==================== genius_key_input
### Selected gate families, genius_key_input

Drawn at 3 px/um.
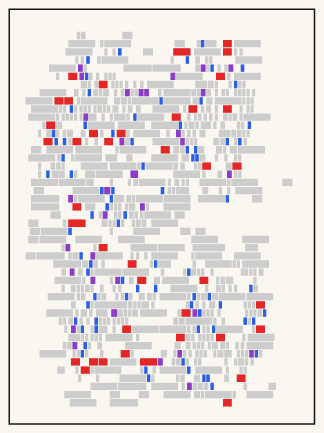

==> config.mk <==
export PLATFORM = sky130hd
export DESIGN_NAME = genius_key_input
export DESIGN_NICKNAME = d
export VERILOG_FILES = /design/src/rtl/genius_key_input.sv
export SDC_FILE = /design/constraint.sdc
export NUM_CORES = 1
export LEC_CHECK = 0
export ABC_AREA = 1
export CAP_MARGIN = 10
export CORE_ASPECT_RATIO = 1.4
export CORE_MARGIN = 5
export CORE_UTILIZATION = 45
export CTS_CLUSTER_SIZE = 40
export DETAILED_ROUTE_END_ITERATION = 8
export PLACE_DENSITY = 0.7
export SYNTH_ARGS = -nofsm -noshare
export SYNTH_HDL_FRONTEND = slang
export SYNTH_SLANG_ARGS = --single-unit
export TNS_END_PERCENT = 10
==> constraint.sdc <==
create_clock -name CLOCK_50 -period 3.9 [get_ports CLOCK_50]
set_input_delay 0.78 -clock CLOCK_50 [delete_from_list [all_inputs] [get_ports CLOCK_50]]
set_output_delay 0.78 -clock CLOCK_50 [all_outputs]
set_load 0.02 [all_outputs]
==> src/rtl/genius_key_input.sv <==
// genius_key_input: conditions four raw active-low push-buttons into single
// registered key events for the Genius game logic.
//   CLOCK_50    system clock, rising edge
//   reset       asynchronous active-low reset
//   KEY[3:0]    raw buttons, 0 = pressed, asynchronous
//   enable      1 = press events accepted, 0 = presses discarded
//   key_ready   consumer accepts the pending event
//   clr_overrun synchronous clear of the overrun flag
//   key_valid   event pending
//   key_code    index of the pressed key
//   key_onehot  one-hot of key_code, zero while no event is pending
//   key_held    debounced pressed state per key
//   overrun     sticky: an accepted press was lost to backpressure
module genius_key_input #(
  parameter int unsigned P_KEY           = 4,
  parameter int unsigned DEBOUNCE_CYCLES = 500000,
  parameter int unsigned CNT_W           = 19
) (
  input  logic             CLOCK_50,
  input  logic             reset,
  input  logic [P_KEY-1:0] KEY,
  input  logic             enable,
  input  logic             key_ready,
  input  logic             clr_overrun,
  output logic             key_valid,
  output logic [1:0]       key_code,
  output logic [P_KEY-1:0] key_onehot,
  output logic [P_KEY-1:0] key_held,
  output logic             overrun
);

  localparam logic [CNT_W-1:0] DB_LAST = CNT_W'(DEBOUNCE_CYCLES - 1);

  logic [P_KEY-1:0] sync1_q, sync2_q;
  logic [P_KEY-1:0] s;
  logic [CNT_W-1:0] cnt_q [P_KEY];
  logic [CNT_W-1:0] cnt_d [P_KEY];
  logic [P_KEY-1:0] held_q, held_d;
  logic [P_KEY-1:0] held_dly_q;
  logic [P_KEY-1:0] press;
  logic             cand;
  logic [1:0]       win_code;
  logic [P_KEY-1:0] win_onehot;

  logic             valid_q, valid_d;
  logic [1:0]       code_q, code_d;
  logic [P_KEY-1:0] onehot_q, onehot_d;
  logic             ovr_q, ovr_d;

  // Synchronized buttons, active-high
  assign s = ~sync2_q;

  // Debounce: count consecutive mismatching cycles, toggle on the last one
  always_comb begin
    held_d = held_q;
    for (int i = 0; i < int'(P_KEY); i++) begin
      cnt_d[i] = '0;
      if (s[i] != held_q[i]) begin
        if (cnt_q[i] == DB_LAST) begin
          held_d[i] = ~held_q[i];
        end else begin
          cnt_d[i] = cnt_q[i] + CNT_W'(1);
        end
      end
    end
  end

  // Rising edge of the debounced state; lowest index wins
  assign press = held_q & ~held_dly_q;

  always_comb begin
    win_code = '0;
    for (int i = int'(P_KEY) - 1; i >= 0; i--) begin
      if (press[i]) win_code = 2'(i);
    end
  end

  assign win_onehot = P_KEY'(1) << win_code;
  assign cand       = (|press) & enable;

  // Event register and overrun flag next state
  always_comb begin
    valid_d  = valid_q;
    code_d   = code_q;
    onehot_d = onehot_q;
    ovr_d    = ovr_q;
    if (clr_overrun) ovr_d = 1'b0;
    if (!valid_q || key_ready) begin
      if (cand) begin
        valid_d  = 1'b1;
        code_d   = win_code;
        onehot_d = win_onehot;
      end else if (valid_q) begin
        valid_d  = 1'b0;
        onehot_d = '0;
      end
    end else if (cand) begin
      // Set takes priority over a same-edge clear
      ovr_d = 1'b1;
    end
  end

  always_ff @(posedge CLOCK_50 or negedge reset) begin
    if (!reset) begin
      sync1_q    <= '1;
      sync2_q    <= '1;
      held_q     <= '0;
      held_dly_q <= '0;
      for (int i = 0; i < int'(P_KEY); i++) cnt_q[i] <= '0;
      valid_q    <= 1'b0;
      code_q     <= '0;
      onehot_q   <= '0;
      ovr_q      <= 1'b0;
    end else begin
      sync1_q    <= KEY;
      sync2_q    <= sync1_q;
      held_q     <= held_d;
      held_dly_q <= held_q;
      for (int i = 0; i < int'(P_KEY); i++) cnt_q[i] <= cnt_d[i];
      valid_q    <= valid_d;
      code_q     <= code_d;
      onehot_q   <= onehot_d;
      ovr_q      <= ovr_d;
    end
  end

  assign key_valid  = valid_q;
  assign key_code   = code_q;
  assign key_onehot = onehot_q;
  assign key_held   = held_q;
  assign overrun    = ovr_q;

endmodule

==================== ret_pop_sequencer
**src/rtl/ret_pop_sequencer.sv**
```systemverilog
// Return-family microcode sequencer (RET, RETI, optional RET cc): pops PC lo/hi off the stack, paced by i_M_Tick.
// Conditional returns are built only when RET_SEQ_COND_EN is defined.
module ret_pop_sequencer #(
    parameter int ADDR_W = 16
) (
    input  logic              i_Clk,
    input  logic              i_Rst_n,
    input  logic              i_M_Tick,
    input  logic              i_Start,
    input  logic [7:0]        i_Opcode,
    input  logic              i_Flag_Z,
    input  logic              i_Flag_C,
    input  logic [ADDR_W-1:0] i_SP,
    input  logic [7:0]        i_Mem_Data,
    output logic              o_Mem_Rd,
    output logic [ADDR_W-1:0] o_Mem_Addr,
    output logic [ADDR_W-1:0] o_SP,
    output logic              o_SP_Write,
    output logic [ADDR_W-1:0] o_PC,
    output logic              o_PC_Write,
    output logic              o_IME_Set,
    output logic              o_Busy,
    output logic              o_Done,
    output logic              o_Illegal
);

    typedef enum logic [2:0] {
        S_IDLE   = 3'd0,
        S_POP_LO = 3'd1,
        S_POP_HI = 3'd2,
        S_LOAD   = 3'd3
`ifdef RET_SEQ_COND_EN
        ,S_COND  = 3'd4
`endif
    } state_t;

    localparam logic [ADDR_W-1:0] SP_ONE  = {{(ADDR_W-1){1'b0}}, 1'b1};
    localparam logic [ADDR_W-1:0] ADDR_ZERO = {ADDR_W{1'b0}};

    state_t            r_state, w_state_nxt;
    logic [ADDR_W-1:0] r_sp, w_sp_nxt;
    logic [7:0]        r_lo, w_lo_nxt;
    logic [7:0]        r_hi, w_hi_nxt;
    logic              r_reti, w_reti_nxt;
    logic              r_mem_rd, w_mem_rd_nxt;
    logic [ADDR_W-1:0] r_mem_addr, w_mem_addr_nxt;
    logic              r_sp_write, w_sp_write_nxt;
    logic [ADDR_W-1:0] r_pc, w_pc_nxt;
    logic              r_pc_write, w_pc_write_nxt;
    logic              r_ime_set, w_ime_set_nxt;
    logic              r_busy, w_busy_nxt;
    logic              r_done, w_done_nxt;
    logic              r_illegal, w_illegal_nxt;
    logic              w_is_ret;

    assign w_is_ret = (i_Opcode == 8'hC9) || (i_Opcode == 8'hD9);

`ifdef RET_SEQ_COND_EN
    logic       r_flag_z, w_flag_z_nxt;
    logic       r_flag_c, w_flag_c_nxt;
    logic [1:0] r_cc, w_cc_nxt;
    logic       w_is_cc;
    logic       w_cond_true;

    // C0/C8/D0/D8 share 11xx_x000; bits 4:3 select NZ/Z/NC/C
    assign w_is_cc = (i_Opcode == 8'hC0) || (i_Opcode == 8'hC8) ||
                     (i_Opcode == 8'hD0) || (i_Opcode == 8'hD8);

    // Condition evaluation against the flags captured at start
    always_comb begin
        w_cond_true = 1'b0;
        case (r_cc)
            2'b00:   w_cond_true = ~r_flag_z;
            2'b01:   w_cond_true = r_flag_z;
            2'b10:   w_cond_true = ~r_flag_c;
            2'b11:   w_cond_true = r_flag_c;
            default: w_cond_true = 1'b0;
        endcase
    end
`else
    logic w_unused_flags;
    assign w_unused_flags = i_Flag_Z ^ i_Flag_C;
`endif

    // Next-state and next-output computation
    always_comb begin
        w_state_nxt    = r_state;
        w_sp_nxt       = r_sp;
        w_lo_nxt       = r_lo;
        w_hi_nxt       = r_hi;
        w_reti_nxt     = r_reti;
        w_pc_nxt       = r_pc;
        w_sp_write_nxt = 1'b0;
        w_pc_write_nxt = 1'b0;
        w_ime_set_nxt  = 1'b0;
        w_done_nxt     = 1'b0;
        w_illegal_nxt  = 1'b0;
`ifdef RET_SEQ_COND_EN
        w_flag_z_nxt   = r_flag_z;
        w_flag_c_nxt   = r_flag_c;
        w_cc_nxt       = r_cc;
`endif
        case (r_state)
            S_IDLE: begin
                // A tick coinciding with start is deliberately not consumed here
                if (i_Start && w_is_ret) begin
                    w_state_nxt = S_POP_LO;
                    w_sp_nxt    = i_SP;
                    w_reti_nxt  = (i_Opcode == 8'hD9);
`ifdef RET_SEQ_COND_EN
                end else if (i_Start && w_is_cc) begin
                    w_state_nxt  = S_COND;
                    w_sp_nxt     = i_SP;
                    w_reti_nxt   = 1'b0;
                    w_flag_z_nxt = i_Flag_Z;
                    w_flag_c_nxt = i_Flag_C;
                    w_cc_nxt     = i_Opcode[4:3];
`endif
                end else if (i_Start) begin
                    w_illegal_nxt = 1'b1;
                end else begin
                    w_state_nxt = S_IDLE;
                end
            end
`ifdef RET_SEQ_COND_EN
            S_COND: begin
                if (i_M_Tick && w_cond_true) begin
                    w_state_nxt = S_POP_LO;
                end else if (i_M_Tick) begin
                    w_state_nxt = S_IDLE;
                    w_done_nxt  = 1'b1;
                end else begin
                    w_state_nxt = S_COND;
                end
            end
`endif
            S_POP_LO: begin
                if (i_M_Tick) begin
                    w_lo_nxt       = i_Mem_Data;
                    w_sp_nxt       = r_sp + SP_ONE;
                    w_sp_write_nxt = 1'b1;
                    w_state_nxt    = S_POP_HI;
                end else begin
                    w_state_nxt = S_POP_LO;
                end
            end
            S_POP_HI: begin
                if (i_M_Tick) begin
                    w_hi_nxt       = i_Mem_Data;
                    w_sp_nxt       = r_sp + SP_ONE;
                    w_sp_write_nxt = 1'b1;
                    w_state_nxt    = S_LOAD;
                end else begin
                    w_state_nxt = S_POP_HI;
                end
            end
            S_LOAD: begin
                if (i_M_Tick) begin
                    w_pc_nxt       = ADDR_W'({r_hi, r_lo});
                    w_pc_write_nxt = 1'b1;
                    w_ime_set_nxt  = r_reti;
                    w_done_nxt     = 1'b1;
                    w_state_nxt    = S_IDLE;
                end else begin
                    w_state_nxt = S_LOAD;
                end
            end
            default: begin
                w_state_nxt = S_IDLE;
            end
        endcase

        // Read strobe/address track the state being entered so they cover the whole read state
        w_mem_rd_nxt   = (w_state_nxt == S_POP_LO) || (w_state_nxt == S_POP_HI);
        w_mem_addr_nxt = w_mem_rd_nxt ? w_sp_nxt : ADDR_ZERO;
        w_busy_nxt     = (w_state_nxt != S_IDLE);
    end

    // State and registered outputs
    always_ff @(posedge i_Clk or negedge i_Rst_n) begin
        if (!i_Rst_n) begin
            r_state    <= S_IDLE;
            r_sp       <= ADDR_ZERO;
            r_lo       <= 8'h00;
            r_hi       <= 8'h00;
            r_reti     <= 1'b0;
            r_mem_rd   <= 1'b0;
            r_mem_addr <= ADDR_ZERO;
            r_sp_write <= 1'b0;
            r_pc       <= ADDR_ZERO;
            r_pc_write <= 1'b0;
            r_ime_set  <= 1'b0;
            r_busy     <= 1'b0;
            r_done     <= 1'b0;
            r_illegal  <= 1'b0;
`ifdef RET_SEQ_COND_EN
            r_flag_z   <= 1'b0;
            r_flag_c   <= 1'b0;
            r_cc       <= 2'b00;
`endif
        end else begin
            r_state    <= w_state_nxt;
            r_sp       <= w_sp_nxt;
            r_lo       <= w_lo_nxt;
            r_hi       <= w_hi_nxt;
            r_reti     <= w_reti_nxt;
            r_mem_rd   <= w_mem_rd_nxt;
            r_mem_addr <= w_mem_addr_nxt;
            r_sp_write <= w_sp_write_nxt;
            r_pc       <= w_pc_nxt;
            r_pc_write <= w_pc_write_nxt;
            r_ime_set  <= w_ime_set_nxt;
            r_busy     <= w_busy_nxt;
            r_done     <= w_done_nxt;
            r_illegal  <= w_illegal_nxt;
`ifdef RET_SEQ_COND_EN
            r_flag_z   <= w_flag_z_nxt;
            r_flag_c   <= w_flag_c_nxt;
            r_cc       <= w_cc_nxt;
`endif
        end
    end

    assign o_Mem_Rd   = r_mem_rd;
    assign o_Mem_Addr = r_mem_addr;
    assign o_SP       = r_sp;
    assign o_SP_Write = r_sp_write;
    assign o_PC       = r_pc;
    assign o_PC_Write = r_pc_write;
    assign o_IME_Set  = r_ime_set;
    assign o_Busy     = r_busy;
    assign o_Done     = r_done;
    assign o_Illegal  = r_illegal;

endmodule
```
**config.mk**
```make
export PLATFORM = sky130hd
export DESIGN_NAME = ret_pop_sequencer
export DESIGN_NICKNAME = d
export VERILOG_FILES = /design/src/rtl/ret_pop_sequencer.sv
export SDC_FILE = /design/constraint.sdc
export NUM_CORES = 1
export LEC_CHECK = 0
export CAP_MARGIN = 20
export CORE_ASPECT_RATIO = 1.4
export CORE_MARGIN = 2
export CORE_UTILIZATION = 35
export DETAILED_ROUTE_END_ITERATION = 10
export PLACE_DENSITY = 0.69
export SYNTH_ARGS = -nofsm -noshare
export SYNTH_HDL_FRONTEND = slang
export SYNTH_SLANG_ARGS = --single-unit
```
**constraint.sdc**
```tcl
create_clock -name i_Clk -period 4.3 [get_ports i_Clk]
set_clock_uncertainty 0.15 [all_clocks]
set_input_delay 0.645 -clock i_Clk [delete_from_list [all_inputs] [get_ports i_Clk]]
set_output_delay 0.645 -clock i_Clk [all_outputs]
set_load 0.05 [all_outputs]
```
### Port wiring, genius_key_input

Drawn at 3 px/um.
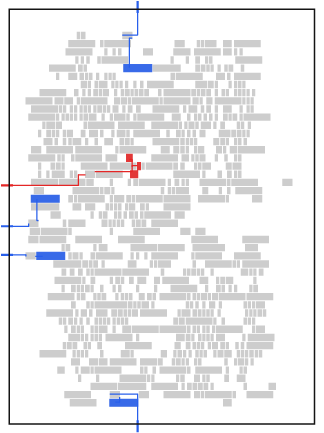
Key: key_ready = red [bits 1, direction input, end cells 3, buffers 1, wire 47.8 um]; KEY = blue [bits 4, direction input, end cells 4, buffers 4, wire 67.4 um]
Port Buffers: 20
num ports: 21

About 'Selected gate families' of genius_key_input:
Key: xor and xnor cells = red [cells 40, most used xor2_1]; aoi and oai cells = purple [cells 32, most used a21oi_1]; inv cells = blue [cells 77, most used inv_1]
most common cell after layout, fill and taps aside: nor2_1
logic share of the area: 0.4096
final std cells w/o fill: 858

==> results.json, genius_key_input <==
{
  "worstPathMaxFanout": 6,
  "holdBufCountCts": 0,
  "met1Wirelength_mm": 4.598,
  "comb_cell_power_mw": 0.0684,
  "fp_nets": 690,
  "finalSetupTns_ps": 0,
  "fin_ws_ps": 1662,
  "status": "finished, final reports clean",
  "signal_buffers": 22,
  "vias": 4267,
  "intPower_mw": 1.636,
  "yosys_cells": 677,
  "root_buffer": "clkbuf_16",
  "worstPathBufferInverterCount": 1,
  "wl_met2_mm": 5.390,
  "drive_above_1_share": 0.09804,
  "synth_adder_area_share": 0.009547,
  "clkSlewWorstSetupHoldPaths_ps": 70,
  "power_density_nw_per_um2": 348.2,
  "worst_path_largest_cell_delay_ps": 650,
  "fin_crit_ps": 2238,
  "finalCritPeriodShare": 0.5739,
  "min_to": "sync2_q[0]$_DFF_PN1_",
  "fill_cells": 1061,
  "place_ws_ps": 1879,
  "register_area_um2": 2512,
  "die_y_um": 137.7,
  "r2r-start": "sync2_q[3]$_DFF_PN1_",
  "num_antenna_cells": 0,
  "final_area_um2": 5947,
  "largest_class": "sequential cells",
  "postSynthAreaPerCell_um2": 7.744,
  "synth_top_area_share": 0.4391,
  "placed_area_um2": 5630,
  "logic_gates": 499,
  "combPwrFrac": 0.033,
  "crit_slowest_cell": "clkdlybuf4s50_1",
  "die_area_um2": 13940
}
### Port wiring, ret_pop_sequencer

Drawn at 4 px/um.
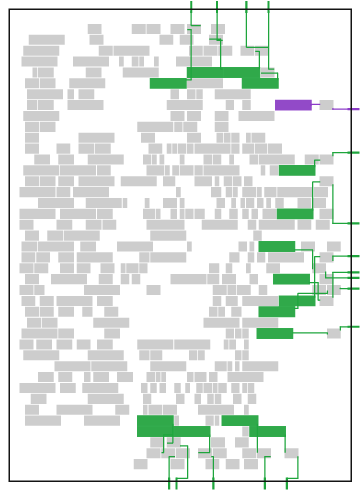
Key: o_Mem_Addr = green [bits 16, direction output, end cells 16, buffers 16, wire 264 um]; o_Mem_Rd = purple [bits 1, direction output, end cells 1, buffers 1, wire 6.80 um]
num ports: 93
Port Buffers: 90

==> results.json, ret_pop_sequencer <==
{
  "clkSlewWorstSetupHoldPaths_ps": 60,
  "fin_util": 0.4980,
  "register_area_um2": 1852,
  "hold_ws_ps": 302.1,
  "buffer_area_frac": 0.2026,
  "numCtsBuffers": 9,
  "antenna_left": 0,
  "place_inst": 458,
  "setup_viol": 0,
  "vias_per_cell": 5.230,
  "hold_viol": 0,
  "gp_congestion": 0.8128,
  "intPower_mw": 1.194,
  "maxCapViolations": 0,
  "ys_async_sr_fraction": 1.000,
  "grt_pass1_vias": 2590,
  "post_cts_resized": 0,
  "clock_path_buffers": 2,
  "r2r_end": "o_Mem_Addr[11]$_DFF_PN0_",
  "grt.met3_usage": 0.04418,
  "clock-sinks": 74,
  "top_cells_by_count": "dfrtp_1 (74), mux2_2 (26), nand2_1 (23)",
  "top_area_cell": "dfrtp_1",
  "met1Wirelength_mm": 3.058,
  "route.met3.wl_um": 471,
  "top_layer_used": "met4",
  "worstPathBufferInverterCount": 1,
  "n_all_inverters": 6,
  "max_slew_margin": 0.3944,
  "maxSlewViolCount": 0,
  "reg2reg_depth": 5,
  "place_ws_ps": 1267,
  "vias": 2479,
  "logic_gates": 180,
  "post_cts_buffers": 0,
  "postSynthAreaPerCell_um2": 11.86,
  "largest_class": "sequential cells",
  "r2r-start": "r_state[0]$_DFF_PN0_",
  "status": "finished, final reports clean",
  "crit_slowest_cell": "and3_1",
  "synth-edff-count": 0
}

==> layout pictures side by side <==
Clock distribution.
picture 1
Drawn at 3 px/um.
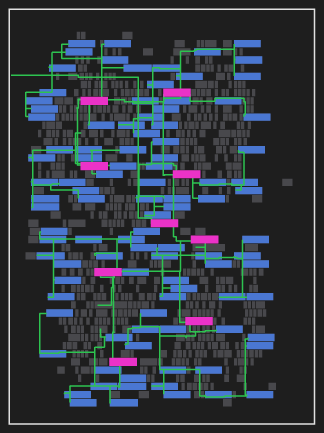
picture 2
Drawn at 4 px/um.
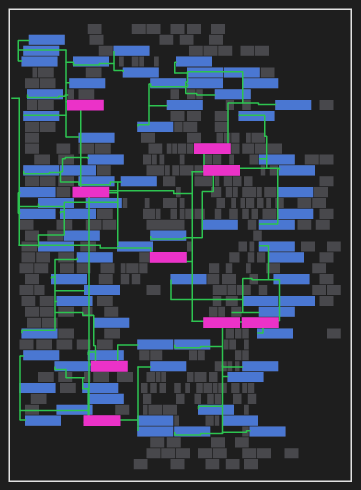
picture 2 -> ret_pop_sequencer
picture 1 -> genius_key_input

Key to picture 2:
Key: clock drivers = magenta [count 9]; clock wires = green [length 960 um]; flip-flops = blue [count 74]
Position of the flops: widely spread. There are 10 routed clock nets.


==================== impulse_receiver
### Routing congestion, impulse_receiver

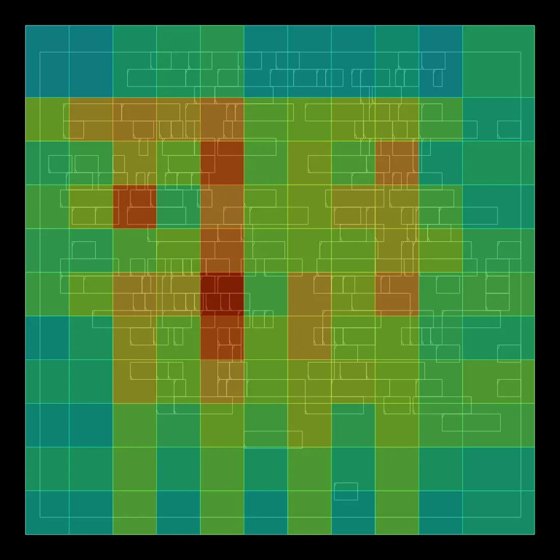

--- src/rtl/impulse_pkg.sv ---
// Shared definitions for the held-impulse synapse line (generator and receiver sides).
// Latency: n/a (types, constants and a helper function only).
// Backpressure: n/a.
package impulse_pkg;

  // Nominal impulse width driven by the upstream generator.
  localparam int DEF_HOLD_TIME = 8;
  localparam int DEF_MAX_WIDTH = 4 * DEF_HOLD_TIME;
  localparam int DEF_WW        = $clog2(DEF_MAX_WIDTH + 1);

  // Pulse-width measurement FSM.
  typedef enum logic {
    IDLE  = 1'b0,
    COUNT = 1'b1
  } imp_state_t;

  // Event record for the default line configuration, as seen by the membrane integrator.
  typedef struct packed {
    logic [DEF_WW-1:0] width;
    logic              burst;
  } imp_event_t;

  // 8-bit increment that sticks at 255.
  function automatic logic [7:0] sat_inc8(input logic [7:0] v);
    return (v == 8'hFF) ? v : v + 8'd1;
  endfunction

endpackage

--- src/rtl/impulse_event_fifo.sv ---
// Two-entry FIFO holding measured impulse events, head presented as registered data.
// Latency: a push is visible at the head the cycle after it is written into an empty queue.
// Backpressure: pop on pop_rdy with a non-empty queue; a push into a full queue without a pop is discarded.
module impulse_event_fifo #(
  parameter int DW = 8
) (
  input  logic          clk,
  input  logic          rst,
  input  logic          push_vld,
  input  logic [DW-1:0] push_dat,
  input  logic          pop_rdy,
  output logic [DW-1:0] head_dat,
  output logic          full,
  output logic          empty
);

  logic [1:0]    cnt_q, cnt_d;
  logic [DW-1:0] slot0_q, slot0_d;
  logic [DW-1:0] slot1_q, slot1_d;
  logic          pop, push;

  // Pop shifts slot1 into the head; push then lands in the first free slot.
  always_comb begin
    pop     = (cnt_q != 2'd0) && pop_rdy;
    push    = push_vld && ((cnt_q != 2'd2) || pop);
    cnt_d   = cnt_q;
    slot0_d = slot0_q;
    slot1_d = slot1_q;
    if (pop) begin
      slot0_d = slot1_q;
      cnt_d   = cnt_q - 2'd1;
    end
    if (push) begin
      if (cnt_d == 2'd0) slot0_d = push_dat;
      else               slot1_d = push_dat;
      cnt_d = cnt_d + 2'd1;
    end
  end

  // Queue storage and occupancy.
  always_ff @(posedge clk or posedge rst) begin
    if (rst) begin
      cnt_q   <= 2'd0;
      slot0_q <= '0;
      slot1_q <= '0;
    end else begin
      cnt_q   <= cnt_d;
      slot0_q <= slot0_d;
      slot1_q <= slot1_d;
    end
  end

  assign head_dat = slot0_q;
  assign full     = (cnt_q == 2'd2);
  assign empty    = (cnt_q == 2'd0);

endmodule

--- src/rtl/impulse_receiver.sv ---
// Measures high pulses on synin, rejects glitches, queues accepted impulses as events.
// Latency: event visible the cycle after the falling edge of synin is sampled.
// Backpressure: 2-entry queue; an event arriving with the queue full and no pop is dropped and flagged.
module impulse_receiver
  import impulse_pkg::*;
#(
  parameter int  HOLD_TIME = DEF_HOLD_TIME,
  parameter int  MIN_WIDTH = HOLD_TIME,
  parameter int  MAX_WIDTH = 4 * HOLD_TIME,
  localparam int WW        = $clog2(MAX_WIDTH + 1)
) (
  input  logic          clk,
  input  logic          reset,
  input  logic          synin,
  output logic          ev_valid,
  input  logic          ev_ready,
  output logic [WW-1:0] ev_width,
  output logic          ev_burst,
  output logic          stuck,
  output logic          overflow,
  output logic [7:0]    glitch_cnt
);

  localparam logic [WW-1:0] MIN_W  = WW'(MIN_WIDTH);
  localparam logic [WW-1:0] MAX_W  = WW'(MAX_WIDTH);
  localparam logic [WW-1:0] HOLD_W = WW'(HOLD_TIME);
  localparam logic [WW-1:0] ONE_W  = WW'(1);

  typedef struct packed {
    logic [WW-1:0] width;
    logic          burst;
  } ev_t;

  imp_state_t    state_q, state_d;
  logic [WW-1:0] width_q, width_d;
  logic          stuck_q, stuck_d;
  logic          overflow_q, overflow_d;
  logic [7:0]    glitch_q, glitch_d;

  logic fall_vld, accept_vld, reject_vld, drop_vld;
  ev_t  push_dat, head_dat;
  logic fifo_full, fifo_empty;

  // Classify a pulse at the cycle its falling edge is sampled.
  always_comb begin
    fall_vld       = (state_q == COUNT) && !synin;
    accept_vld     = fall_vld && (width_q >= MIN_W);
    reject_vld     = fall_vld && (width_q < MIN_W);
    push_dat.width = width_q;
    push_dat.burst = (width_q > HOLD_W);
    // Same-cycle pop frees the slot, so a full queue only drops without ev_ready.
    drop_vld       = accept_vld && fifo_full && !ev_ready;
  end

  // Next-state for the width FSM, saturating width counter and status flags.
  always_comb begin
    state_d    = state_q;
    width_d    = width_q;
    glitch_d   = glitch_q;
    overflow_d = overflow_q | drop_vld;
    if (reject_vld) glitch_d = sat_inc8(glitch_q);
    case (state_q)
      IDLE: begin
        if (synin) begin
          state_d = COUNT;
          width_d = ONE_W;
        end
      end
      COUNT: begin
        if (synin) begin
          if (width_q != MAX_W) width_d = width_q + ONE_W;
        end else begin
          state_d = IDLE;
          width_d = '0;
        end
      end
      default: begin
        state_d = IDLE;
        width_d = '0;
      end
    endcase
    // Registered so stuck rises with the saturating sample and falls with the release.
    stuck_d = (state_d == COUNT) && (width_d == MAX_W);
  end

  // FSM and status registers.
  always_ff @(posedge clk or posedge reset) begin
    if (reset) begin
      state_q    <= IDLE;
      width_q    <= '0;
      stuck_q    <= 1'b0;
      overflow_q <= 1'b0;
      glitch_q   <= 8'd0;
    end else begin
      state_q    <= state_d;
      width_q    <= width_d;
      stuck_q    <= stuck_d;
      overflow_q <= overflow_d;
      glitch_q   <= glitch_d;
    end
  end

  impulse_event_fifo #(
    .DW($bits(ev_t))
  ) u_fifo (
    .clk      (clk),
    .rst      (reset),
    .push_vld (accept_vld),
    .push_dat (push_dat),
    .pop_rdy  (ev_ready),
    .head_dat (head_dat),
    .full     (fifo_full),
    .empty    (fifo_empty)
  );

  assign ev_valid   = !fifo_empty;
  assign ev_width   = head_dat.width;
  assign ev_burst   = head_dat.burst;
  assign stuck      = stuck_q;
  assign overflow   = overflow_q;
  assign glitch_cnt = glitch_q;

endmodule

--- config.mk ---
export PLATFORM = sky130hd
export DESIGN_NAME = impulse_receiver
export DESIGN_NICKNAME = d
export VERILOG_FILES = /design/src/rtl/impulse_pkg.sv /design/src/rtl/impulse_event_fifo.sv /design/src/rtl/impulse_receiver.sv
export SDC_FILE = /design/constraint.sdc
export NUM_CORES = 1
export LEC_CHECK = 0
export ABC_CLOCK_PERIOD_IN_PS = 7410
export CORE_MARGIN = 2
export CORE_UTILIZATION = 30
export DETAILED_ROUTE_END_ITERATION = 12
export GPL_ROUTABILITY_DRIVEN = 0
export GPL_TIMING_DRIVEN = 1
export PLACE_DENSITY = 0.58
export SETUP_SLACK_MARGIN = 0.15
export SLEW_MARGIN = 10
export SYNTH_ARGS = -nofsm -noshare
export SYNTH_HDL_FRONTEND = slang
export SYNTH_SLANG_ARGS = --single-unit
--- constraint.sdc ---
create_clock -name clk -period 7.41 [get_ports clk]
set_clock_uncertainty 0.15 [all_clocks]
set_input_delay 1.8525 -clock clk [delete_from_list [all_inputs] [get_ports clk]]
set_output_delay 1.8525 -clock clk [all_outputs]
set_load 0.01 [all_outputs]
==================== packet_sink
**config.mk**
```make
export PLATFORM = sky130hd
export DESIGN_NAME = packet_sink
export DESIGN_NICKNAME = d
export VERILOG_FILES = /design/src/rtl/noc_pkg.sv /design/src/rtl/packet_sink.sv
export SDC_FILE = /design/constraint.sdc
export NUM_CORES = 1
export LEC_CHECK = 0
export ABC_AREA = 1
export CAP_MARGIN = 0
export CORE_MARGIN = 1
export CORE_UTILIZATION = 43
export CTS_CLUSTER_SIZE = 8
export DETAILED_ROUTE_END_ITERATION = 8
export PLACE_DENSITY = 0.68
export SKIP_LAST_GASP = 1
export SYNTH_ARGS = -nofsm -noshare
export SYNTH_HDL_FRONTEND = slang
export SYNTH_SLANG_ARGS = --single-unit
```
**constraint.sdc**
```tcl
create_clock -name clk -period 4.4 [get_ports clk]
set_clock_uncertainty 0.05 [all_clocks]
set_input_delay 0.44 -clock clk [delete_from_list [all_inputs] [get_ports clk]]
set_output_delay 0.44 -clock clk [all_outputs]
set_load 0.03 [all_outputs]
```
**src/rtl/noc_pkg.sv**
```systemverilog
// noc_pkg: flit type encodings, flit field offsets and sink FSM state encoding
// shared by NoC endpoints.
package noc_pkg;

    localparam logic [1:0] FLIT_BODY   = 2'b00;
    localparam logic [1:0] FLIT_HEAD   = 2'b01;
    localparam logic [1:0] FLIT_TAIL   = 2'b10;
    localparam logic [1:0] FLIT_SINGLE = 2'b11;

    typedef enum logic [1:0] {
        IDLE = 2'd0,
        RECV = 2'd1,
        DROP = 2'd2
    } state_t;

    function automatic int flit_type_lo(input int data_size);
        return data_size;
    endfunction

    function automatic int flit_type_hi(input int data_size);
        return data_size + 1;
    endfunction

endpackage

```
**src/rtl/packet_sink.sv**
```systemverilog
// packet_sink: NoC local-port consumer that reassembles flits into packets,
// checks framing/address/length and keeps counters plus sticky error flags.
module packet_sink
    import noc_pkg::*;
#(
    parameter int DATA_SIZE    = 4,
    parameter int ADDR_SIZE    = 1,
    parameter int ADDR         = 0,
    parameter int MAX_PACK_LEN = 10,
    parameter int READY_PERIOD = 0,
    parameter int CNT_SIZE     = 16
) (
    input  logic                 clk,
    input  logic                 a_rst,
    input  logic [DATA_SIZE+1:0] data_i,
    input  logic                 in_w,
    output logic                 in_r,
    output logic [CNT_SIZE-1:0]  packs_ok,
    output logic [CNT_SIZE-1:0]  flits_cnt,
    output logic                 err_addr,
    output logic                 err_frame,
    output logic                 err_len,
    output logic                 busy
);

    localparam int TH = flit_type_hi(DATA_SIZE);
    localparam int TL = flit_type_lo(DATA_SIZE);
    localparam int LW = $clog2(MAX_PACK_LEN + 1) + 1;
    localparam bit BP = READY_PERIOD >= 2;
    localparam int PW = READY_PERIOD > 2 ? $clog2(READY_PERIOD) : 1;
    localparam logic [ADDR_SIZE-1:0] ADDR_V   = ADDR_SIZE'(ADDR);
    localparam logic [PW-1:0]        LAST     = PW'(READY_PERIOD - 1);
    localparam logic [LW-1:0]        LEN_MAX  = LW'(MAX_PACK_LEN);

    state_t          state;
    logic [LW-1:0]   len;
    logic            addr_ok;
    logic [PW-1:0]   stall;
    logic [PW-1:0]   stall_next;
    logic [1:0]      ftype;
    logic            dest_ok;
    logic            xfer;
    logic            len_full;
    logic            unused_payload;

    assign ftype          = data_i[TH:TL];
    assign dest_ok        = data_i[ADDR_SIZE-1:0] == ADDR_V;
    assign xfer           = in_w && in_r;
    assign len_full       = len == LEN_MAX;
    assign stall_next     = stall == LAST ? '0 : stall + 1'b1;
    assign unused_payload = ^data_i;

    // in_r is registered from the next stall count so it drops exactly once per period
    always_ff @(posedge clk or negedge a_rst) begin
        if (!a_rst) begin
            stall <= '0;
            in_r  <= 1'b0;
        end else if (BP) begin
            stall <= stall_next;
            in_r  <= stall_next != LAST;
        end else begin
            in_r  <= 1'b1;
        end
    end

    always_ff @(posedge clk or negedge a_rst) begin
        if (!a_rst) begin
            state     <= IDLE;
            len       <= '0;
            addr_ok   <= 1'b0;
            packs_ok  <= '0;
            flits_cnt <= '0;
            err_addr  <= 1'b0;
            err_frame <= 1'b0;
            err_len   <= 1'b0;
            busy      <= 1'b0;
        end else if (xfer) begin
            flits_cnt <= flits_cnt + 1'b1;
            if (ftype == FLIT_SINGLE) begin
                if (state != IDLE) err_frame <= 1'b1;
                if (dest_ok) packs_ok <= packs_ok + 1'b1;
                else err_addr <= 1'b1;
                state <= IDLE;
                len   <= '0;
                busy  <= 1'b0;
            end else if (ftype == FLIT_HEAD) begin
                if (state != IDLE) err_frame <= 1'b1;
                if (!dest_ok) err_addr <= 1'b1;
                addr_ok <= dest_ok;
                state   <= RECV;
                len     <= LW'(1);
                busy    <= 1'b1;
            end else if (state == IDLE) begin
                err_frame <= 1'b1;
            end else if (ftype == FLIT_BODY) begin
                if (state == RECV && len_full) begin
                    err_len <= 1'b1;
                    state   <= DROP;
                end else if (state == RECV) begin
                    len <= len + 1'b1;
                end
            end else begin
                // tail that would push the packet past the limit still closes it
                if (state == RECV && len_full) err_len <= 1'b1;
                else if (state == RECV && addr_ok) packs_ok <= packs_ok + 1'b1;
                state <= IDLE;
                len   <= '0;
                busy  <= 1'b0;
            end
        end
    end

endmodule

```
==================== note_sequencer_flat
--- src/rtl/note_sequencer_if.sv ---
// Control, pattern-write and voice-output bundle for the note step sequencer.
// Latency: none, wires only.
// Backpressure: none; start/stop/wr_en and all outputs are single-cycle pulses or levels.
// Ports: master = controller side (drives start/stop/loop_en/num_steps/step_period/gate_len,
//        wr_en/wr_addr/wr_data; observes wr_ack and the voice outputs).
//        slave = sequencer (drives wr_ack, freq_select, note_on, note_off, busy, step_idx, done).
interface note_sequencer_if #(
  parameter int TW = 24,
  parameter int IW = 4
);
  logic          start;
  logic          stop;
  logic          loop_en;
  logic [4:0]    num_steps;
  logic [TW-1:0] step_period;
  logic [TW-1:0] gate_len;
  logic          wr_en;
  logic [IW-1:0] wr_addr;
  logic [6:0]    wr_data;
  logic          wr_ack;
  logic [5:0]    freq_select;
  logic          note_on;
  logic          note_off;
  logic          busy;
  logic [IW-1:0] step_idx;
  logic          done;

  modport master (
    output start, stop, loop_en, num_steps, step_period, gate_len,
    output wr_en, wr_addr, wr_data,
    input  wr_ack, freq_select, note_on, note_off, busy, step_idx, done
  );

  modport slave (
    input  start, stop, loop_en, num_steps, step_period, gate_len,
    input  wr_en, wr_addr, wr_data,
    output wr_ack, freq_select, note_on, note_off, busy, step_idx, done
  );
endinterface

--- src/rtl/note_sequencer.sv ---
// Step sequencer: plays a pattern of note codes/rests into the voice as freq_select + note_on/note_off.
// Latency: start accepted at edge T0 gives busy/note_on for step 0 on the following cycle; all outputs registered.
// Backpressure: none; writes are dropped (no wr_ack) while playing or when coincident with an accepted start.
// Ports: clk, reset_n (async, active-low) plus bus (note_sequencer_if.slave) carrying control, the
//        pattern write port and the voice outputs.
module note_sequencer #(
  parameter int         STEPS        = 16,
  parameter int         TW           = 24,
  parameter logic [5:0] DEFAULT_NOTE = 6'd33
) (
  input  logic clk,
  input  logic reset_n,
  note_sequencer_if.slave bus
);
  localparam int         IW     = $clog2(STEPS);
  localparam logic [4:0] STEPS5 = 5'(STEPS);

  typedef enum logic {IDLE, PLAY} state_t;

  state_t        state_q, state_d;
  logic [6:0]    pattern [STEPS];
  logic [TW-1:0] timer_q, timer_d;
  logic [TW-1:0] pm1_q, pm1_d;      // step period minus one
  logic [TW-1:0] g_q, g_d;          // gate length after clamping
  logic [IW-1:0] last_q, last_d;    // index of the final active step
  logic [IW-1:0] idx_q, idx_d;
  logic          gate_q, gate_d;
  logic [5:0]    freq_q, freq_d;
  logic          on_q, on_d, off_q, off_d, done_q, done_d, busy_q, busy_d, ack_q;

  logic          start_acc, wr_acc, new_step;
  logic [IW-1:0] step_sel;
  logic [4:0]    ns_eff;
  logic [TW-1:0] p_eff, p_eff_m1, g_raw, g_clamp;

  // stop beats start when both arrive in IDLE.
  assign start_acc = (state_q == IDLE) && bus.start && !bus.stop;
  assign wr_acc    = bus.wr_en && (state_q == IDLE) && !start_acc;

  // Playback parameter clamping, evaluated on the inputs at the start edge.
  assign ns_eff   = (bus.num_steps == 5'd0 || bus.num_steps > STEPS5) ? STEPS5 : bus.num_steps;
  assign p_eff    = (bus.step_period < TW'(2)) ? TW'(2) : bus.step_period;
  assign p_eff_m1 = p_eff - TW'(1);
  assign g_raw    = (bus.gate_len == '0) ? TW'(1) : bus.gate_len;
  assign g_clamp  = (g_raw > p_eff_m1) ? p_eff_m1 : g_raw;

  always_ff @(posedge clk or negedge reset_n) begin
    if (!reset_n) begin
      state_q <= IDLE;
      timer_q <= '0;
      pm1_q   <= '0;
      g_q     <= '0;
      last_q  <= '0;
      idx_q   <= '0;
      gate_q  <= 1'b0;
      freq_q  <= DEFAULT_NOTE;
      on_q    <= 1'b0;
      off_q   <= 1'b0;
      done_q  <= 1'b0;
      busy_q  <= 1'b0;
      ack_q   <= 1'b0;
    end else begin
      state_q <= state_d;
      timer_q <= timer_d;
      pm1_q   <= pm1_d;
      g_q     <= g_d;
      last_q  <= last_d;
      idx_q   <= idx_d;
      gate_q  <= gate_d;
      freq_q  <= freq_d;
      on_q    <= on_d;
      off_q   <= off_d;
      done_q  <= done_d;
      busy_q  <= busy_d;
      ack_q   <= wr_acc;
    end
  end

  always_ff @(posedge clk or negedge reset_n) begin
    if (!reset_n) begin
      for (int i = 0; i < STEPS; i++) pattern[i] <= 7'h40;
    end else if (wr_acc) begin
      pattern[bus.wr_addr] <= bus.wr_data;
    end
  end

  always_comb begin
    state_d  = state_q;
    timer_d  = timer_q;
    pm1_d    = pm1_q;
    g_d      = g_q;
    last_d   = last_q;
    idx_d    = idx_q;
    gate_d   = gate_q;
    freq_d   = freq_q;
    busy_d   = busy_q;
    on_d     = 1'b0;
    off_d    = 1'b0;
    done_d   = 1'b0;
    new_step = 1'b0;
    step_sel = '0;

    case (state_q)
      IDLE: begin
        if (start_acc) begin
          state_d  = PLAY;
          busy_d   = 1'b1;
          idx_d    = '0;
          timer_d  = '0;
          pm1_d    = p_eff_m1;
          g_d      = g_clamp;
          last_d   = IW'(ns_eff - 5'd1);
          new_step = 1'b1;
        end
      end
      PLAY: begin
        if (bus.stop) begin
          // Abort wins over advance and gate end; close an open gate exactly once.
          state_d = IDLE;
          busy_d  = 1'b0;
          idx_d   = '0;
          timer_d = '0;
          off_d   = gate_q;
          gate_d  = 1'b0;
        end else if (timer_q == pm1_q) begin
          timer_d = '0;
          if (idx_q == last_q && !bus.loop_en) begin
            state_d = IDLE;
            busy_d  = 1'b0;
            done_d  = 1'b1;
            idx_d   = '0;
          end else begin
            idx_d    = (idx_q == last_q) ? '0 : idx_q + 1'b1;
            new_step = 1'b1;
            step_sel = idx_d;
          end
        end else begin
          timer_d = timer_q + TW'(1);
          // Registered so note_off is visible in the cycle whose timer equals G.
          if (gate_q && (timer_q + TW'(1)) == g_q) begin
            off_d  = 1'b1;
            gate_d = 1'b0;
          end
        end
      end
      default: state_d = IDLE;
    endcase

    // Non-rest step entry: retune and trigger; rests leave freq_select alone.
    if (new_step && !pattern[step_sel][6]) begin
      freq_d = pattern[step_sel][5:0];
      on_d   = 1'b1;
      gate_d = 1'b1;
    end
  end

  assign bus.wr_ack      = ack_q;
  assign bus.freq_select = freq_q;
  assign bus.note_on     = on_q;
  assign bus.note_off    = off_q;
  assign bus.busy        = busy_q;
  assign bus.step_idx    = idx_q;
  assign bus.done        = done_q;
endmodule
--- src/flat_wrapper.sv ---
// flat-port wrapper written by rule: the top's interface ports become plain ports
module note_sequencer_flat 
#(
  parameter int         STEPS        = 16,
  parameter int         TW           = 24,
  parameter logic [5:0] DEFAULT_NOTE = 6'd33
)
  (clk, reset_n, bus_start, bus_stop, bus_loop_en, bus_num_steps, bus_step_period, bus_gate_len, bus_wr_en, bus_wr_addr, bus_wr_data, bus_wr_ack, bus_freq_select, bus_note_on, bus_note_off, bus_busy, bus_step_idx, bus_done);
  note_sequencer_if #(.TW(TW)) bus_i ();
  input  logic clk;
  input  logic reset_n;
  input wire logic [$bits(bus_i.start)-1:0] bus_start;
  input wire logic [$bits(bus_i.stop)-1:0] bus_stop;
  input wire logic [$bits(bus_i.loop_en)-1:0] bus_loop_en;
  input wire logic [$bits(bus_i.num_steps)-1:0] bus_num_steps;
  input wire logic [$bits(bus_i.step_period)-1:0] bus_step_period;
  input wire logic [$bits(bus_i.gate_len)-1:0] bus_gate_len;
  input wire logic [$bits(bus_i.wr_en)-1:0] bus_wr_en;
  input wire logic [$bits(bus_i.wr_addr)-1:0] bus_wr_addr;
  input wire logic [$bits(bus_i.wr_data)-1:0] bus_wr_data;
  output wire logic [$bits(bus_i.wr_ack)-1:0] bus_wr_ack;
  output wire logic [$bits(bus_i.freq_select)-1:0] bus_freq_select;
  output wire logic [$bits(bus_i.note_on)-1:0] bus_note_on;
  output wire logic [$bits(bus_i.note_off)-1:0] bus_note_off;
  output wire logic [$bits(bus_i.busy)-1:0] bus_busy;
  output wire logic [$bits(bus_i.step_idx)-1:0] bus_step_idx;
  output wire logic [$bits(bus_i.done)-1:0] bus_done;
  assign bus_i.start = bus_start;
  assign bus_i.stop = bus_stop;
  assign bus_i.loop_en = bus_loop_en;
  assign bus_i.num_steps = bus_num_steps;
  assign bus_i.step_period = bus_step_period;
  assign bus_i.gate_len = bus_gate_len;
  assign bus_i.wr_en = bus_wr_en;
  assign bus_i.wr_addr = bus_wr_addr;
  assign bus_i.wr_data = bus_wr_data;
  assign bus_wr_ack = bus_i.wr_ack;
  assign bus_freq_select = bus_i.freq_select;
  assign bus_note_on = bus_i.note_on;
  assign bus_note_off = bus_i.note_off;
  assign bus_busy = bus_i.busy;
  assign bus_step_idx = bus_i.step_idx;
  assign bus_done = bus_i.done;
  note_sequencer #(.STEPS(STEPS), .TW(TW), .DEFAULT_NOTE(DEFAULT_NOTE)) u_core (.clk(clk), .reset_n(reset_n), .bus(bus_i));
endmodule
--- config.mk ---
export PLATFORM = sky130hd
export DESIGN_NAME = note_sequencer_flat
export DESIGN_NICKNAME = d
export VERILOG_FILES = /design/src/rtl/note_sequencer_if.sv /design/src/rtl/note_sequencer.sv /design/src/flat_wrapper.sv
export SDC_FILE = /design/constraint.sdc
export NUM_CORES = 1
export LEC_CHECK = 0
export ABC_AREA = 0
export CORE_MARGIN = 2
export CORE_UTILIZATION = 46
export CTS_BUF_LIST = sky130_fd_sc_hd__clkbuf_16
export CTS_CLUSTER_SIZE = 40
export DETAILED_ROUTE_END_ITERATION = 16
export PLACE_DENSITY = 0.62
export SYNTH_ARGS = -nofsm -noshare
export SYNTH_HDL_FRONTEND = slang
export SYNTH_SLANG_ARGS = --single-unit
export TNS_END_PERCENT = 20
--- constraint.sdc ---
create_clock -name clk -period 3.65 [get_ports clk]
set_input_delay 0.9125 -clock clk [delete_from_list [all_inputs] [get_ports clk]]
set_output_delay 0.9125 -clock clk [all_outputs]
set_load 0.01 [all_outputs]
==================== combo_lock_driver
$ cat src/rtl/combo_lock_driver.sv
// combo_lock_driver
//   Transmitter end of the two-button combination-lock interface. On an
//   accepted start it holds the target lock in reset for two cycles, plays
//   the latched code out as single-cycle button pulses separated by GAP_W
//   idle cycles, then waits up to TIMEOUT cycles for the lock's unlock flag.
//   A missing flag triggers a full retry, up to MAX_TRIES attempts in total.
//
// Ports
//   CLK         in   system clock, rising edge
//   RST         in   asynchronous active-low reset
//   start       in   operation request, only looked at while idle
//   code        in   [LEN] press sequence, LSB first (0 = x, 1 = x1)
//   y           in   unlock flag from the lock (may be a 1-cycle pulse)
//   x, x1       out  button pulses to the lock
//   lock_rst_n  out  active-low reset to the lock
//   busy        out  high whenever an operation is in progress
//   done        out  1-cycle pulse at the end of an operation
//   success     out  result of the last operation
//   tries       out  [4] attempts used by the last/current operation
//
// Every output is a flop. Outputs are computed from the next-state values,
// so each output lines up exactly with the state it belongs to.

module combo_lock_driver #(
    parameter int LEN       = 5,
    parameter int GAP_W     = 2,
    parameter int TIMEOUT   = 8,
    parameter int MAX_TRIES = 3
) (
    input  logic           CLK,
    input  logic           RST,
    input  logic           start,
    input  logic [LEN-1:0] code,
    input  logic           y,
    output logic           x,
    output logic           x1,
    output logic           lock_rst_n,
    output logic           busy,
    output logic           done,
    output logic           success,
    output logic [3:0]     tries
);

    localparam int IDX_W = (LEN > 1) ? $clog2(LEN) : 1;
    localparam int CNT_W = 8;

    localparam logic [IDX_W-1:0] IDX_LAST  = IDX_W'(LEN - 1);
    localparam logic [IDX_W-1:0] IDX_ONE   = IDX_W'(1);
    localparam logic [CNT_W-1:0] GAP_LAST  = CNT_W'(GAP_W - 1);
    localparam logic [CNT_W-1:0] TO_LAST   = CNT_W'(TIMEOUT);
    localparam logic [CNT_W-1:0] LRST_LAST = CNT_W'(1);
    localparam logic [3:0]       MAX_T     = 4'(MAX_TRIES);

    typedef enum logic [2:0] {
        S_IDLE,
        S_LRST,
        S_PRESS,
        S_GAP,
        S_WAIT_ACK,
        S_DONE,
        S_FAIL
    } state_t;

    state_t           state_q, state_d;
    logic [CNT_W-1:0] cnt_q, cnt_d;     // shared by LRST, GAP and WAIT_ACK
    logic [IDX_W-1:0] idx_q, idx_d;     // current press index
    logic [LEN-1:0]   code_q, code_d;
    logic [3:0]       tries_q, tries_d;
    logic             success_q, success_d;

    logic x_q, x_d;
    logic x1_q, x1_d;
    logic lrst_n_q, lrst_n_d;
    logic busy_q, busy_d;
    logic done_q, done_d;

    // ------------------------------------------------------------------
    // Next-state logic
    // ------------------------------------------------------------------
    always_comb begin
        state_d   = state_q;
        cnt_d     = cnt_q;
        idx_d     = idx_q;
        code_d    = code_q;
        tries_d   = tries_q;
        success_d = success_q;

        unique case (state_q)
            S_IDLE: begin
                if (start) begin
                    code_d    = code;
                    tries_d   = 4'd1;
                    success_d = 1'b0;
                    cnt_d     = '0;
                    state_d   = S_LRST;
                end
            end

            S_LRST: begin
                if (cnt_q == LRST_LAST) begin
                    cnt_d   = '0;
                    idx_d   = '0;
                    state_d = S_PRESS;
                end else begin
                    cnt_d = cnt_q + 1'b1;
                end
            end

            S_PRESS: begin
                cnt_d = '0;
                if (idx_q == IDX_LAST) begin
                    // Wait counter counts 1..TIMEOUT, so the first wait
                    // cycle already carries the value 1.
                    cnt_d   = CNT_W'(1);
                    state_d = S_WAIT_ACK;
                end else begin
                    state_d = S_GAP;
                end
            end

            S_GAP: begin
                if (cnt_q == GAP_LAST) begin
                    cnt_d   = '0;
                    idx_d   = idx_q + IDX_ONE;
                    state_d = S_PRESS;
                end else begin
                    cnt_d = cnt_q + 1'b1;
                end
            end

            S_WAIT_ACK: begin
                // The flag wins over the timeout on the final wait cycle.
                if (y) begin
                    success_d = 1'b1;
                    state_d   = S_DONE;
                end else if (cnt_q == TO_LAST) begin
                    cnt_d = '0;
                    if (tries_q < MAX_T) begin
                        tries_d = tries_q + 4'd1;
                        state_d = S_LRST;
                    end else begin
                        state_d = S_FAIL;
                    end
                end else begin
                    cnt_d = cnt_q + 1'b1;
                end
            end

            // A start seen here is deliberately dropped; it is picked up
            // in IDLE on the following cycle if still asserted.
            S_DONE:  state_d = S_IDLE;
            S_FAIL:  state_d = S_IDLE;

            default: state_d = S_IDLE;
        endcase
    end

    // ------------------------------------------------------------------
    // Output decode from the next state, registered below
    // ------------------------------------------------------------------
    always_comb begin
        x_d      = 1'b0;
        x1_d     = 1'b0;
        lrst_n_d = 1'b1;
        busy_d   = (state_d != S_IDLE);
        done_d   = 1'b0;

        unique case (state_d)
            S_LRST:  lrst_n_d = 1'b0;
            S_PRESS: begin
                x_d  = ~code_d[idx_d];
                x1_d =  code_d[idx_d];
            end
            S_DONE,
            S_FAIL:  done_d = 1'b1;
            default: ;
        endcase
    end

    // ------------------------------------------------------------------
    // State and output registers
    // ------------------------------------------------------------------
    always_ff @(posedge CLK or negedge RST) begin
        if (!RST) begin
            state_q   <= S_IDLE;
            cnt_q     <= '0;
            idx_q     <= '0;
            code_q    <= '0;
            tries_q   <= '0;
            success_q <= 1'b0;
            x_q       <= 1'b0;
            x1_q      <= 1'b0;
            lrst_n_q  <= 1'b1;
            busy_q    <= 1'b0;
            done_q    <= 1'b0;
        end else begin
            state_q   <= state_d;
            cnt_q     <= cnt_d;
            idx_q     <= idx_d;
            code_q    <= code_d;
            tries_q   <= tries_d;
            success_q <= success_d;
            x_q       <= x_d;
            x1_q      <= x1_d;
            lrst_n_q  <= lrst_n_d;
            busy_q    <= busy_d;
            done_q    <= done_d;
        end
    end

    assign x          = x_q;
    assign x1         = x1_q;
    assign lock_rst_n = lrst_n_q;
    assign busy       = busy_q;
    assign done       = done_q;
    assign success    = success_q;
    assign tries      = tries_q;

endmodule
$ cat config.mk
export PLATFORM = sky130hd
export DESIGN_NAME = combo_lock_driver
export DESIGN_NICKNAME = d
export VERILOG_FILES = /design/src/rtl/combo_lock_driver.sv
export SDC_FILE = /design/constraint.sdc
export NUM_CORES = 1
export LEC_CHECK = 0
export CORE_MARGIN = 3
export CORE_UTILIZATION = 55
export DETAILED_ROUTE_END_ITERATION = 10
export PLACE_DENSITY = 0.78
export SLEW_MARGIN = 20
export SYNTH_ARGS = -nofsm -noshare
export SYNTH_HDL_FRONTEND = slang
export SYNTH_SLANG_ARGS = --single-unit
$ cat constraint.sdc
create_clock -name CLK -period 3.75 [get_ports CLK]
set_input_delay 0.75 -clock CLK [delete_from_list [all_inputs] [get_ports CLK]]
set_output_delay 0.75 -clock CLK [all_outputs]
set_load 0.05 [all_outputs]

==> notes/layouts.md <==
Pictures saved along the way, in no particular order.

Port wiring.
(a)
Drawn at 6 px/um.
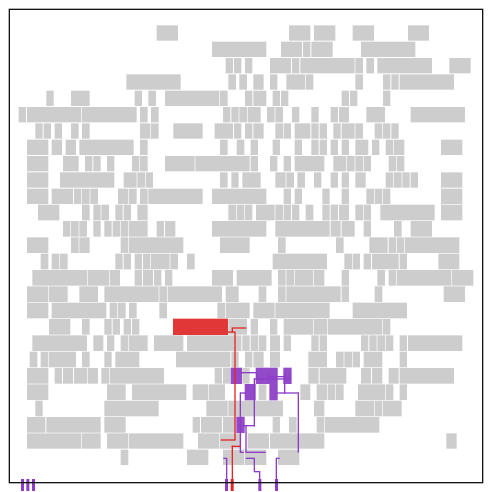
(b)
Drawn at 3 px/um.
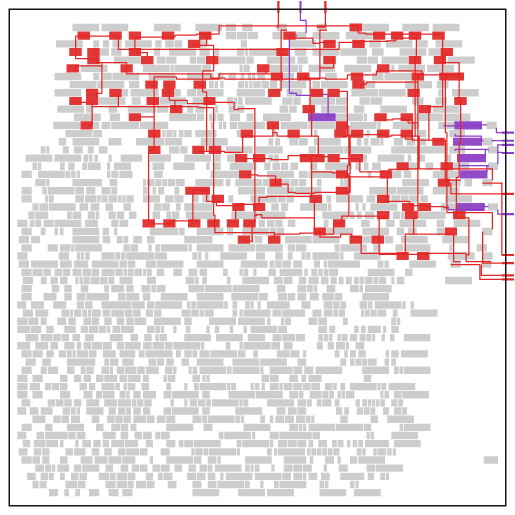
(c)
Drawn at 6 px/um.
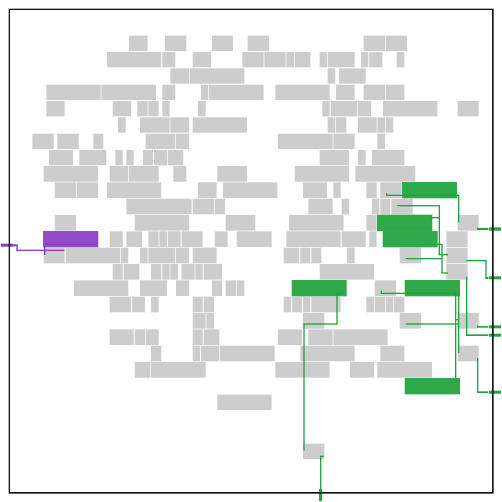
(d)
Drawn at 8 px/um.
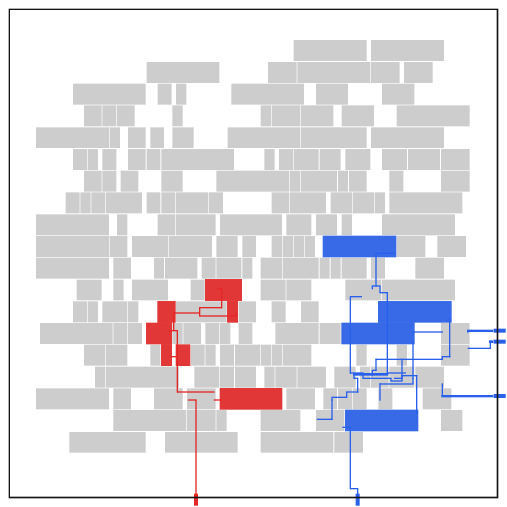
(d) -> combo_lock_driver
(b) -> note_sequencer_flat
(c) -> impulse_receiver
(a) -> packet_sink
Of these, smallest die: (d)

### Clock distribution, impulse_receiver

Drawn at 6 px/um.
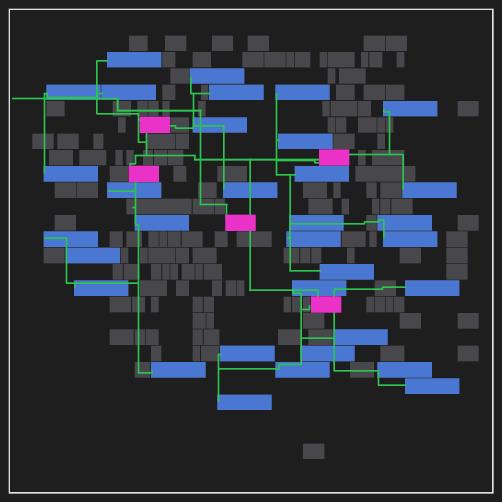
Key: flip-flops = blue [count 33]; clock wires = green [length 467 um]; clock drivers = magenta [count 5]
There are 6 routed clock nets.
clock latency (worst-skew pair): 280 ps
Power Clock: 0.175 mW
clock network fraction of design power: 0.307

### Selected gate families, impulse_receiver

Drawn at 4 px/um.
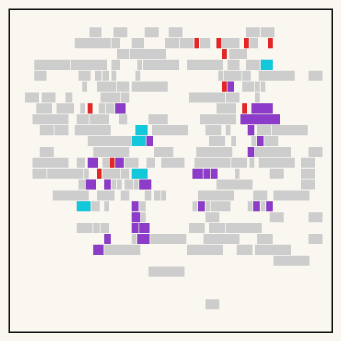
Key: non-inverting ao/oa cells = cyan [cells 5]; inv cells = red [cells 10, most used inv_1]; aoi and oai cells = purple [cells 26, most used o21ai_0]
most common cell after layout, fill and taps aside: dfrtp_1
logic share of the area: 0.3958
final std cells w/o fill: 260

About 'Routing congestion' of impulse_receiver:
post-DR wirelength/cell: 12.75 um
GR peak layer: met2
met2 usage: 0.1758

==> results.json, impulse_receiver <==
{
  "place_ws_ps": 2402,
  "syn_inst": 167,
  "fin_crit_ps": 4598,
  "finalSetupTns_ps": 0,
  "grt.met1_usage": 0.1709,
  "met1Wirelength_mm": 1.735,
  "netSwitchingFraction": 0.3046,
  "comb_area_um2": 843.3,
  "worst_pin_slew_ps": 1068,
  "crit_path_start_kind": "input port",
  "vias": 1256,
  "synth_top_area_share": 0.4721,
  "numCtsBuffers": 5,
  "maxSlewViolCount": 0,
  "fp_nets": 177,
  "buffer_area_frac": 0.1022,
  "hold_viol": 0,
  "final_cell_mix": "dfrtp_1 (33), clkdlybuf4s50_1 (21), nand2_1 (15), o21ai_0 (11)",
  "arrival_ps": 4560,
  "comb_cell_power_mw": 0.160,
  "route.met3.wl_um": 122,
  "grt_pass1_wl_mm": 6.058,
  "status": "finished, final reports clean",
  "crit_type": "input port to register",
  "die_y_um": 80.36,
  "worstSetupEndpoint": "u_fifo.head_dat[6]$_DFF_PP0_"
}
### Selected gate families, packet_sink

Drawn at 4 px/um.
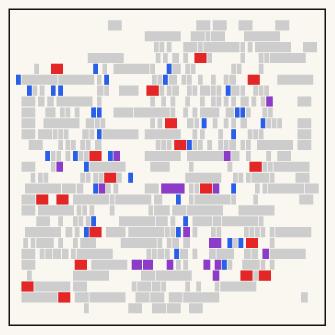
Key: xor and xnor cells = red [cells 19, most used xor2_1, where widely spread]; inv cells = blue [cells 34, most used inv_1]; aoi and oai cells = purple [cells 16, most used o21ai_0]
logic share of the area: 0.4019
final std cells w/o fill: 461

==> results.json, packet_sink <==
{
  "synth-simple-area-share": 0.3616,
  "clkbuf_count": 6,
  "clock_path_buffers": 2,
  "hp-class": "input port to async pin",
  "grt_pass1_vias": 2142,
  "synth_adder_area_share": 0.01981,
  "grt_usage": 0.1932,
  "status": "finished, final reports clean",
  "largest_class": "logic gates",
  "vias_per_cell": 4.829,
  "pwr-share-seq": 0.481,
  "fp_util": 0.4532,
  "clock_latency_ps": 300,
  "finalSetupTns_ps": 0,
  "dp_hpwl_mm": 3.865,
  "hold_ws_ps": 254.7,
  "top_logic_kind": "simple AND/OR/NAND/NOR gates",
  "max_slew_margin": 0.3274,
  "die_area_um2": 6185,
  "grt_overflow": 0,
  "holdBufCountCts": 0,
  "fin_nets": 402,
  "ys_types": 27,
  "num_antenna_cells": 0,
  "areaGrowthSynthToFinish_pct": 22.39,
  "met1Wirelength_mm": 2.528,
  "flop_cell": "dfrtp_1",
  "final_cell_mix": "nand2_1 (145), dfrtp_1 (45), clkdlybuf4s50_1 (41), nor2_1 (37), inv_1 (30)",
  "worstPathMaxFanout": 7,
  "end_kind": "output port",
  "power_density_nw_per_um2": 354.1,
  "r2r_end": "packs_ok[4]$_DFFE_PN0P_"
}
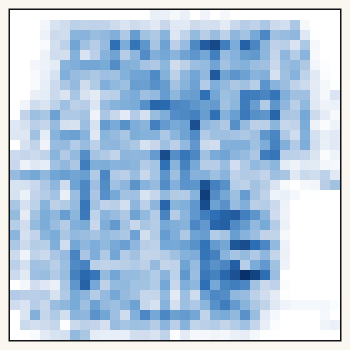
*Signal metal coverage by tile, note_sequencer_flat*
Drawn at 2 px/um. The die is cut into 33 by 33 equal tiles; white is low, dark blue is high, scaled to the fullest tile. Values are wire area over tile area, all layers added.
The emptiest ninth of the die: south-east. The densest ninth of the die: centre. The mean over all tiles is 0.19. 20% of the tiles are over half the peak. 14% of the tiles are nearly empty. The fullest tile reaches 0.58.
DR vias: 9666
post-DR wirelength/cell: 19.39 um
Tot GR Track Use: 0.2458
Routed WL: 33.05 mm

### Selected gate families, note_sequencer_flat

Drawn at 2 px/um.
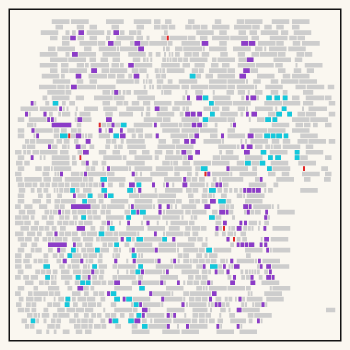
Key: non-inverting ao/oa cells = cyan [cells 77, most used o21a_1]; inv cells = red [cells 8, most used inv_1]; aoi and oai cells = purple [cells 190, most used o21ai_0]
final std cells w/o fill: 1704
most common cell after layout, fill and taps aside: dfrtp_1

==> results.json, note_sequencer_flat <==
{
  "fin_ws_ps": -823.4,
  "status": "complete, but fails checks",
  "ys_types": 73,
  "largest_register_ffs": 112,
  "r2r-start": "u_core.bus.step_idx[2]$_DFFE_PN0P_",
  "largestPowerGroup": "sequential cells",
  "worst_pin_slew_ps": 1203,
  "finalPower_mw": 7.013,
  "worstPathMaxFanout": 7,
  "signal_buffers": 264,
  "vias_per_cell": 5.673,
  "arrival_ps": 4870,
  "postSynthAreaPerCell_um2": 10.28,
  "flop_cell": "dfrtp_1",
  "ys_sh_aoi": 0.1520,
  "top_area_cell": "dfrtp_1",
  "p_seq_mw": 3.07,
  "synth_adder_area_share": 0.02835,
  "synth_top_area_share": 0.3927,
  "holdBufCountCts": 0,
  "grt.met2_usage": 0.3520,
  "hold_viol": 0,
  "num_antenna_cells": 0,
  "drive_above_1_share": 0.3071,
  "reg2reg_depth": 8,
  "tool_warnings": 29,
  "synth_flops": 205,
  "setup_viol": 24,
  "intPower_mw": 5.001,
  "dp_hpwl_mm": 23.61,
  "worstSetupEndpoint": "u_core.g_q[0]$_DFFE_PN0P_",
  "yosys_cells": 1159,
  "fin_skew_ps": 28.82,
  "netSwitchingFraction": 0.2868,
  "violations": "setup timing",
  "place_inst": 1644,
  "ys_async_sr_fraction": 1.000,
  "comb_area_share": 0.4337,
  "n_all_inverters": 8,
  "met1Wirelength_mm": 16.85,
  "firstDrtPassIters": 6,
  "top_cells_by_count": "dfrtp_1 (187), mux2_2 (125), nand2_1 (95)",
  "synth-simple-area-share": 0.1518,
  "wl_met2_mm": 13.88,
  "maxSlewViolCount": 0,
  "r2r_end": "u_core.bus.freq_select[1]$_DFFE_PN0P_",
  "cts_max_level": 1,
  "ioPinCount": 85,
  "grt_pass1_vias": 9350,
  "hp-class": "input port to async pin",
  "clkPwrFrac": 0.325,
  "crit_slowest_cell": "clkdlybuf4s50_1",
  "synth_top_cell_by_count": "dfrtp_1",
  "fmax_ghz": 0.2235,
  "grt_overflow": 0,
  "grt_pass1_wl_mm": 52.09
}
### Routing congestion, combo_lock_driver

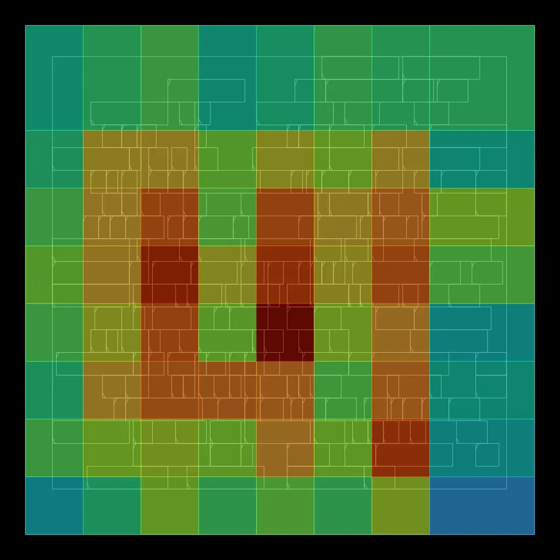
met2 usage: 0.3603
GR peak layer: met2
met3 usage: 0.06383

==> results.json, combo_lock_driver <==
{
  "status": "finished, final reports clean",
  "final_area_um2": 1936,
  "syn_inst": 164,
  "synth-edff-count": 0,
  "vias_per_cell": 6.009,
  "grt_usage": 0.2144,
  "cp_common_cell": "nand2_1",
  "ys_types": 50,
  "hp-start": "code_q[4]$_DFF_PN0_",
  "clock_power_mw": 0.192,
  "combPwrFrac": 0.553,
  "numCtsBuffers": 5,
  "worst_pin_slew_ps": 511.7,
  "grt.met1_usage": 0.2590,
  "vias": 1316,
  "clock_path_buffers": 2,
  "maxSlewViolCount": 0,
  "cp.depth": 11,
  "clock_area_frac": 0.03038,
  "tap_cells": 31,
  "crit_path_start": "cnt_q[1]$_DFFE_PN0P_",
  "ys_async_sr_fraction": 1.000,
  "switching_power_mw": 0.7612,
  "grt_pass1_wl_mm": 5.851,
  "wl_met2_mm": 1.625,
  "post_cts_resized": 0,
  "crit_chain": "inv_1 -> ha_1 -> nor4b_2 -> nand2_1 -> ha_1 -> nand2_1 -> o211ai_1 -> nand2_1 -> mux4_2 -> a22oi_1 -> and3b_1",
  "lay_top_count": "dfrtp_1",
  "finalPower_mw": 1.665,
  "areaGrowthSynthToFinish_pct": 17.02,
  "die_x_um": 60.84,
  "min_to": "code_q[4]$_DFF_PN0_",
  "top_layer_used": "met4",
  "maxCapViolations": 0,
  "logic_gates": 125,
  "grt_max_degree": 30,
  "largestPowerGroup": "combinational cells",
  "tool_warnings": 29,
  "clkPwrFrac": 0.116,
  "grt_pass1_vias": 1340,
  "firstDrtPassIters": 4,
  "p_seq_mw": 0.552,
  "worstSetupEndpoint": "x$_DFF_PN0_",
  "met1Wirelength_mm": 1.461,
  "synth_flops": 29,
  "crit_required_ps": 4020,
  "die_area_um2": 3702,
  "top_area_cell": "dfrtp_1",
  "comb_cell_power_mw": 0.920,
  "hp-class": "register to register",
  "yosysWarningCount": 0,
  "antenna_found_initial": 0,
  "dp_hpwl_mm": 2.505,
  "flop_cell": "dfrtp_1",
  "p_leak_nw": 0.8126,
  "worstPathBufferInverterCount": 1,
  "rows": 19,
  "power_density_nw_per_um2": 860.0,
  "ioPinCount": 19,
  "holdBufCountCts": 0,
  "place_ws_ps": 1001,
  "yosys.area_share.xor_xnor": 0.005295,
  "fin_ws_ps": 983.0,
  "synth-simple-area-share": 0.2421
}

==================== rv32_mem_arbiter_flat
**src/rtl/rv32_mem_arbiter_if.sv**
```systemverilog
// Core-side instruction/data request ports and the unified memory bus, bundled for the arbiter.
// Latency: n/a (signal bundle only).
// Backpressure: requests are held valid until *_done; memory stalls the issue phase by withholding mem_gnt.
//
// Modports:
//   master - the arbiter: samples requests and memory responses, drives done/rdata/bus_err and mem_* request.
//   slave  - the environment (core ports plus memory): the mirror image of master.
interface rv32_mem_arbiter_if;
    // instruction port
    logic        i_valid;
    logic [31:0] i_addr;
    logic        i_done;
    logic [31:0] i_rdata;
    // data port
    logic        d_valid;
    logic        d_we;
    logic [31:0] d_addr;
    logic [31:0] d_wdata;
    logic [3:0]  d_wstrb;
    logic        d_done;
    logic [31:0] d_rdata;
    logic        bus_err;
    // unified memory bus
    logic        mem_req;
    logic        mem_we;
    logic [31:0] mem_addr;
    logic [31:0] mem_wdata;
    logic [3:0]  mem_wstrb;
    logic        mem_gnt;
    logic        mem_rvalid;
    logic [31:0] mem_rdata;

    modport master (
        input  i_valid, i_addr, d_valid, d_we, d_addr, d_wdata, d_wstrb,
        input  mem_gnt, mem_rvalid, mem_rdata,
        output i_done, i_rdata, d_done, d_rdata, bus_err,
        output mem_req, mem_we, mem_addr, mem_wdata, mem_wstrb
    );

    modport slave (
        output i_valid, i_addr, d_valid, d_we, d_addr, d_wdata, d_wstrb,
        output mem_gnt, mem_rvalid, mem_rdata,
        input  i_done, i_rdata, d_done, d_rdata, bus_err,
        input  mem_req, mem_we, mem_addr, mem_wdata, mem_wstrb
    );
endinterface

```
**src/rtl/rv32_mem_arbiter.sv**
```systemverilog
// Round-robin merge of instruction and data requests onto one single-outstanding memory bus.
// Latency: valid -> done is 3 cycles minimum (gnt and rvalid immediate), plus memory stall cycles.
// Backpressure: mem_req held until mem_gnt; requesters hold valid until done; no timeout recovery beyond bus_err.
//
// Ports:
//   clk   - single clock, posedge
//   reset - synchronous, active-high
//   bus   - rv32_mem_arbiter_if.master: i_*/d_* requester ports, bus_err, mem_* memory bus
// Parameter TIMEOUT: WAIT cycles without mem_rvalid before an error response (>= 2).
module rv32_mem_arbiter #(
    parameter int unsigned TIMEOUT = 256
) (
    input  logic                clk,
    input  logic                reset,
    rv32_mem_arbiter_if.master  bus
);
    localparam int unsigned     CW       = $clog2(TIMEOUT);
    localparam logic [CW-1:0]   CNT_LAST = CW'(TIMEOUT - 1);
    localparam logic [31:0]     ERR_DATA = 32'hDEAD_BEEF;

    typedef enum logic [1:0] {IDLE, ISSUE, WAIT} state_t;
    typedef enum logic {GNT_INSTR, GNT_DATA} grant_t;

    typedef struct packed {
        logic        we;
        logic [31:0] addr;
        logic [31:0] wdata;
        logic [3:0]  wstrb;
    } mem_cmd_t;

    state_t         state;
    grant_t         last_grant;     // also identifies the owner of the transaction in flight
    logic [CW-1:0]  cnt;
    mem_cmd_t       cmd;
    logic           mem_req_q;
    logic           i_done_q;
    logic           d_done_q;
    logic           bus_err_q;
    logic [31:0]    i_rdata_q;
    logic [31:0]    d_rdata_q;

    logic           pick_data;
    logic           rsp_pulse;
    logic           rsp_fire;
    logic [31:0]    rsp_data;

    // Only one requester: it wins. Both: the one that did not win last time.
    always_comb begin
        pick_data = 1'b0;
        if (bus.d_valid && !bus.i_valid) begin
            pick_data = 1'b1;
        end else if (bus.d_valid && bus.i_valid) begin
            pick_data = (last_grant == GNT_INSTR);
        end
    end

    // While a done pulse is out, the requester has not yet dropped valid;
    // sampling it now would re-grant a request that has just completed.
    assign rsp_pulse = i_done_q | d_done_q;

    // A real response on the final timeout cycle wins over the error response.
    assign rsp_fire = bus.mem_rvalid || (cnt == CNT_LAST);
    assign rsp_data = bus.mem_rvalid ? bus.mem_rdata : ERR_DATA;

    always_ff @(posedge clk) begin
        if (reset) begin
            state      <= IDLE;
            last_grant <= GNT_DATA;
            cnt        <= '0;
            cmd        <= '0;
            mem_req_q  <= 1'b0;
            i_done_q   <= 1'b0;
            d_done_q   <= 1'b0;
            bus_err_q  <= 1'b0;
            i_rdata_q  <= '0;
            d_rdata_q  <= '0;
        end else begin
            i_done_q  <= 1'b0;
            d_done_q  <= 1'b0;
            bus_err_q <= 1'b0;
            case (state)
                IDLE: begin
                    if (!rsp_pulse && (bus.i_valid || bus.d_valid)) begin
                        if (pick_data) begin
                            last_grant <= GNT_DATA;
                            cmd <= '{we:    bus.d_we,
                                     addr:  bus.d_addr,
                                     wdata: bus.d_wdata,
                                     wstrb: bus.d_we ? bus.d_wstrb : 4'b0000};
                        end else begin
                            last_grant <= GNT_INSTR;
                            cmd <= '{we: 1'b0, addr: bus.i_addr, wdata: 32'h0, wstrb: 4'b0000};
                        end
                        mem_req_q <= 1'b1;
                        state     <= ISSUE;
                    end
                end
                ISSUE: begin
                    if (bus.mem_gnt) begin
                        mem_req_q <= 1'b0;
                        cnt       <= '0;
                        state     <= WAIT;
                    end
                end
                WAIT: begin
                    if (rsp_fire) begin
                        if (last_grant == GNT_DATA) begin
                            d_done_q  <= 1'b1;
                            d_rdata_q <= rsp_data;
                        end else begin
                            i_done_q  <= 1'b1;
                            i_rdata_q <= rsp_data;
                        end
                        bus_err_q <= !bus.mem_rvalid;
                        state     <= IDLE;
                    end else begin
                        cnt <= cnt + 1'b1;
                    end
                end
                default: state <= IDLE;
            endcase
        end
    end

    assign bus.mem_req   = mem_req_q;
    assign bus.mem_we    = cmd.we;
    assign bus.mem_addr  = cmd.addr;
    assign bus.mem_wdata = cmd.wdata;
    assign bus.mem_wstrb = cmd.wstrb;
    assign bus.i_done    = i_done_q;
    assign bus.i_rdata   = i_rdata_q;
    assign bus.d_done    = d_done_q;
    assign bus.d_rdata   = d_rdata_q;
    assign bus.bus_err   = bus_err_q;
endmodule

```
**src/flat_wrapper.sv**
```systemverilog
// flat-port wrapper written by rule: the top's interface ports become plain ports
module rv32_mem_arbiter_flat 
#(
    parameter int unsigned TIMEOUT = 256
)
  (clk, reset, bus_i_valid, bus_i_addr, bus_d_valid, bus_d_we, bus_d_addr, bus_d_wdata, bus_d_wstrb, bus_mem_gnt, bus_mem_rvalid, bus_mem_rdata, bus_i_done, bus_i_rdata, bus_d_done, bus_d_rdata, bus_bus_err, bus_mem_req, bus_mem_we, bus_mem_addr, bus_mem_wdata, bus_mem_wstrb);
  rv32_mem_arbiter_if bus_i ();
  input  logic clk;
  input  logic reset;
  input wire logic [$bits(bus_i.i_valid)-1:0] bus_i_valid;
  input wire logic [$bits(bus_i.i_addr)-1:0] bus_i_addr;
  input wire logic [$bits(bus_i.d_valid)-1:0] bus_d_valid;
  input wire logic [$bits(bus_i.d_we)-1:0] bus_d_we;
  input wire logic [$bits(bus_i.d_addr)-1:0] bus_d_addr;
  input wire logic [$bits(bus_i.d_wdata)-1:0] bus_d_wdata;
  input wire logic [$bits(bus_i.d_wstrb)-1:0] bus_d_wstrb;
  input wire logic [$bits(bus_i.mem_gnt)-1:0] bus_mem_gnt;
  input wire logic [$bits(bus_i.mem_rvalid)-1:0] bus_mem_rvalid;
  input wire logic [$bits(bus_i.mem_rdata)-1:0] bus_mem_rdata;
  output wire logic [$bits(bus_i.i_done)-1:0] bus_i_done;
  output wire logic [$bits(bus_i.i_rdata)-1:0] bus_i_rdata;
  output wire logic [$bits(bus_i.d_done)-1:0] bus_d_done;
  output wire logic [$bits(bus_i.d_rdata)-1:0] bus_d_rdata;
  output wire logic [$bits(bus_i.bus_err)-1:0] bus_bus_err;
  output wire logic [$bits(bus_i.mem_req)-1:0] bus_mem_req;
  output wire logic [$bits(bus_i.mem_we)-1:0] bus_mem_we;
  output wire logic [$bits(bus_i.mem_addr)-1:0] bus_mem_addr;
  output wire logic [$bits(bus_i.mem_wdata)-1:0] bus_mem_wdata;
  output wire logic [$bits(bus_i.mem_wstrb)-1:0] bus_mem_wstrb;
  assign bus_i.i_valid = bus_i_valid;
  assign bus_i.i_addr = bus_i_addr;
  assign bus_i.d_valid = bus_d_valid;
  assign bus_i.d_we = bus_d_we;
  assign bus_i.d_addr = bus_d_addr;
  assign bus_i.d_wdata = bus_d_wdata;
  assign bus_i.d_wstrb = bus_d_wstrb;
  assign bus_i.mem_gnt = bus_mem_gnt;
  assign bus_i.mem_rvalid = bus_mem_rvalid;
  assign bus_i.mem_rdata = bus_mem_rdata;
  assign bus_i_done = bus_i.i_done;
  assign bus_i_rdata = bus_i.i_rdata;
  assign bus_d_done = bus_i.d_done;
  assign bus_d_rdata = bus_i.d_rdata;
  assign bus_bus_err = bus_i.bus_err;
  assign bus_mem_req = bus_i.mem_req;
  assign bus_mem_we = bus_i.mem_we;
  assign bus_mem_addr = bus_i.mem_addr;
  assign bus_mem_wdata = bus_i.mem_wdata;
  assign bus_mem_wstrb = bus_i.mem_wstrb;
  rv32_mem_arbiter #(.TIMEOUT(TIMEOUT)) u_core (.clk(clk), .reset(reset), .bus(bus_i));
endmodule
```
**config.mk**
```make
export PLATFORM = sky130hd
export DESIGN_NAME = rv32_mem_arbiter_flat
export DESIGN_NICKNAME = d
export VERILOG_FILES = /design/src/rtl/rv32_mem_arbiter_if.sv /design/src/rtl/rv32_mem_arbiter.sv /design/src/flat_wrapper.sv
export SDC_FILE = /design/constraint.sdc
export NUM_CORES = 1
export LEC_CHECK = 0
export ABC_AREA = 1
export CAP_MARGIN = 25
export CORE_MARGIN = 10
export CORE_UTILIZATION = 47
export CTS_BUF_LIST = sky130_fd_sc_hd__clkbuf_4
export CTS_CLUSTER_DIAMETER = 100
export CTS_CLUSTER_SIZE = 20
export DETAILED_ROUTE_END_ITERATION = 8
export GPL_TIMING_DRIVEN = 0
export PLACE_DENSITY = 0.89
export SYNTH_ARGS = -nofsm -noshare
export SYNTH_HDL_FRONTEND = slang
export SYNTH_SLANG_ARGS = --single-unit
```
**constraint.sdc**
```tcl
create_clock -name clk -period 2.4 [get_ports clk]
set_input_delay 0.72 -clock clk [delete_from_list [all_inputs] [get_ports clk]]
set_output_delay 0.72 -clock clk [all_outputs]
set_load 0.1 [all_outputs]
```
==================== bsg_blackparrot_mc_credit_endpoint
### config.mk
export PLATFORM = sky130hd
export DESIGN_NAME = bsg_blackparrot_mc_credit_endpoint
export DESIGN_NICKNAME = d
export VERILOG_FILES = /design/src/rtl/bsg_blackparrot_mc_endpoint_pkg.sv /design/src/rtl/bsg_blackparrot_mc_credit_counter.sv /design/src/rtl/bsg_fifo_1r1w_small.sv /design/src/rtl/bsg_two_fifo.sv /design/src/rtl/bsg_blackparrot_mc_credit_endpoint.sv
export SDC_FILE = /design/constraint.sdc
export NUM_CORES = 1
export LEC_CHECK = 0
export CAP_MARGIN = 25
export CELL_PAD_IN_SITES_DETAIL_PLACEMENT = 1
export CELL_PAD_IN_SITES_GLOBAL_PLACEMENT = 1
export CORE_MARGIN = 1
export CORE_UTILIZATION = 54
export DETAILED_ROUTE_END_ITERATION = 8
export DONT_BUFFER_PORTS = 1
export GPL_ROUTABILITY_DRIVEN = 0
export PLACE_DENSITY = 0.9
export SLEW_MARGIN = 40
export SYNTH_ARGS = -nofsm -noshare
export SYNTH_HDL_FRONTEND = slang
export SYNTH_SLANG_ARGS = --single-unit
export TNS_END_PERCENT = 20
### constraint.sdc
create_clock -name clk_i -period 6 [get_ports clk_i]
set_input_delay 1.8 -clock clk_i [delete_from_list [all_inputs] [get_ports clk_i]]
set_output_delay 1.8 -clock clk_i [all_outputs]
set_load 0.03 [all_outputs]
### src/rtl/bsg_blackparrot_mc_endpoint_pkg.sv
// Shared widths and credit constants for the manycore-side BlackParrot credit endpoint.
package bsg_blackparrot_mc_endpoint_pkg;

  localparam int unsigned fwd_width_gp       = 96;
  localparam int unsigned rev_width_gp       = 48;
  localparam int unsigned max_out_credits_gp = 16;
  localparam int unsigned rev_fifo_els_gp    = 4;

  // Bits needed to hold the values 0..x inclusive.
  function automatic int unsigned bsg_width_f(input int unsigned x);
    return $clog2(x + 1);
  endfunction

  localparam int unsigned credit_width_gp = bsg_width_f(max_out_credits_gp);

endpackage

### src/rtl/bsg_blackparrot_mc_credit_counter.sv
// Up/down credit counter that saturates at both ends and flags underflow stickily.
module bsg_blackparrot_mc_credit_counter
  import bsg_blackparrot_mc_endpoint_pkg::*;
#(
  parameter int unsigned max_val_p = max_out_credits_gp,
  parameter int unsigned width_p   = bsg_width_f(max_val_p)
) (
  input  logic               clk_i,
  input  logic               reset_n_i,
  input  logic               up_i,
  input  logic               down_i,
  output logic [width_p-1:0] count_o,
  output logic               error_o
);

  logic [width_p-1:0] count_q, count_d;
  logic               error_q, error_d;

  always_comb begin
    count_d = count_q;
    error_d = error_q;
    case ({up_i, down_i})
      2'b10: if (count_q != width_p'(max_val_p)) count_d = count_q + width_p'(1);
      2'b01: begin
        // A return with nothing outstanding is a protocol error, not a wrap.
        if (count_q == '0) error_d = 1'b1;
        else               count_d = count_q - width_p'(1);
      end
      default: ;
    endcase
  end

  always_ff @(posedge clk_i or negedge reset_n_i) begin
    if (!reset_n_i) begin
      count_q <= '0;
      error_q <= 1'b0;
    end else begin
      count_q <= count_d;
      error_q <= error_d;
    end
  end

  assign count_o = count_q;
  assign error_o = error_q;

endmodule

### src/rtl/bsg_fifo_1r1w_small.sv
// Small circular-buffer FIFO; ready/valid come straight from registered occupancy, no bypass.
module bsg_fifo_1r1w_small #(
  parameter int unsigned width_p = 8,
  parameter int unsigned els_p   = 4
) (
  input  logic               clk_i,
  input  logic               reset_n_i,
  input  logic               v_i,
  input  logic [width_p-1:0] data_i,
  output logic               ready_and_o,
  output logic               v_o,
  output logic [width_p-1:0] data_o,
  input  logic               yumi_i
);

  localparam int unsigned ptr_w_lp = (els_p > 1) ? $clog2(els_p) : 1;
  localparam int unsigned cnt_w_lp = $clog2(els_p + 1);

  logic [width_p-1:0]  mem_q [els_p];
  logic [ptr_w_lp-1:0] wr_ptr_q, wr_ptr_d, rd_ptr_q, rd_ptr_d;
  logic [cnt_w_lp-1:0] count_q, count_d;
  logic                enq, deq;

  assign ready_and_o = (count_q != cnt_w_lp'(els_p));
  assign v_o         = (count_q != '0);
  assign data_o      = mem_q[rd_ptr_q];
  assign enq         = v_i & ready_and_o;
  assign deq         = yumi_i & v_o;

  function automatic logic [ptr_w_lp-1:0] ptr_incr(input logic [ptr_w_lp-1:0] p);
    return (p == ptr_w_lp'(els_p - 1)) ? '0 : p + ptr_w_lp'(1);
  endfunction

  always_comb begin
    wr_ptr_d = enq ? ptr_incr(wr_ptr_q) : wr_ptr_q;
    rd_ptr_d = deq ? ptr_incr(rd_ptr_q) : rd_ptr_q;
    count_d  = count_q;
    if (enq & ~deq)      count_d = count_q + cnt_w_lp'(1);
    else if (~enq & deq) count_d = count_q - cnt_w_lp'(1);
  end

  always_ff @(posedge clk_i or negedge reset_n_i) begin
    if (!reset_n_i) begin
      wr_ptr_q <= '0;
      rd_ptr_q <= '0;
      count_q  <= '0;
    end else begin
      wr_ptr_q <= wr_ptr_d;
      rd_ptr_q <= rd_ptr_d;
      count_q  <= count_d;
    end
  end

  // Storage needs no reset; occupancy alone decides what is valid.
  always_ff @(posedge clk_i) begin
    if (enq) mem_q[wr_ptr_q] <= data_i;
  end

endmodule

### src/rtl/bsg_two_fifo.sv
// Two-entry registered buffer: full throughput with a fully registered ready.
module bsg_two_fifo #(
  parameter int unsigned width_p = 8
) (
  input  logic               clk_i,
  input  logic               reset_n_i,
  input  logic               v_i,
  input  logic [width_p-1:0] data_i,
  output logic               ready_and_o,
  output logic               v_o,
  output logic [width_p-1:0] data_o,
  input  logic               yumi_i
);

  bsg_fifo_1r1w_small #(.width_p(width_p), .els_p(2)) fifo (
    .clk_i      (clk_i),
    .reset_n_i  (reset_n_i),
    .v_i        (v_i),
    .data_i     (data_i),
    .ready_and_o(ready_and_o),
    .v_o        (v_o),
    .data_o     (data_o),
    .yumi_i     (yumi_i)
  );

endmodule

### src/rtl/bsg_blackparrot_mc_credit_endpoint.sv
// Manycore-side proc-link endpoint: credit-limited request issue, buffered responses, fence/drain.
module bsg_blackparrot_mc_credit_endpoint
  import bsg_blackparrot_mc_endpoint_pkg::*;
#(
  parameter int unsigned fwd_width_p       = fwd_width_gp,
  parameter int unsigned rev_width_p       = rev_width_gp,
  parameter int unsigned max_out_credits_p = max_out_credits_gp,
  parameter int unsigned rev_fifo_els_p    = rev_fifo_els_gp,
  localparam int unsigned credit_width_lp  = bsg_width_f(max_out_credits_p)
) (
  input  logic                       clk_i,
  input  logic                       reset_n_i,
  input  logic                       req_v_i,
  input  logic [fwd_width_p-1:0]     req_data_i,
  output logic                       req_ready_and_o,
  output logic                       fwd_v_o,
  output logic [fwd_width_p-1:0]     fwd_data_o,
  input  logic                       fwd_ready_and_i,
  input  logic                       rev_v_i,
  input  logic [rev_width_p-1:0]     rev_data_i,
  output logic                       rev_ready_and_o,
  output logic                       resp_v_o,
  output logic [rev_width_p-1:0]     resp_data_o,
  input  logic                       resp_yumi_i,
  input  logic                       fence_i,
  output logic                       fence_done_o,
  output logic [credit_width_lp-1:0] credits_used_o,
  output logic                       error_o
);

  logic fwd_fifo_ready, rev_fifo_ready;
  logic req_accept, rev_accept;
  logic rev_en_q;

  // Holds rev_ready low until the first edge after reset is released.
  always_ff @(posedge clk_i or negedge reset_n_i) begin
    if (!reset_n_i) rev_en_q <= 1'b0;
    else            rev_en_q <= 1'b1;
  end

  assign req_ready_and_o = fwd_fifo_ready
                         & (credits_used_o < credit_width_lp'(max_out_credits_p))
                         & ~fence_i;
  assign req_accept      = req_v_i & req_ready_and_o;
  assign rev_ready_and_o = rev_fifo_ready & rev_en_q;
  assign rev_accept      = rev_v_i & rev_ready_and_o;
  assign fence_done_o    = (credits_used_o == '0) & ~fwd_v_o;

  bsg_two_fifo #(.width_p(fwd_width_p)) fwd_fifo (
    .clk_i      (clk_i),
    .reset_n_i  (reset_n_i),
    .v_i        (req_accept),
    .data_i     (req_data_i),
    .ready_and_o(fwd_fifo_ready),
    .v_o        (fwd_v_o),
    .data_o     (fwd_data_o),
    .yumi_i     (fwd_v_o & fwd_ready_and_i)
  );

  bsg_fifo_1r1w_small #(.width_p(rev_width_p), .els_p(rev_fifo_els_p)) rev_fifo (
    .clk_i      (clk_i),
    .reset_n_i  (reset_n_i),
    .v_i        (rev_accept),
    .data_i     (rev_data_i),
    .ready_and_o(rev_fifo_ready),
    .v_o        (resp_v_o),
    .data_o     (resp_data_o),
    .yumi_i     (resp_yumi_i)
  );

  bsg_blackparrot_mc_credit_counter #(
    .max_val_p(max_out_credits_p),
    .width_p  (credit_width_lp)
  ) credit_counter (
    .clk_i    (clk_i),
    .reset_n_i(reset_n_i),
    .up_i     (req_accept),
    .down_i   (rev_accept),
    .count_o  (credits_used_o),
    .error_o  (error_o)
  );

endmodule

==================== scancode_digit_sequencer
`config.mk`:
```
export PLATFORM = sky130hd
export DESIGN_NAME = scancode_digit_sequencer
export DESIGN_NICKNAME = d
export VERILOG_FILES = /design/src/rtl/scancode_digit_sequencer.sv
export SDC_FILE = /design/constraint.sdc
export NUM_CORES = 1
export LEC_CHECK = 0
export ABC_AREA = 1
export CORE_MARGIN = 1
export CORE_UTILIZATION = 54
export DETAILED_ROUTE_END_ITERATION = 8
export MAX_ROUTING_LAYER = met4
export PLACE_DENSITY = 0.87
export SLEW_MARGIN = 20
export SYNTH_ARGS = -nofsm -noshare
export SYNTH_HDL_FRONTEND = slang
export SYNTH_SLANG_ARGS = --single-unit
```
`constraint.sdc`:
```
create_clock -name clk -period 2.5 [get_ports clk]
set_clock_uncertainty 0.2 [all_clocks]
set_input_delay 0.5 -clock clk [delete_from_list [all_inputs] [get_ports clk]]
set_output_delay 0.5 -clock clk [all_outputs]
set_load 0.005 [all_outputs]
```
`src/rtl/scancode_digit_sequencer.sv`:
```
// PS/2 scancode front end: tracks make/break/extended prefixes, pushes digit make codes into a FIFO.
// Optional auto-repeat suppression via `define SCANSEQ_TYPEMATIC_FILTER_EN.
module scancode_digit_sequencer #(
  parameter int FIFO_DEPTH = 4
) (
  input  logic                          clk,
  input  logic                          resetn,
  input  logic                          code_valid,
  input  logic [7:0]                    code,
  output logic                          dout_valid,
  output logic [3:0]                    dout,
  input  logic                          dout_ready,
  output logic                          err_bad_code,
  output logic                          overflow,
  output logic [$clog2(FIFO_DEPTH):0]   level
);

  localparam int AW = $clog2(FIFO_DEPTH);
  localparam int LW = AW + 1;

  typedef enum logic [1:0] {IDLE, BREAK, EXT, EXT_BREAK} state_t;

  state_t         state_q;
  logic           err_q;
  logic           overflow_q;
  logic [3:0]     mem_q [FIFO_DEPTH];
  logic [AW-1:0]  wr_ptr_q, rd_ptr_q;
  logic [LW-1:0]  count_q, count_d;

  logic           is_digit;
  logic [3:0]     digit;
  logic           repeat_hit;
  logic           push_req, bad_code, full, pop, push_ok;

  always_comb begin
    is_digit = 1'b1;
    digit    = 4'd0;
    case (code)
      8'h45: digit = 4'd0;
      8'h16: digit = 4'd1;
      8'h1E: digit = 4'd2;
      8'h26: digit = 4'd3;
      8'h25: digit = 4'd4;
      8'h2E: digit = 4'd5;
      8'h36: digit = 4'd6;
      8'h3D: digit = 4'd7;
      8'h3E: digit = 4'd8;
      8'h46: digit = 4'd9;
      default: is_digit = 1'b0;
    endcase
  end

`ifdef SCANSEQ_TYPEMATIC_FILTER_EN
  logic       hold_vld_q;
  logic [7:0] hold_code_q;

  assign repeat_hit = hold_vld_q && (code == hold_code_q);

  always_ff @(posedge clk or negedge resetn) begin
    if (!resetn) begin
      hold_vld_q  <= 1'b0;
      hold_code_q <= 8'h00;
    end else if (code_valid) begin
      // Hold tracks the last accepted digit even if the FIFO drops it.
      if (state_q == IDLE && is_digit && !repeat_hit) begin
        hold_vld_q  <= 1'b1;
        hold_code_q <= code;
      end else if (state_q == BREAK && repeat_hit) begin
        hold_vld_q  <= 1'b0;
      end
    end
  end
`else
  assign repeat_hit = 1'b0;
`endif

  always_comb begin
    push_req = 1'b0;
    bad_code = 1'b0;
    if (code_valid && state_q == IDLE && code != 8'hF0 && code != 8'hE0) begin
      if (is_digit) push_req = !repeat_hit;
      else          bad_code = 1'b1;
    end
  end

  assign full    = (count_q == LW'(FIFO_DEPTH));
  assign pop     = dout_valid && dout_ready;
  assign push_ok = push_req && (!full || pop);

  always_comb begin
    count_d = count_q;
    case ({push_ok, pop})
      2'b10:   count_d = count_q + 1'b1;
      2'b01:   count_d = count_q - 1'b1;
      default: count_d = count_q;
    endcase
  end

  always_ff @(posedge clk or negedge resetn) begin
    if (!resetn) begin
      state_q    <= IDLE;
      err_q      <= 1'b0;
      overflow_q <= 1'b0;
    end else begin
      err_q <= bad_code;
      if (push_req && full && !pop) overflow_q <= 1'b1;
      if (code_valid) begin
        case (state_q)
          IDLE: begin
            if (code == 8'hF0)      state_q <= BREAK;
            else if (code == 8'hE0) state_q <= EXT;
            else                    state_q <= IDLE;
          end
          EXT:       state_q <= (code == 8'hF0) ? EXT_BREAK : IDLE;
          default:   state_q <= IDLE;
        endcase
      end
    end
  end

  always_ff @(posedge clk or negedge resetn) begin
    if (!resetn) begin
      for (int i = 0; i < FIFO_DEPTH; i++) mem_q[i] <= 4'd0;
      wr_ptr_q <= '0;
      rd_ptr_q <= '0;
      count_q  <= '0;
    end else begin
      if (push_ok) begin
        mem_q[wr_ptr_q] <= digit;
        wr_ptr_q        <= wr_ptr_q + 1'b1;
      end
      if (pop) rd_ptr_q <= rd_ptr_q + 1'b1;
      count_q <= count_d;
    end
  end

  assign dout_valid   = (count_q != '0);
  assign dout         = mem_q[rd_ptr_q];
  assign err_bad_code = err_q;
  assign overflow     = overflow_q;
  assign level        = count_q;

endmodule

```
==================== mem_port_arbiter_flat
==> src/rtl/mem_port_arbiter_pkg.sv <==
`default_nettype none
// ============================================================================
//  Module      : mem_port_arbiter_pkg
//  Description : Shared encodings for the CPU / loader memory-port arbiter:
//                FSM state values and requester port identifiers.
//  Revision    : 1.0 - initial release
// ============================================================================
package mem_port_arbiter_pkg;

    typedef enum logic [1:0] {
        ARB_IDLE = 2'b00,
        ARB_BUSY = 2'b01,
        ARB_ACK  = 2'b10
    } arb_state_t;

    localparam logic PORT_CPU = 1'b0;
    localparam logic PORT_DMA = 1'b1;

    // Width of the wait counter; covers WAIT values 1..15.
    localparam int c_CNT_W = 4;

endpackage
`default_nettype wire

==> src/rtl/mem_port_arbiter_if.sv <==
`default_nettype none
// ============================================================================
//  Module      : mem_port_arbiter_if
//  Description : Bundle of both requester handshakes and the memory-side bus.
//                slave  = arbiter view, master = requesters + memory view.
//  Revision    : 1.0 - initial release
// ============================================================================
interface mem_port_arbiter_if #(
    parameter int AW = 32,
    parameter int DW = 32
);
    // Port 0 (CPU)
    logic          req0;
    logic          we0;
    logic [AW-1:0] addr0;
    logic [DW-1:0] wdata0;
    logic          ack0;
    // Port 1 (loader / debug DMA)
    logic          req1;
    logic          we1;
    logic [AW-1:0] addr1;
    logic [DW-1:0] wdata1;
    logic          ack1;
    // Completion / status
    logic [DW-1:0] rdata;
    logic          busy;
    logic          gnt_id;
    // Memory side
    logic          mem_en;
    logic          mem_we;
    logic [AW-1:0] mem_addr;
    logic [DW-1:0] mem_wdata;
    logic [DW-1:0] mem_rdata;

    modport slave (
        input  req0, we0, addr0, wdata0,
        input  req1, we1, addr1, wdata1,
        input  mem_rdata,
        output ack0, ack1, rdata, busy, gnt_id,
        output mem_en, mem_we, mem_addr, mem_wdata
    );

    modport master (
        output req0, we0, addr0, wdata0,
        output req1, we1, addr1, wdata1,
        output mem_rdata,
        input  ack0, ack1, rdata, busy, gnt_id,
        input  mem_en, mem_we, mem_addr, mem_wdata
    );

endinterface
`default_nettype wire

==> src/rtl/mem_port_arbiter.sv <==
`default_nettype none
// ============================================================================
//  Module      : mem_port_arbiter
//  Description : Round-robin arbiter sharing one single-ported memory between
//                the multicycle CPU (port 0) and the loader/DMA (port 1).
//                Each grant holds the memory for WAIT cycles, then pulses the
//                winner's ack for one cycle.
//  Revision    : 1.0 - initial release
// ============================================================================
module mem_port_arbiter
    import mem_port_arbiter_pkg::*;
#(
    parameter int AW   = 32,
    parameter int DW   = 32,
    parameter int WAIT = 2
) (
    input wire clk,
    input wire rst,          // asynchronous, active-low
    mem_port_arbiter_if.slave bus
);

    localparam logic [c_CNT_W-1:0] c_WAIT_M1 = c_CNT_W'(WAIT - 1);

    arb_state_t         r_state;
    arb_state_t         w_next_state;
    logic               w_grant;
    logic               w_winner;

    logic [c_CNT_W-1:0] r_cnt;
    logic               r_gnt;
    logic               r_last;
    logic               r_we;
    logic [AW-1:0]      r_addr;
    logic [DW-1:0]      r_wdata;
    logic [DW-1:0]      r_rdata;

    // Next-state and round-robin pick; a tie goes to the port that did not win last.
    always_comb begin
        w_next_state = r_state;
        w_grant      = 1'b0;
        w_winner     = PORT_CPU;
        case (r_state)
            ARB_IDLE: begin
                if (bus.req0 && bus.req1) begin
                    w_grant  = 1'b1;
                    w_winner = ~r_last;
                end else if (bus.req0) begin
                    w_grant  = 1'b1;
                    w_winner = PORT_CPU;
                end else if (bus.req1) begin
                    w_grant  = 1'b1;
                    w_winner = PORT_DMA;
                end
                if (w_grant) begin
                    w_next_state = ARB_BUSY;
                end
            end
            ARB_BUSY: begin
                if (r_cnt == '0) begin
                    w_next_state = ARB_ACK;
                end
            end
            ARB_ACK: begin
                w_next_state = ARB_IDLE;
            end
            default: begin
                w_next_state = ARB_IDLE;
            end
        endcase
    end

    // State register; reset aborts any access in flight.
    always_ff @(posedge clk or negedge rst) begin
        if (!rst) begin
            r_state <= ARB_IDLE;
        end else begin
            r_state <= w_next_state;
        end
    end

    // Grant latches, wait counter and read-data capture.
    always_ff @(posedge clk or negedge rst) begin
        if (!rst) begin
            r_cnt   <= '0;
            r_gnt   <= PORT_CPU;
            r_last  <= PORT_DMA;      // so the CPU wins the first tie
            r_we    <= 1'b0;
            r_addr  <= '0;
            r_wdata <= '0;
            r_rdata <= '0;
        end else if (w_grant) begin
            r_gnt   <= w_winner;
            r_last  <= w_winner;
            r_we    <= w_winner ? bus.we1    : bus.we0;
            r_addr  <= w_winner ? bus.addr1  : bus.addr0;
            r_wdata <= w_winner ? bus.wdata1 : bus.wdata0;
            r_cnt   <= c_WAIT_M1;
        end else if (r_state == ARB_BUSY) begin
            if (r_cnt == '0) begin
                if (!r_we) begin
                    r_rdata <= bus.mem_rdata;
                end
            end else begin
                r_cnt <= r_cnt - 1'b1;
            end
        end
    end

    // Memory bus is driven only in BUSY; address/data come straight from the latches.
    assign bus.mem_en    = (r_state == ARB_BUSY);
    assign bus.mem_we    = (r_state == ARB_BUSY) && r_we;
    assign bus.mem_addr  = r_addr;
    assign bus.mem_wdata = r_wdata;

    assign bus.ack0   = (r_state == ARB_ACK) && (r_gnt == PORT_CPU);
    assign bus.ack1   = (r_state == ARB_ACK) && (r_gnt == PORT_DMA);
    assign bus.rdata  = r_rdata;
    assign bus.busy   = (r_state != ARB_IDLE);
    assign bus.gnt_id = r_gnt;

endmodule
`default_nettype wire
==> src/flat_wrapper.sv <==
// flat-port wrapper written by rule: the top's interface ports become plain ports
module mem_port_arbiter_flat import mem_port_arbiter_pkg::*;
#(
    parameter int AW   = 32,
    parameter int DW   = 32,
    parameter int WAIT = 2
)
  (clk, rst, bus_req0, bus_we0, bus_addr0, bus_wdata0, bus_req1, bus_we1, bus_addr1, bus_wdata1, bus_mem_rdata, bus_ack0, bus_ack1, bus_rdata, bus_busy, bus_gnt_id, bus_mem_en, bus_mem_we, bus_mem_addr, bus_mem_wdata);
  mem_port_arbiter_if #(.AW(AW), .DW(DW)) bus_i ();
  input wire clk;
  input wire rst;
  input wire logic [$bits(bus_i.req0)-1:0] bus_req0;
  input wire logic [$bits(bus_i.we0)-1:0] bus_we0;
  input wire logic [$bits(bus_i.addr0)-1:0] bus_addr0;
  input wire logic [$bits(bus_i.wdata0)-1:0] bus_wdata0;
  input wire logic [$bits(bus_i.req1)-1:0] bus_req1;
  input wire logic [$bits(bus_i.we1)-1:0] bus_we1;
  input wire logic [$bits(bus_i.addr1)-1:0] bus_addr1;
  input wire logic [$bits(bus_i.wdata1)-1:0] bus_wdata1;
  input wire logic [$bits(bus_i.mem_rdata)-1:0] bus_mem_rdata;
  output wire logic [$bits(bus_i.ack0)-1:0] bus_ack0;
  output wire logic [$bits(bus_i.ack1)-1:0] bus_ack1;
  output wire logic [$bits(bus_i.rdata)-1:0] bus_rdata;
  output wire logic [$bits(bus_i.busy)-1:0] bus_busy;
  output wire logic [$bits(bus_i.gnt_id)-1:0] bus_gnt_id;
  output wire logic [$bits(bus_i.mem_en)-1:0] bus_mem_en;
  output wire logic [$bits(bus_i.mem_we)-1:0] bus_mem_we;
  output wire logic [$bits(bus_i.mem_addr)-1:0] bus_mem_addr;
  output wire logic [$bits(bus_i.mem_wdata)-1:0] bus_mem_wdata;
  assign bus_i.req0 = bus_req0;
  assign bus_i.we0 = bus_we0;
  assign bus_i.addr0 = bus_addr0;
  assign bus_i.wdata0 = bus_wdata0;
  assign bus_i.req1 = bus_req1;
  assign bus_i.we1 = bus_we1;
  assign bus_i.addr1 = bus_addr1;
  assign bus_i.wdata1 = bus_wdata1;
  assign bus_i.mem_rdata = bus_mem_rdata;
  assign bus_ack0 = bus_i.ack0;
  assign bus_ack1 = bus_i.ack1;
  assign bus_rdata = bus_i.rdata;
  assign bus_busy = bus_i.busy;
  assign bus_gnt_id = bus_i.gnt_id;
  assign bus_mem_en = bus_i.mem_en;
  assign bus_mem_we = bus_i.mem_we;
  assign bus_mem_addr = bus_i.mem_addr;
  assign bus_mem_wdata = bus_i.mem_wdata;
  mem_port_arbiter #(.AW(AW), .DW(DW), .WAIT(WAIT)) u_core (.clk(clk), .rst(rst), .bus(bus_i));
endmodule
==> config.mk <==
export PLATFORM = sky130hd
export DESIGN_NAME = mem_port_arbiter_flat
export DESIGN_NICKNAME = d
export VERILOG_FILES = /design/src/rtl/mem_port_arbiter_pkg.sv /design/src/rtl/mem_port_arbiter_if.sv /design/src/rtl/mem_port_arbiter.sv /design/src/flat_wrapper.sv
export SDC_FILE = /design/constraint.sdc
export NUM_CORES = 1
export LEC_CHECK = 0
export CAP_MARGIN = 0
export CORE_AREA = 4 4 120 122
export CTS_BUF_LIST = sky130_fd_sc_hd__clkbuf_2
export DETAILED_ROUTE_END_ITERATION = 10
export DIE_AREA = 0 0 124 126
export PLACE_DENSITY = 0.83
export SLEW_MARGIN = 20
export SYNTH_ARGS = -nofsm -noshare
export SYNTH_HDL_FRONTEND = slang
export SYNTH_SLANG_ARGS = --single-unit
export TNS_END_PERCENT = 30
==> constraint.sdc <==
create_clock -name clk -period 2.7 [get_ports clk]
set_clock_uncertainty 0.05 [all_clocks]
set_input_delay 0.54 -clock clk [delete_from_list [all_inputs] [get_ports clk]]
set_output_delay 0.54 -clock clk [all_outputs]
set_load 0.03 [all_outputs]
### Routing congestion, bsg_blackparrot_mc_credit_endpoint

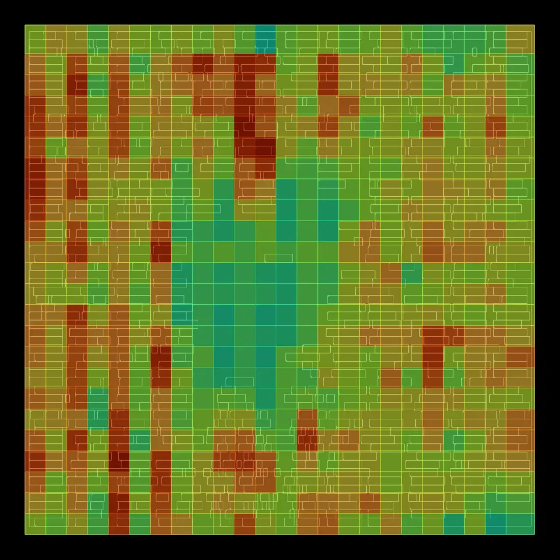
met2 usage: 0.3790
post-DR wirelength/cell: 28.80 um
met1 Use GR: 0.2354
GR peak layer: met2
Final Util: 0.6168

### Signal metal coverage by tile, bsg_blackparrot_mc_credit_endpoint

Drawn at 2 px/um. The die is cut into 34 by 34 equal tiles; white is low, dark blue is high, scaled to the fullest tile. Values are wire area over tile area, all layers added.
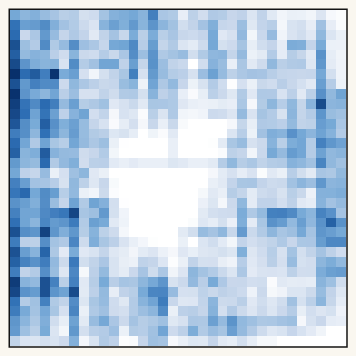
8.6% of the tiles are nearly empty. The mean over all tiles is 0.18. The emptiest ninth of the die: centre. The fullest tile reaches 0.59. 18% of the tiles are over half the peak.
DR vias: 6310
Tot GR Track Use: 0.2178

==> results.json, bsg_blackparrot_mc_credit_endpoint <==
{
  "status": "finished, final reports clean",
  "drive_above_1_share": 0.2919,
  "firstDrtPassIters": 5,
  "die_y_um": 168.1,
  "rsz0062_at_grt": "false",
  "clkSlewWorstSetupHoldPaths_ps": 60,
  "die_x_um": 168.1,
  "netSwitchingFraction": 0.3420,
  "yosys_cells": 654,
  "yosysWarningCount": 0,
  "vias_per_cell": 5.970,
  "p_seq_mw": 3.76,
  "hp-class": "register to register",
  "logic_gates": 218,
  "finalPower_mw": 8.594,
  "hp-start": "rev_fifo.count_q[2]$_DFFE_PN0P_",
  "end_kind": "output port",
  "die_area_um2": 28250,
  "comb_area_share": 0.1668,
  "ys_seq_frac": 0.8046,
  "post_cts_buffers": 0,
  "final_cell_mix": "edfxtp_1 (384), mux2_2 (68), mux4_2 (48), clkbuf_16 (41), mux2_1 (30)",
  "grt_pass1_wl_mm": 44.96,
  "core_area_um2": 27030,
  "intPower_mw": 5.655,
  "ys_area_um2": 14890,
  "clock_path_buffers": 3,
  "setup_viol": 0,
  "synth_top_area_share": 0.7743,
  "largest_class": "sequential cells",
  "grt.met3_usage": 0.1011,
  "tool_warnings": 29,
  "clock-sinks": 402,
  "power_density_nw_per_um2": 515.6,
  "min_path_cells": 1,
  "grt_max_degree": 97
}
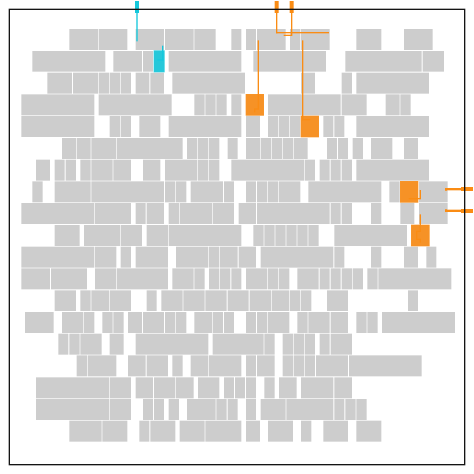
*Port wiring, scancode_digit_sequencer*
Drawn at 8 px/um.
Key: dout_ready = cyan [bits 1, direction input, end cells 1, buffers 1, wire 5.90 um]; dout = orange [bits 4, direction output, end cells 4, buffers 4, wire 44.2 um]
Port Buffers: 21
num ports: 22

### Routing congestion, scancode_digit_sequencer

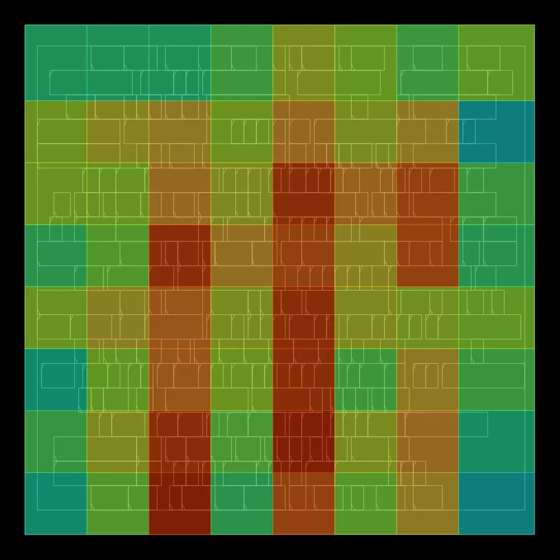
met2 usage: 0.4201
met3 usage: 0.04608
Tot GR Track Use: 0.2463
GR peak layer: met2

==> results.json, scancode_digit_sequencer <==
{
  "tritoncts": "yes",
  "largest_register_ffs": 16,
  "die_x_um": 56.74,
  "synth-edff-count": 0,
  "final_area_um2": 2142,
  "grt_pass1_wl_mm": 6.051,
  "yosys.area_share.xor_xnor": 0.02707,
  "rrSetupSlack_ps": 370,
  "synthesis.area_um2": 1618,
  "clock_area_frac": 0.01227,
  "topCellsByArea": "dfrtp_1 (42%), nand2_1 (19%), inv_1 (5.6%)",
  "seq_share": 0.3160,
  "fill_cells": 201,
  "drc_errors": 0,
  "met1Wirelength_mm": 1.586,
  "maxCapViolations": 0,
  "end_kind": "output port",
  "switching_power_mw": 0.5287,
  "grt_overflow": 0,
  "holdBufCountCts": 0,
  "fin_crit_ps": 2442,
  "register_area_um2": 676.9,
  "maxSlewViolCount": 0,
  "firstDrtPassIters": 4,
  "fp_nets": 229,
  "grt_pass1_vias": 1476,
  "tool_warnings": 29,
  "hold_viol": 0,
  "worstPathBufferInverterCount": 2,
  "synth_adder_area_share": 0.05104,
  "crit_type": "register to output port",
  "post_cts_resized": 15,
  "max_slew_margin": 0.7642,
  "root_buffer": "clkbuf_4",
  "p_leak_nw": 1.125,
  "areaGrowthSynthToFinish_pct": 32.40,
  "vias": 1510,
  "worstSetupEndpoint": "dout[0]",
  "fin_nets": 282,
  "postSynthAreaPerCell_um2": 7.667,
  "clkSlewWorstSetupHoldPaths_ps": 140,
  "status": "finished, final reports clean"
}
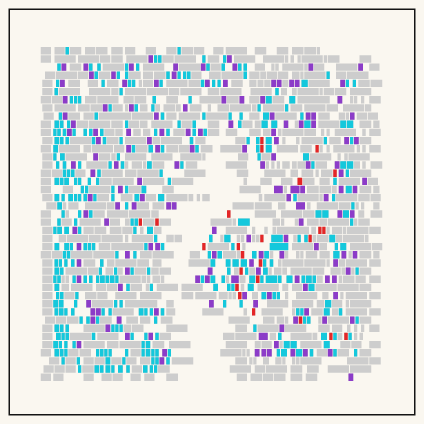
*Selected gate families, rv32_mem_arbiter_flat*
Drawn at 3 px/um.
Key: aoi and oai cells = purple [cells 151, most used a21oi_1, where widely spread]; nand cells = cyan [cells 345, most used nand2_1, where widely spread]; inv cells = red [cells 24, most used inv_1]
most common cell after layout, fill and taps aside: nand2_1
logic share of the area: 0.2887
final std cells w/o fill: 1317

==> results.json, rv32_mem_arbiter_flat <==
{
  "setup_viol": 0,
  "post_cts_buffers": 0,
  "r2r_end": "u_core.bus.d_rdata[20]$_SDFFE_PP0P_",
  "areaGrowthSynthToFinish_pct": 55.97,
  "finalCritPeriodShare": 0.9544,
  "maxSlewViolCount": 0,
  "fp_nets": 980,
  "top_logic_kind": "simple AND/OR/NAND/NOR gates",
  "combPwrFrac": 0.279,
  "synth_top_area_share": 0.4796,
  "topCellsByArea": "dfxtp_1 (48%), nand2_1 (16%), a21oi_1 (9.0%)",
  "ys_async_sr_fraction": 0,
  "fmax_ghz": 0.4366,
  "grt.met3_usage": 0.1135,
  "postSynthAreaPerCell_um2": 7.354,
  "vias_per_cell": 5.153,
  "clkSlewWorstSetupHoldPaths_ps": 120,
  "clock_area_frac": 0.03506,
  "comb_area_um2": 2781,
  "grt.met2_usage": 0.4419,
  "top_cells_by_count": "nand2_1 (257), dfxtp_1 (148), a21oi_1 (111)",
  "place_ws_ps": 33.03,
  "place_inst": 1285,
  "crit_required_ps": 1680,
  "syn_inst": 840,
  "switching_power_mw": 2.180,
  "clock-sinks": 148,
  "grt_usage": 0.2489,
  "numCtsBuffers": 17,
  "buffer_area_frac": 0.3369,
  "rrSetupSlack_ps": 730,
  "register_area_um2": 2963,
  "placed_area_um2": 9125,
  "worst_path_largest_cell_delay_ps": 600,
  "ys_area_um2": 6177,
  "post_cts_resized": 411,
  "synth_top_cell_by_count": "nand2_1",
  "drtIter0Drc": 405,
  "antenna_found_initial": 0,
  "status": "finished, final reports clean",
  "top_area_cell": "dfxtp_1",
  "crit_type": "register to output port",
  "hold_ws_ps": 468.7,
  "wl_met2_mm": 11.72,
  "die_area_um2": 18130,
  "die_y_um": 134.6,
  "min_to": "u_core.bus.mem_addr[28]$_SDFFE_PP0P_"
}
### Selected gate families, mem_port_arbiter_flat

Drawn at 3 px/um.
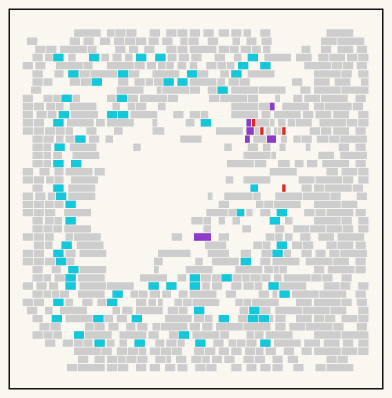
Key: aoi and oai cells = purple [cells 6, most used o21ai_0]; inv cells = red [cells 4, most used inv_1]; non-inverting ao/oa cells = cyan [cells 67, most used a221o_1]
final std cells w/o fill: 841
logic share of the area: 0.2941
most common cell after layout, fill and taps aside: clkdlybuf4s50_1

==> results.json, mem_port_arbiter_flat <==
{
  "firstDrtPassIters": 5,
  "post_cts_buffers": 0,
  "synth_adder_area_share": 0.004753,
  "signal_buffers": 283,
  "worstSetupEndpoint": "bus_ack1",
  "final_area_um2": 8237,
  "ys_types": 29,
  "netSwitchingFraction": 0.4432,
  "root_buffer": "clkbuf_2",
  "tool_warnings": 27,
  "pwr-share-seq": 0.298,
  "p_leak_nw": 3.395,
  "maxSlewViolCount": 0,
  "clkPwrFrac": 0.079,
  "intPower_mw": 5.414,
  "end_kind": "output port",
  "grt.met3_usage": 0.05605,
  "top_logic_kind": "simple AND/OR/NAND/NOR gates",
  "wl_mm": 17.32,
  "setup_viol": 0,
  "crit_required_ps": 2110,
  "reg2reg_depth": 6,
  "cp.depth": 2,
  "status": "finished, final reports clean",
  "fp_nets": 588,
  "crit_chain": "and3b_1 -> clkdlybuf4s50_1",
  "synth-edff-count": 0,
  "clock_path_buffers": 2,
  "areaGrowthSynthToFinish_pct": 56.44,
  "die_area_um2": 15620,
  "grt_pass1_wl_mm": 26.78,
  "r2r_end": "u_core.bus.rdata[8]$_DFFE_PN0P_",
  "rsz0062_at_grt": "false",
  "fin_util": 0.6245,
  "finalCritPeriodShare": 0.9422,
  "core_area_um2": 13190,
  "crit_slowest_cell": "clkdlybuf4s50_1",
  "crit_type": "register to output port",
  "yosysWarningCount": 0,
  "yosys_cells": 420,
  "largestPowerGroup": "combinational cells",
  "ys_area_um2": 5265
}

==> layout pictures side by side <==
Clock distribution.
shot_01.png
Drawn at 4 px/um.
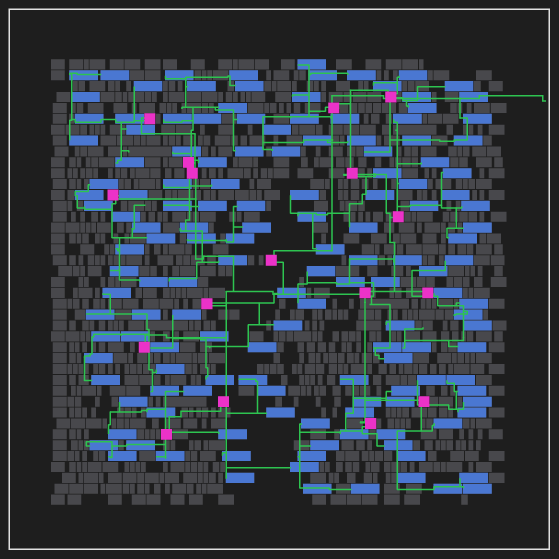
shot_02.png
Drawn at 8 px/um.
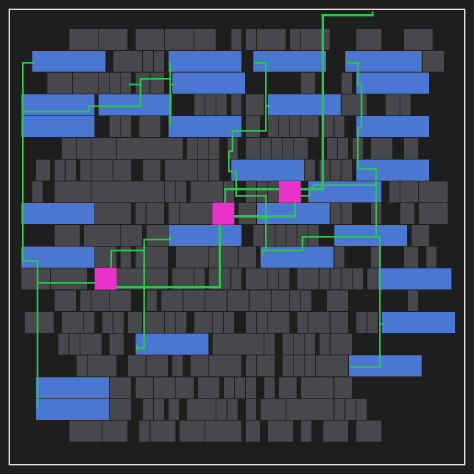
shot_03.png
Drawn at 4 px/um.
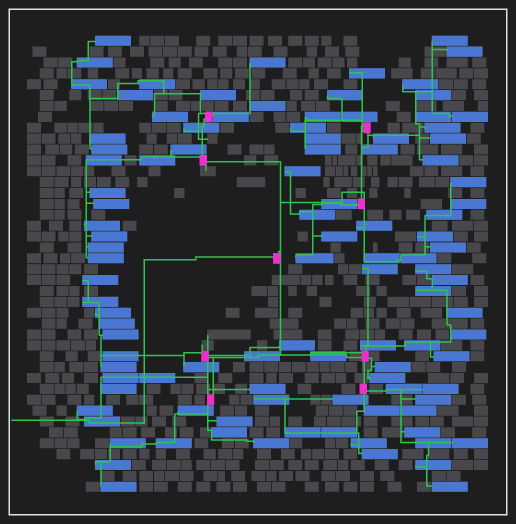
shot_04.png
Drawn at 3 px/um.
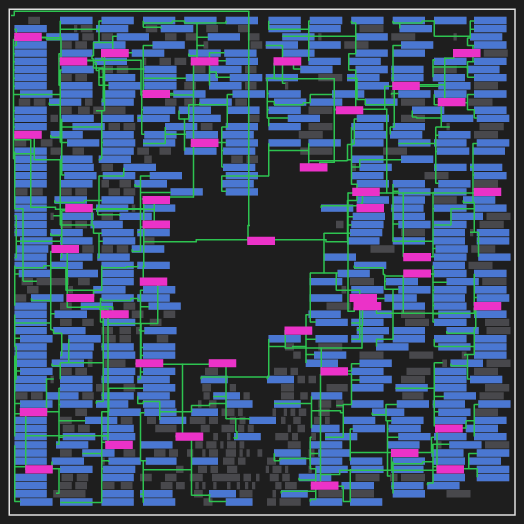
scancode_digit_sequencer -> shot_02.png
rv32_mem_arbiter_flat -> shot_01.png
mem_port_arbiter_flat -> shot_03.png
bsg_blackparrot_mc_credit_endpoint -> shot_04.png
- most sequential cells: shot_04.png
- smallest die: shot_02.png



==> gallery <==
Signal metal coverage by tile.
Plate I
Drawn at 4 px/um. The die is cut into 16 by 16 equal tiles; white is low, dark blue is high, scaled to the fullest tile. Values are wire area over tile area, all layers added.
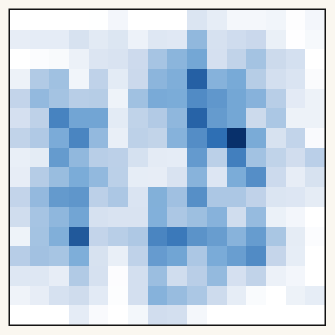
Plate II
Drawn at 3 px/um. The die is cut into 17 by 24 equal tiles; white is low, dark blue is high, scaled to the fullest tile. Values are wire area over tile area, all layers added.
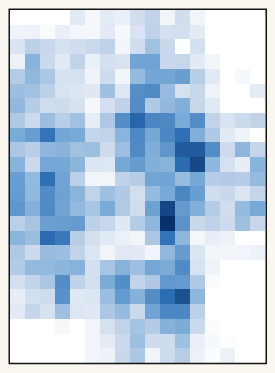
Plate III
Drawn at 4 px/um. The die is cut into 16 by 16 equal tiles; white is low, dark blue is high, scaled to the fullest tile. Values are wire area over tile area, all layers added.
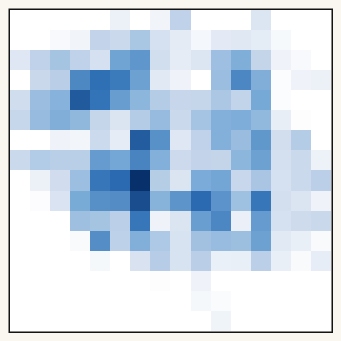
Plate IV
Drawn at 6 px/um. The die is cut into 11 by 11 equal tiles; white is low, dark blue is high, scaled to the fullest tile. Values are wire area over tile area, all layers added.
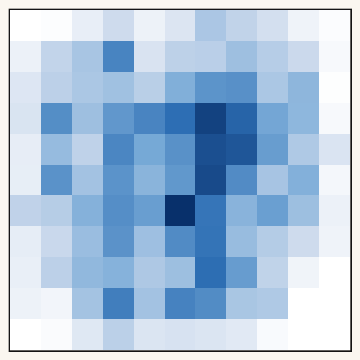
Plate V
Drawn at 3 px/um. The die is cut into 20 by 28 equal tiles; white is low, dark blue is high, scaled to the fullest tile. Values are wire area over tile area, all layers added.
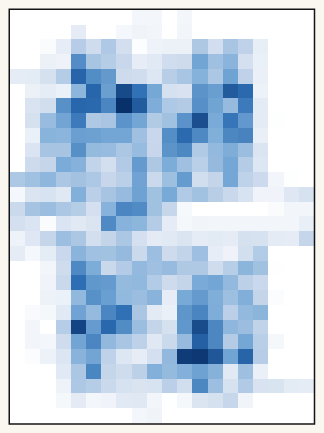
Plate VI
Drawn at 3 px/um. The die is cut into 27 by 27 equal tiles; white is low, dark blue is high, scaled to the fullest tile. Values are wire area over tile area, all layers added.
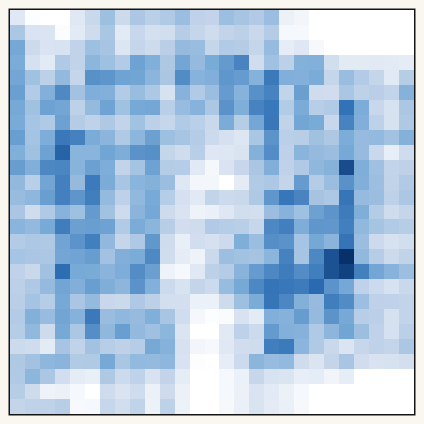
The one with the smallest die is Plate IV.
Plate IV: scancode_digit_sequencer
Plate III: impulse_receiver
Plate VI: rv32_mem_arbiter_flat
Plate II: ret_pop_sequencer
Plate I: packet_sink
Plate V: genius_key_input


==> screenshots <==
Clock distribution.
image #1
Drawn at 6 px/um.
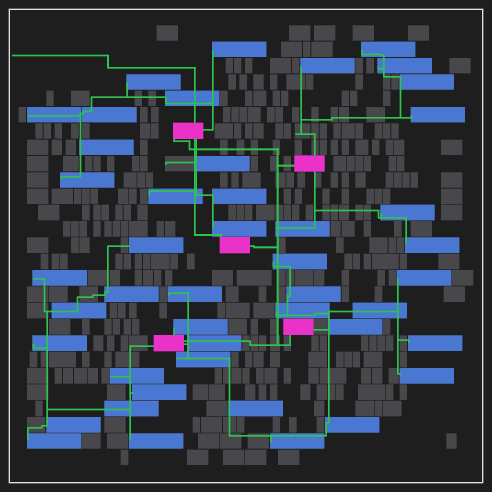
image #2
Drawn at 3 px/um.
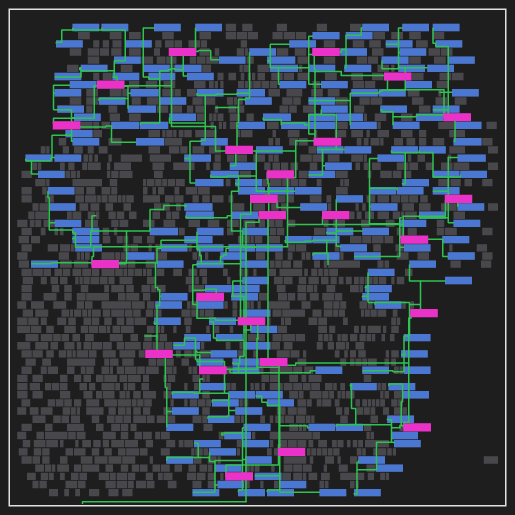
image #3
Drawn at 8 px/um.
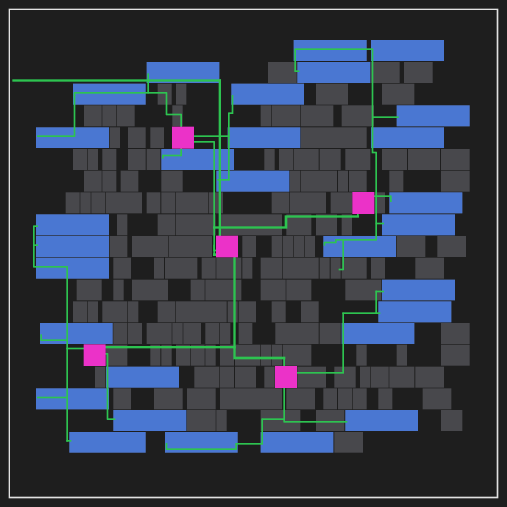
- smallest die: image #3
| from | picture |
|---|---|
| note_sequencer_flat | image #2 |
| packet_sink | image #1 |
| combo_lock_driver | image #3 |

Power and IR drop assume default switching activity.
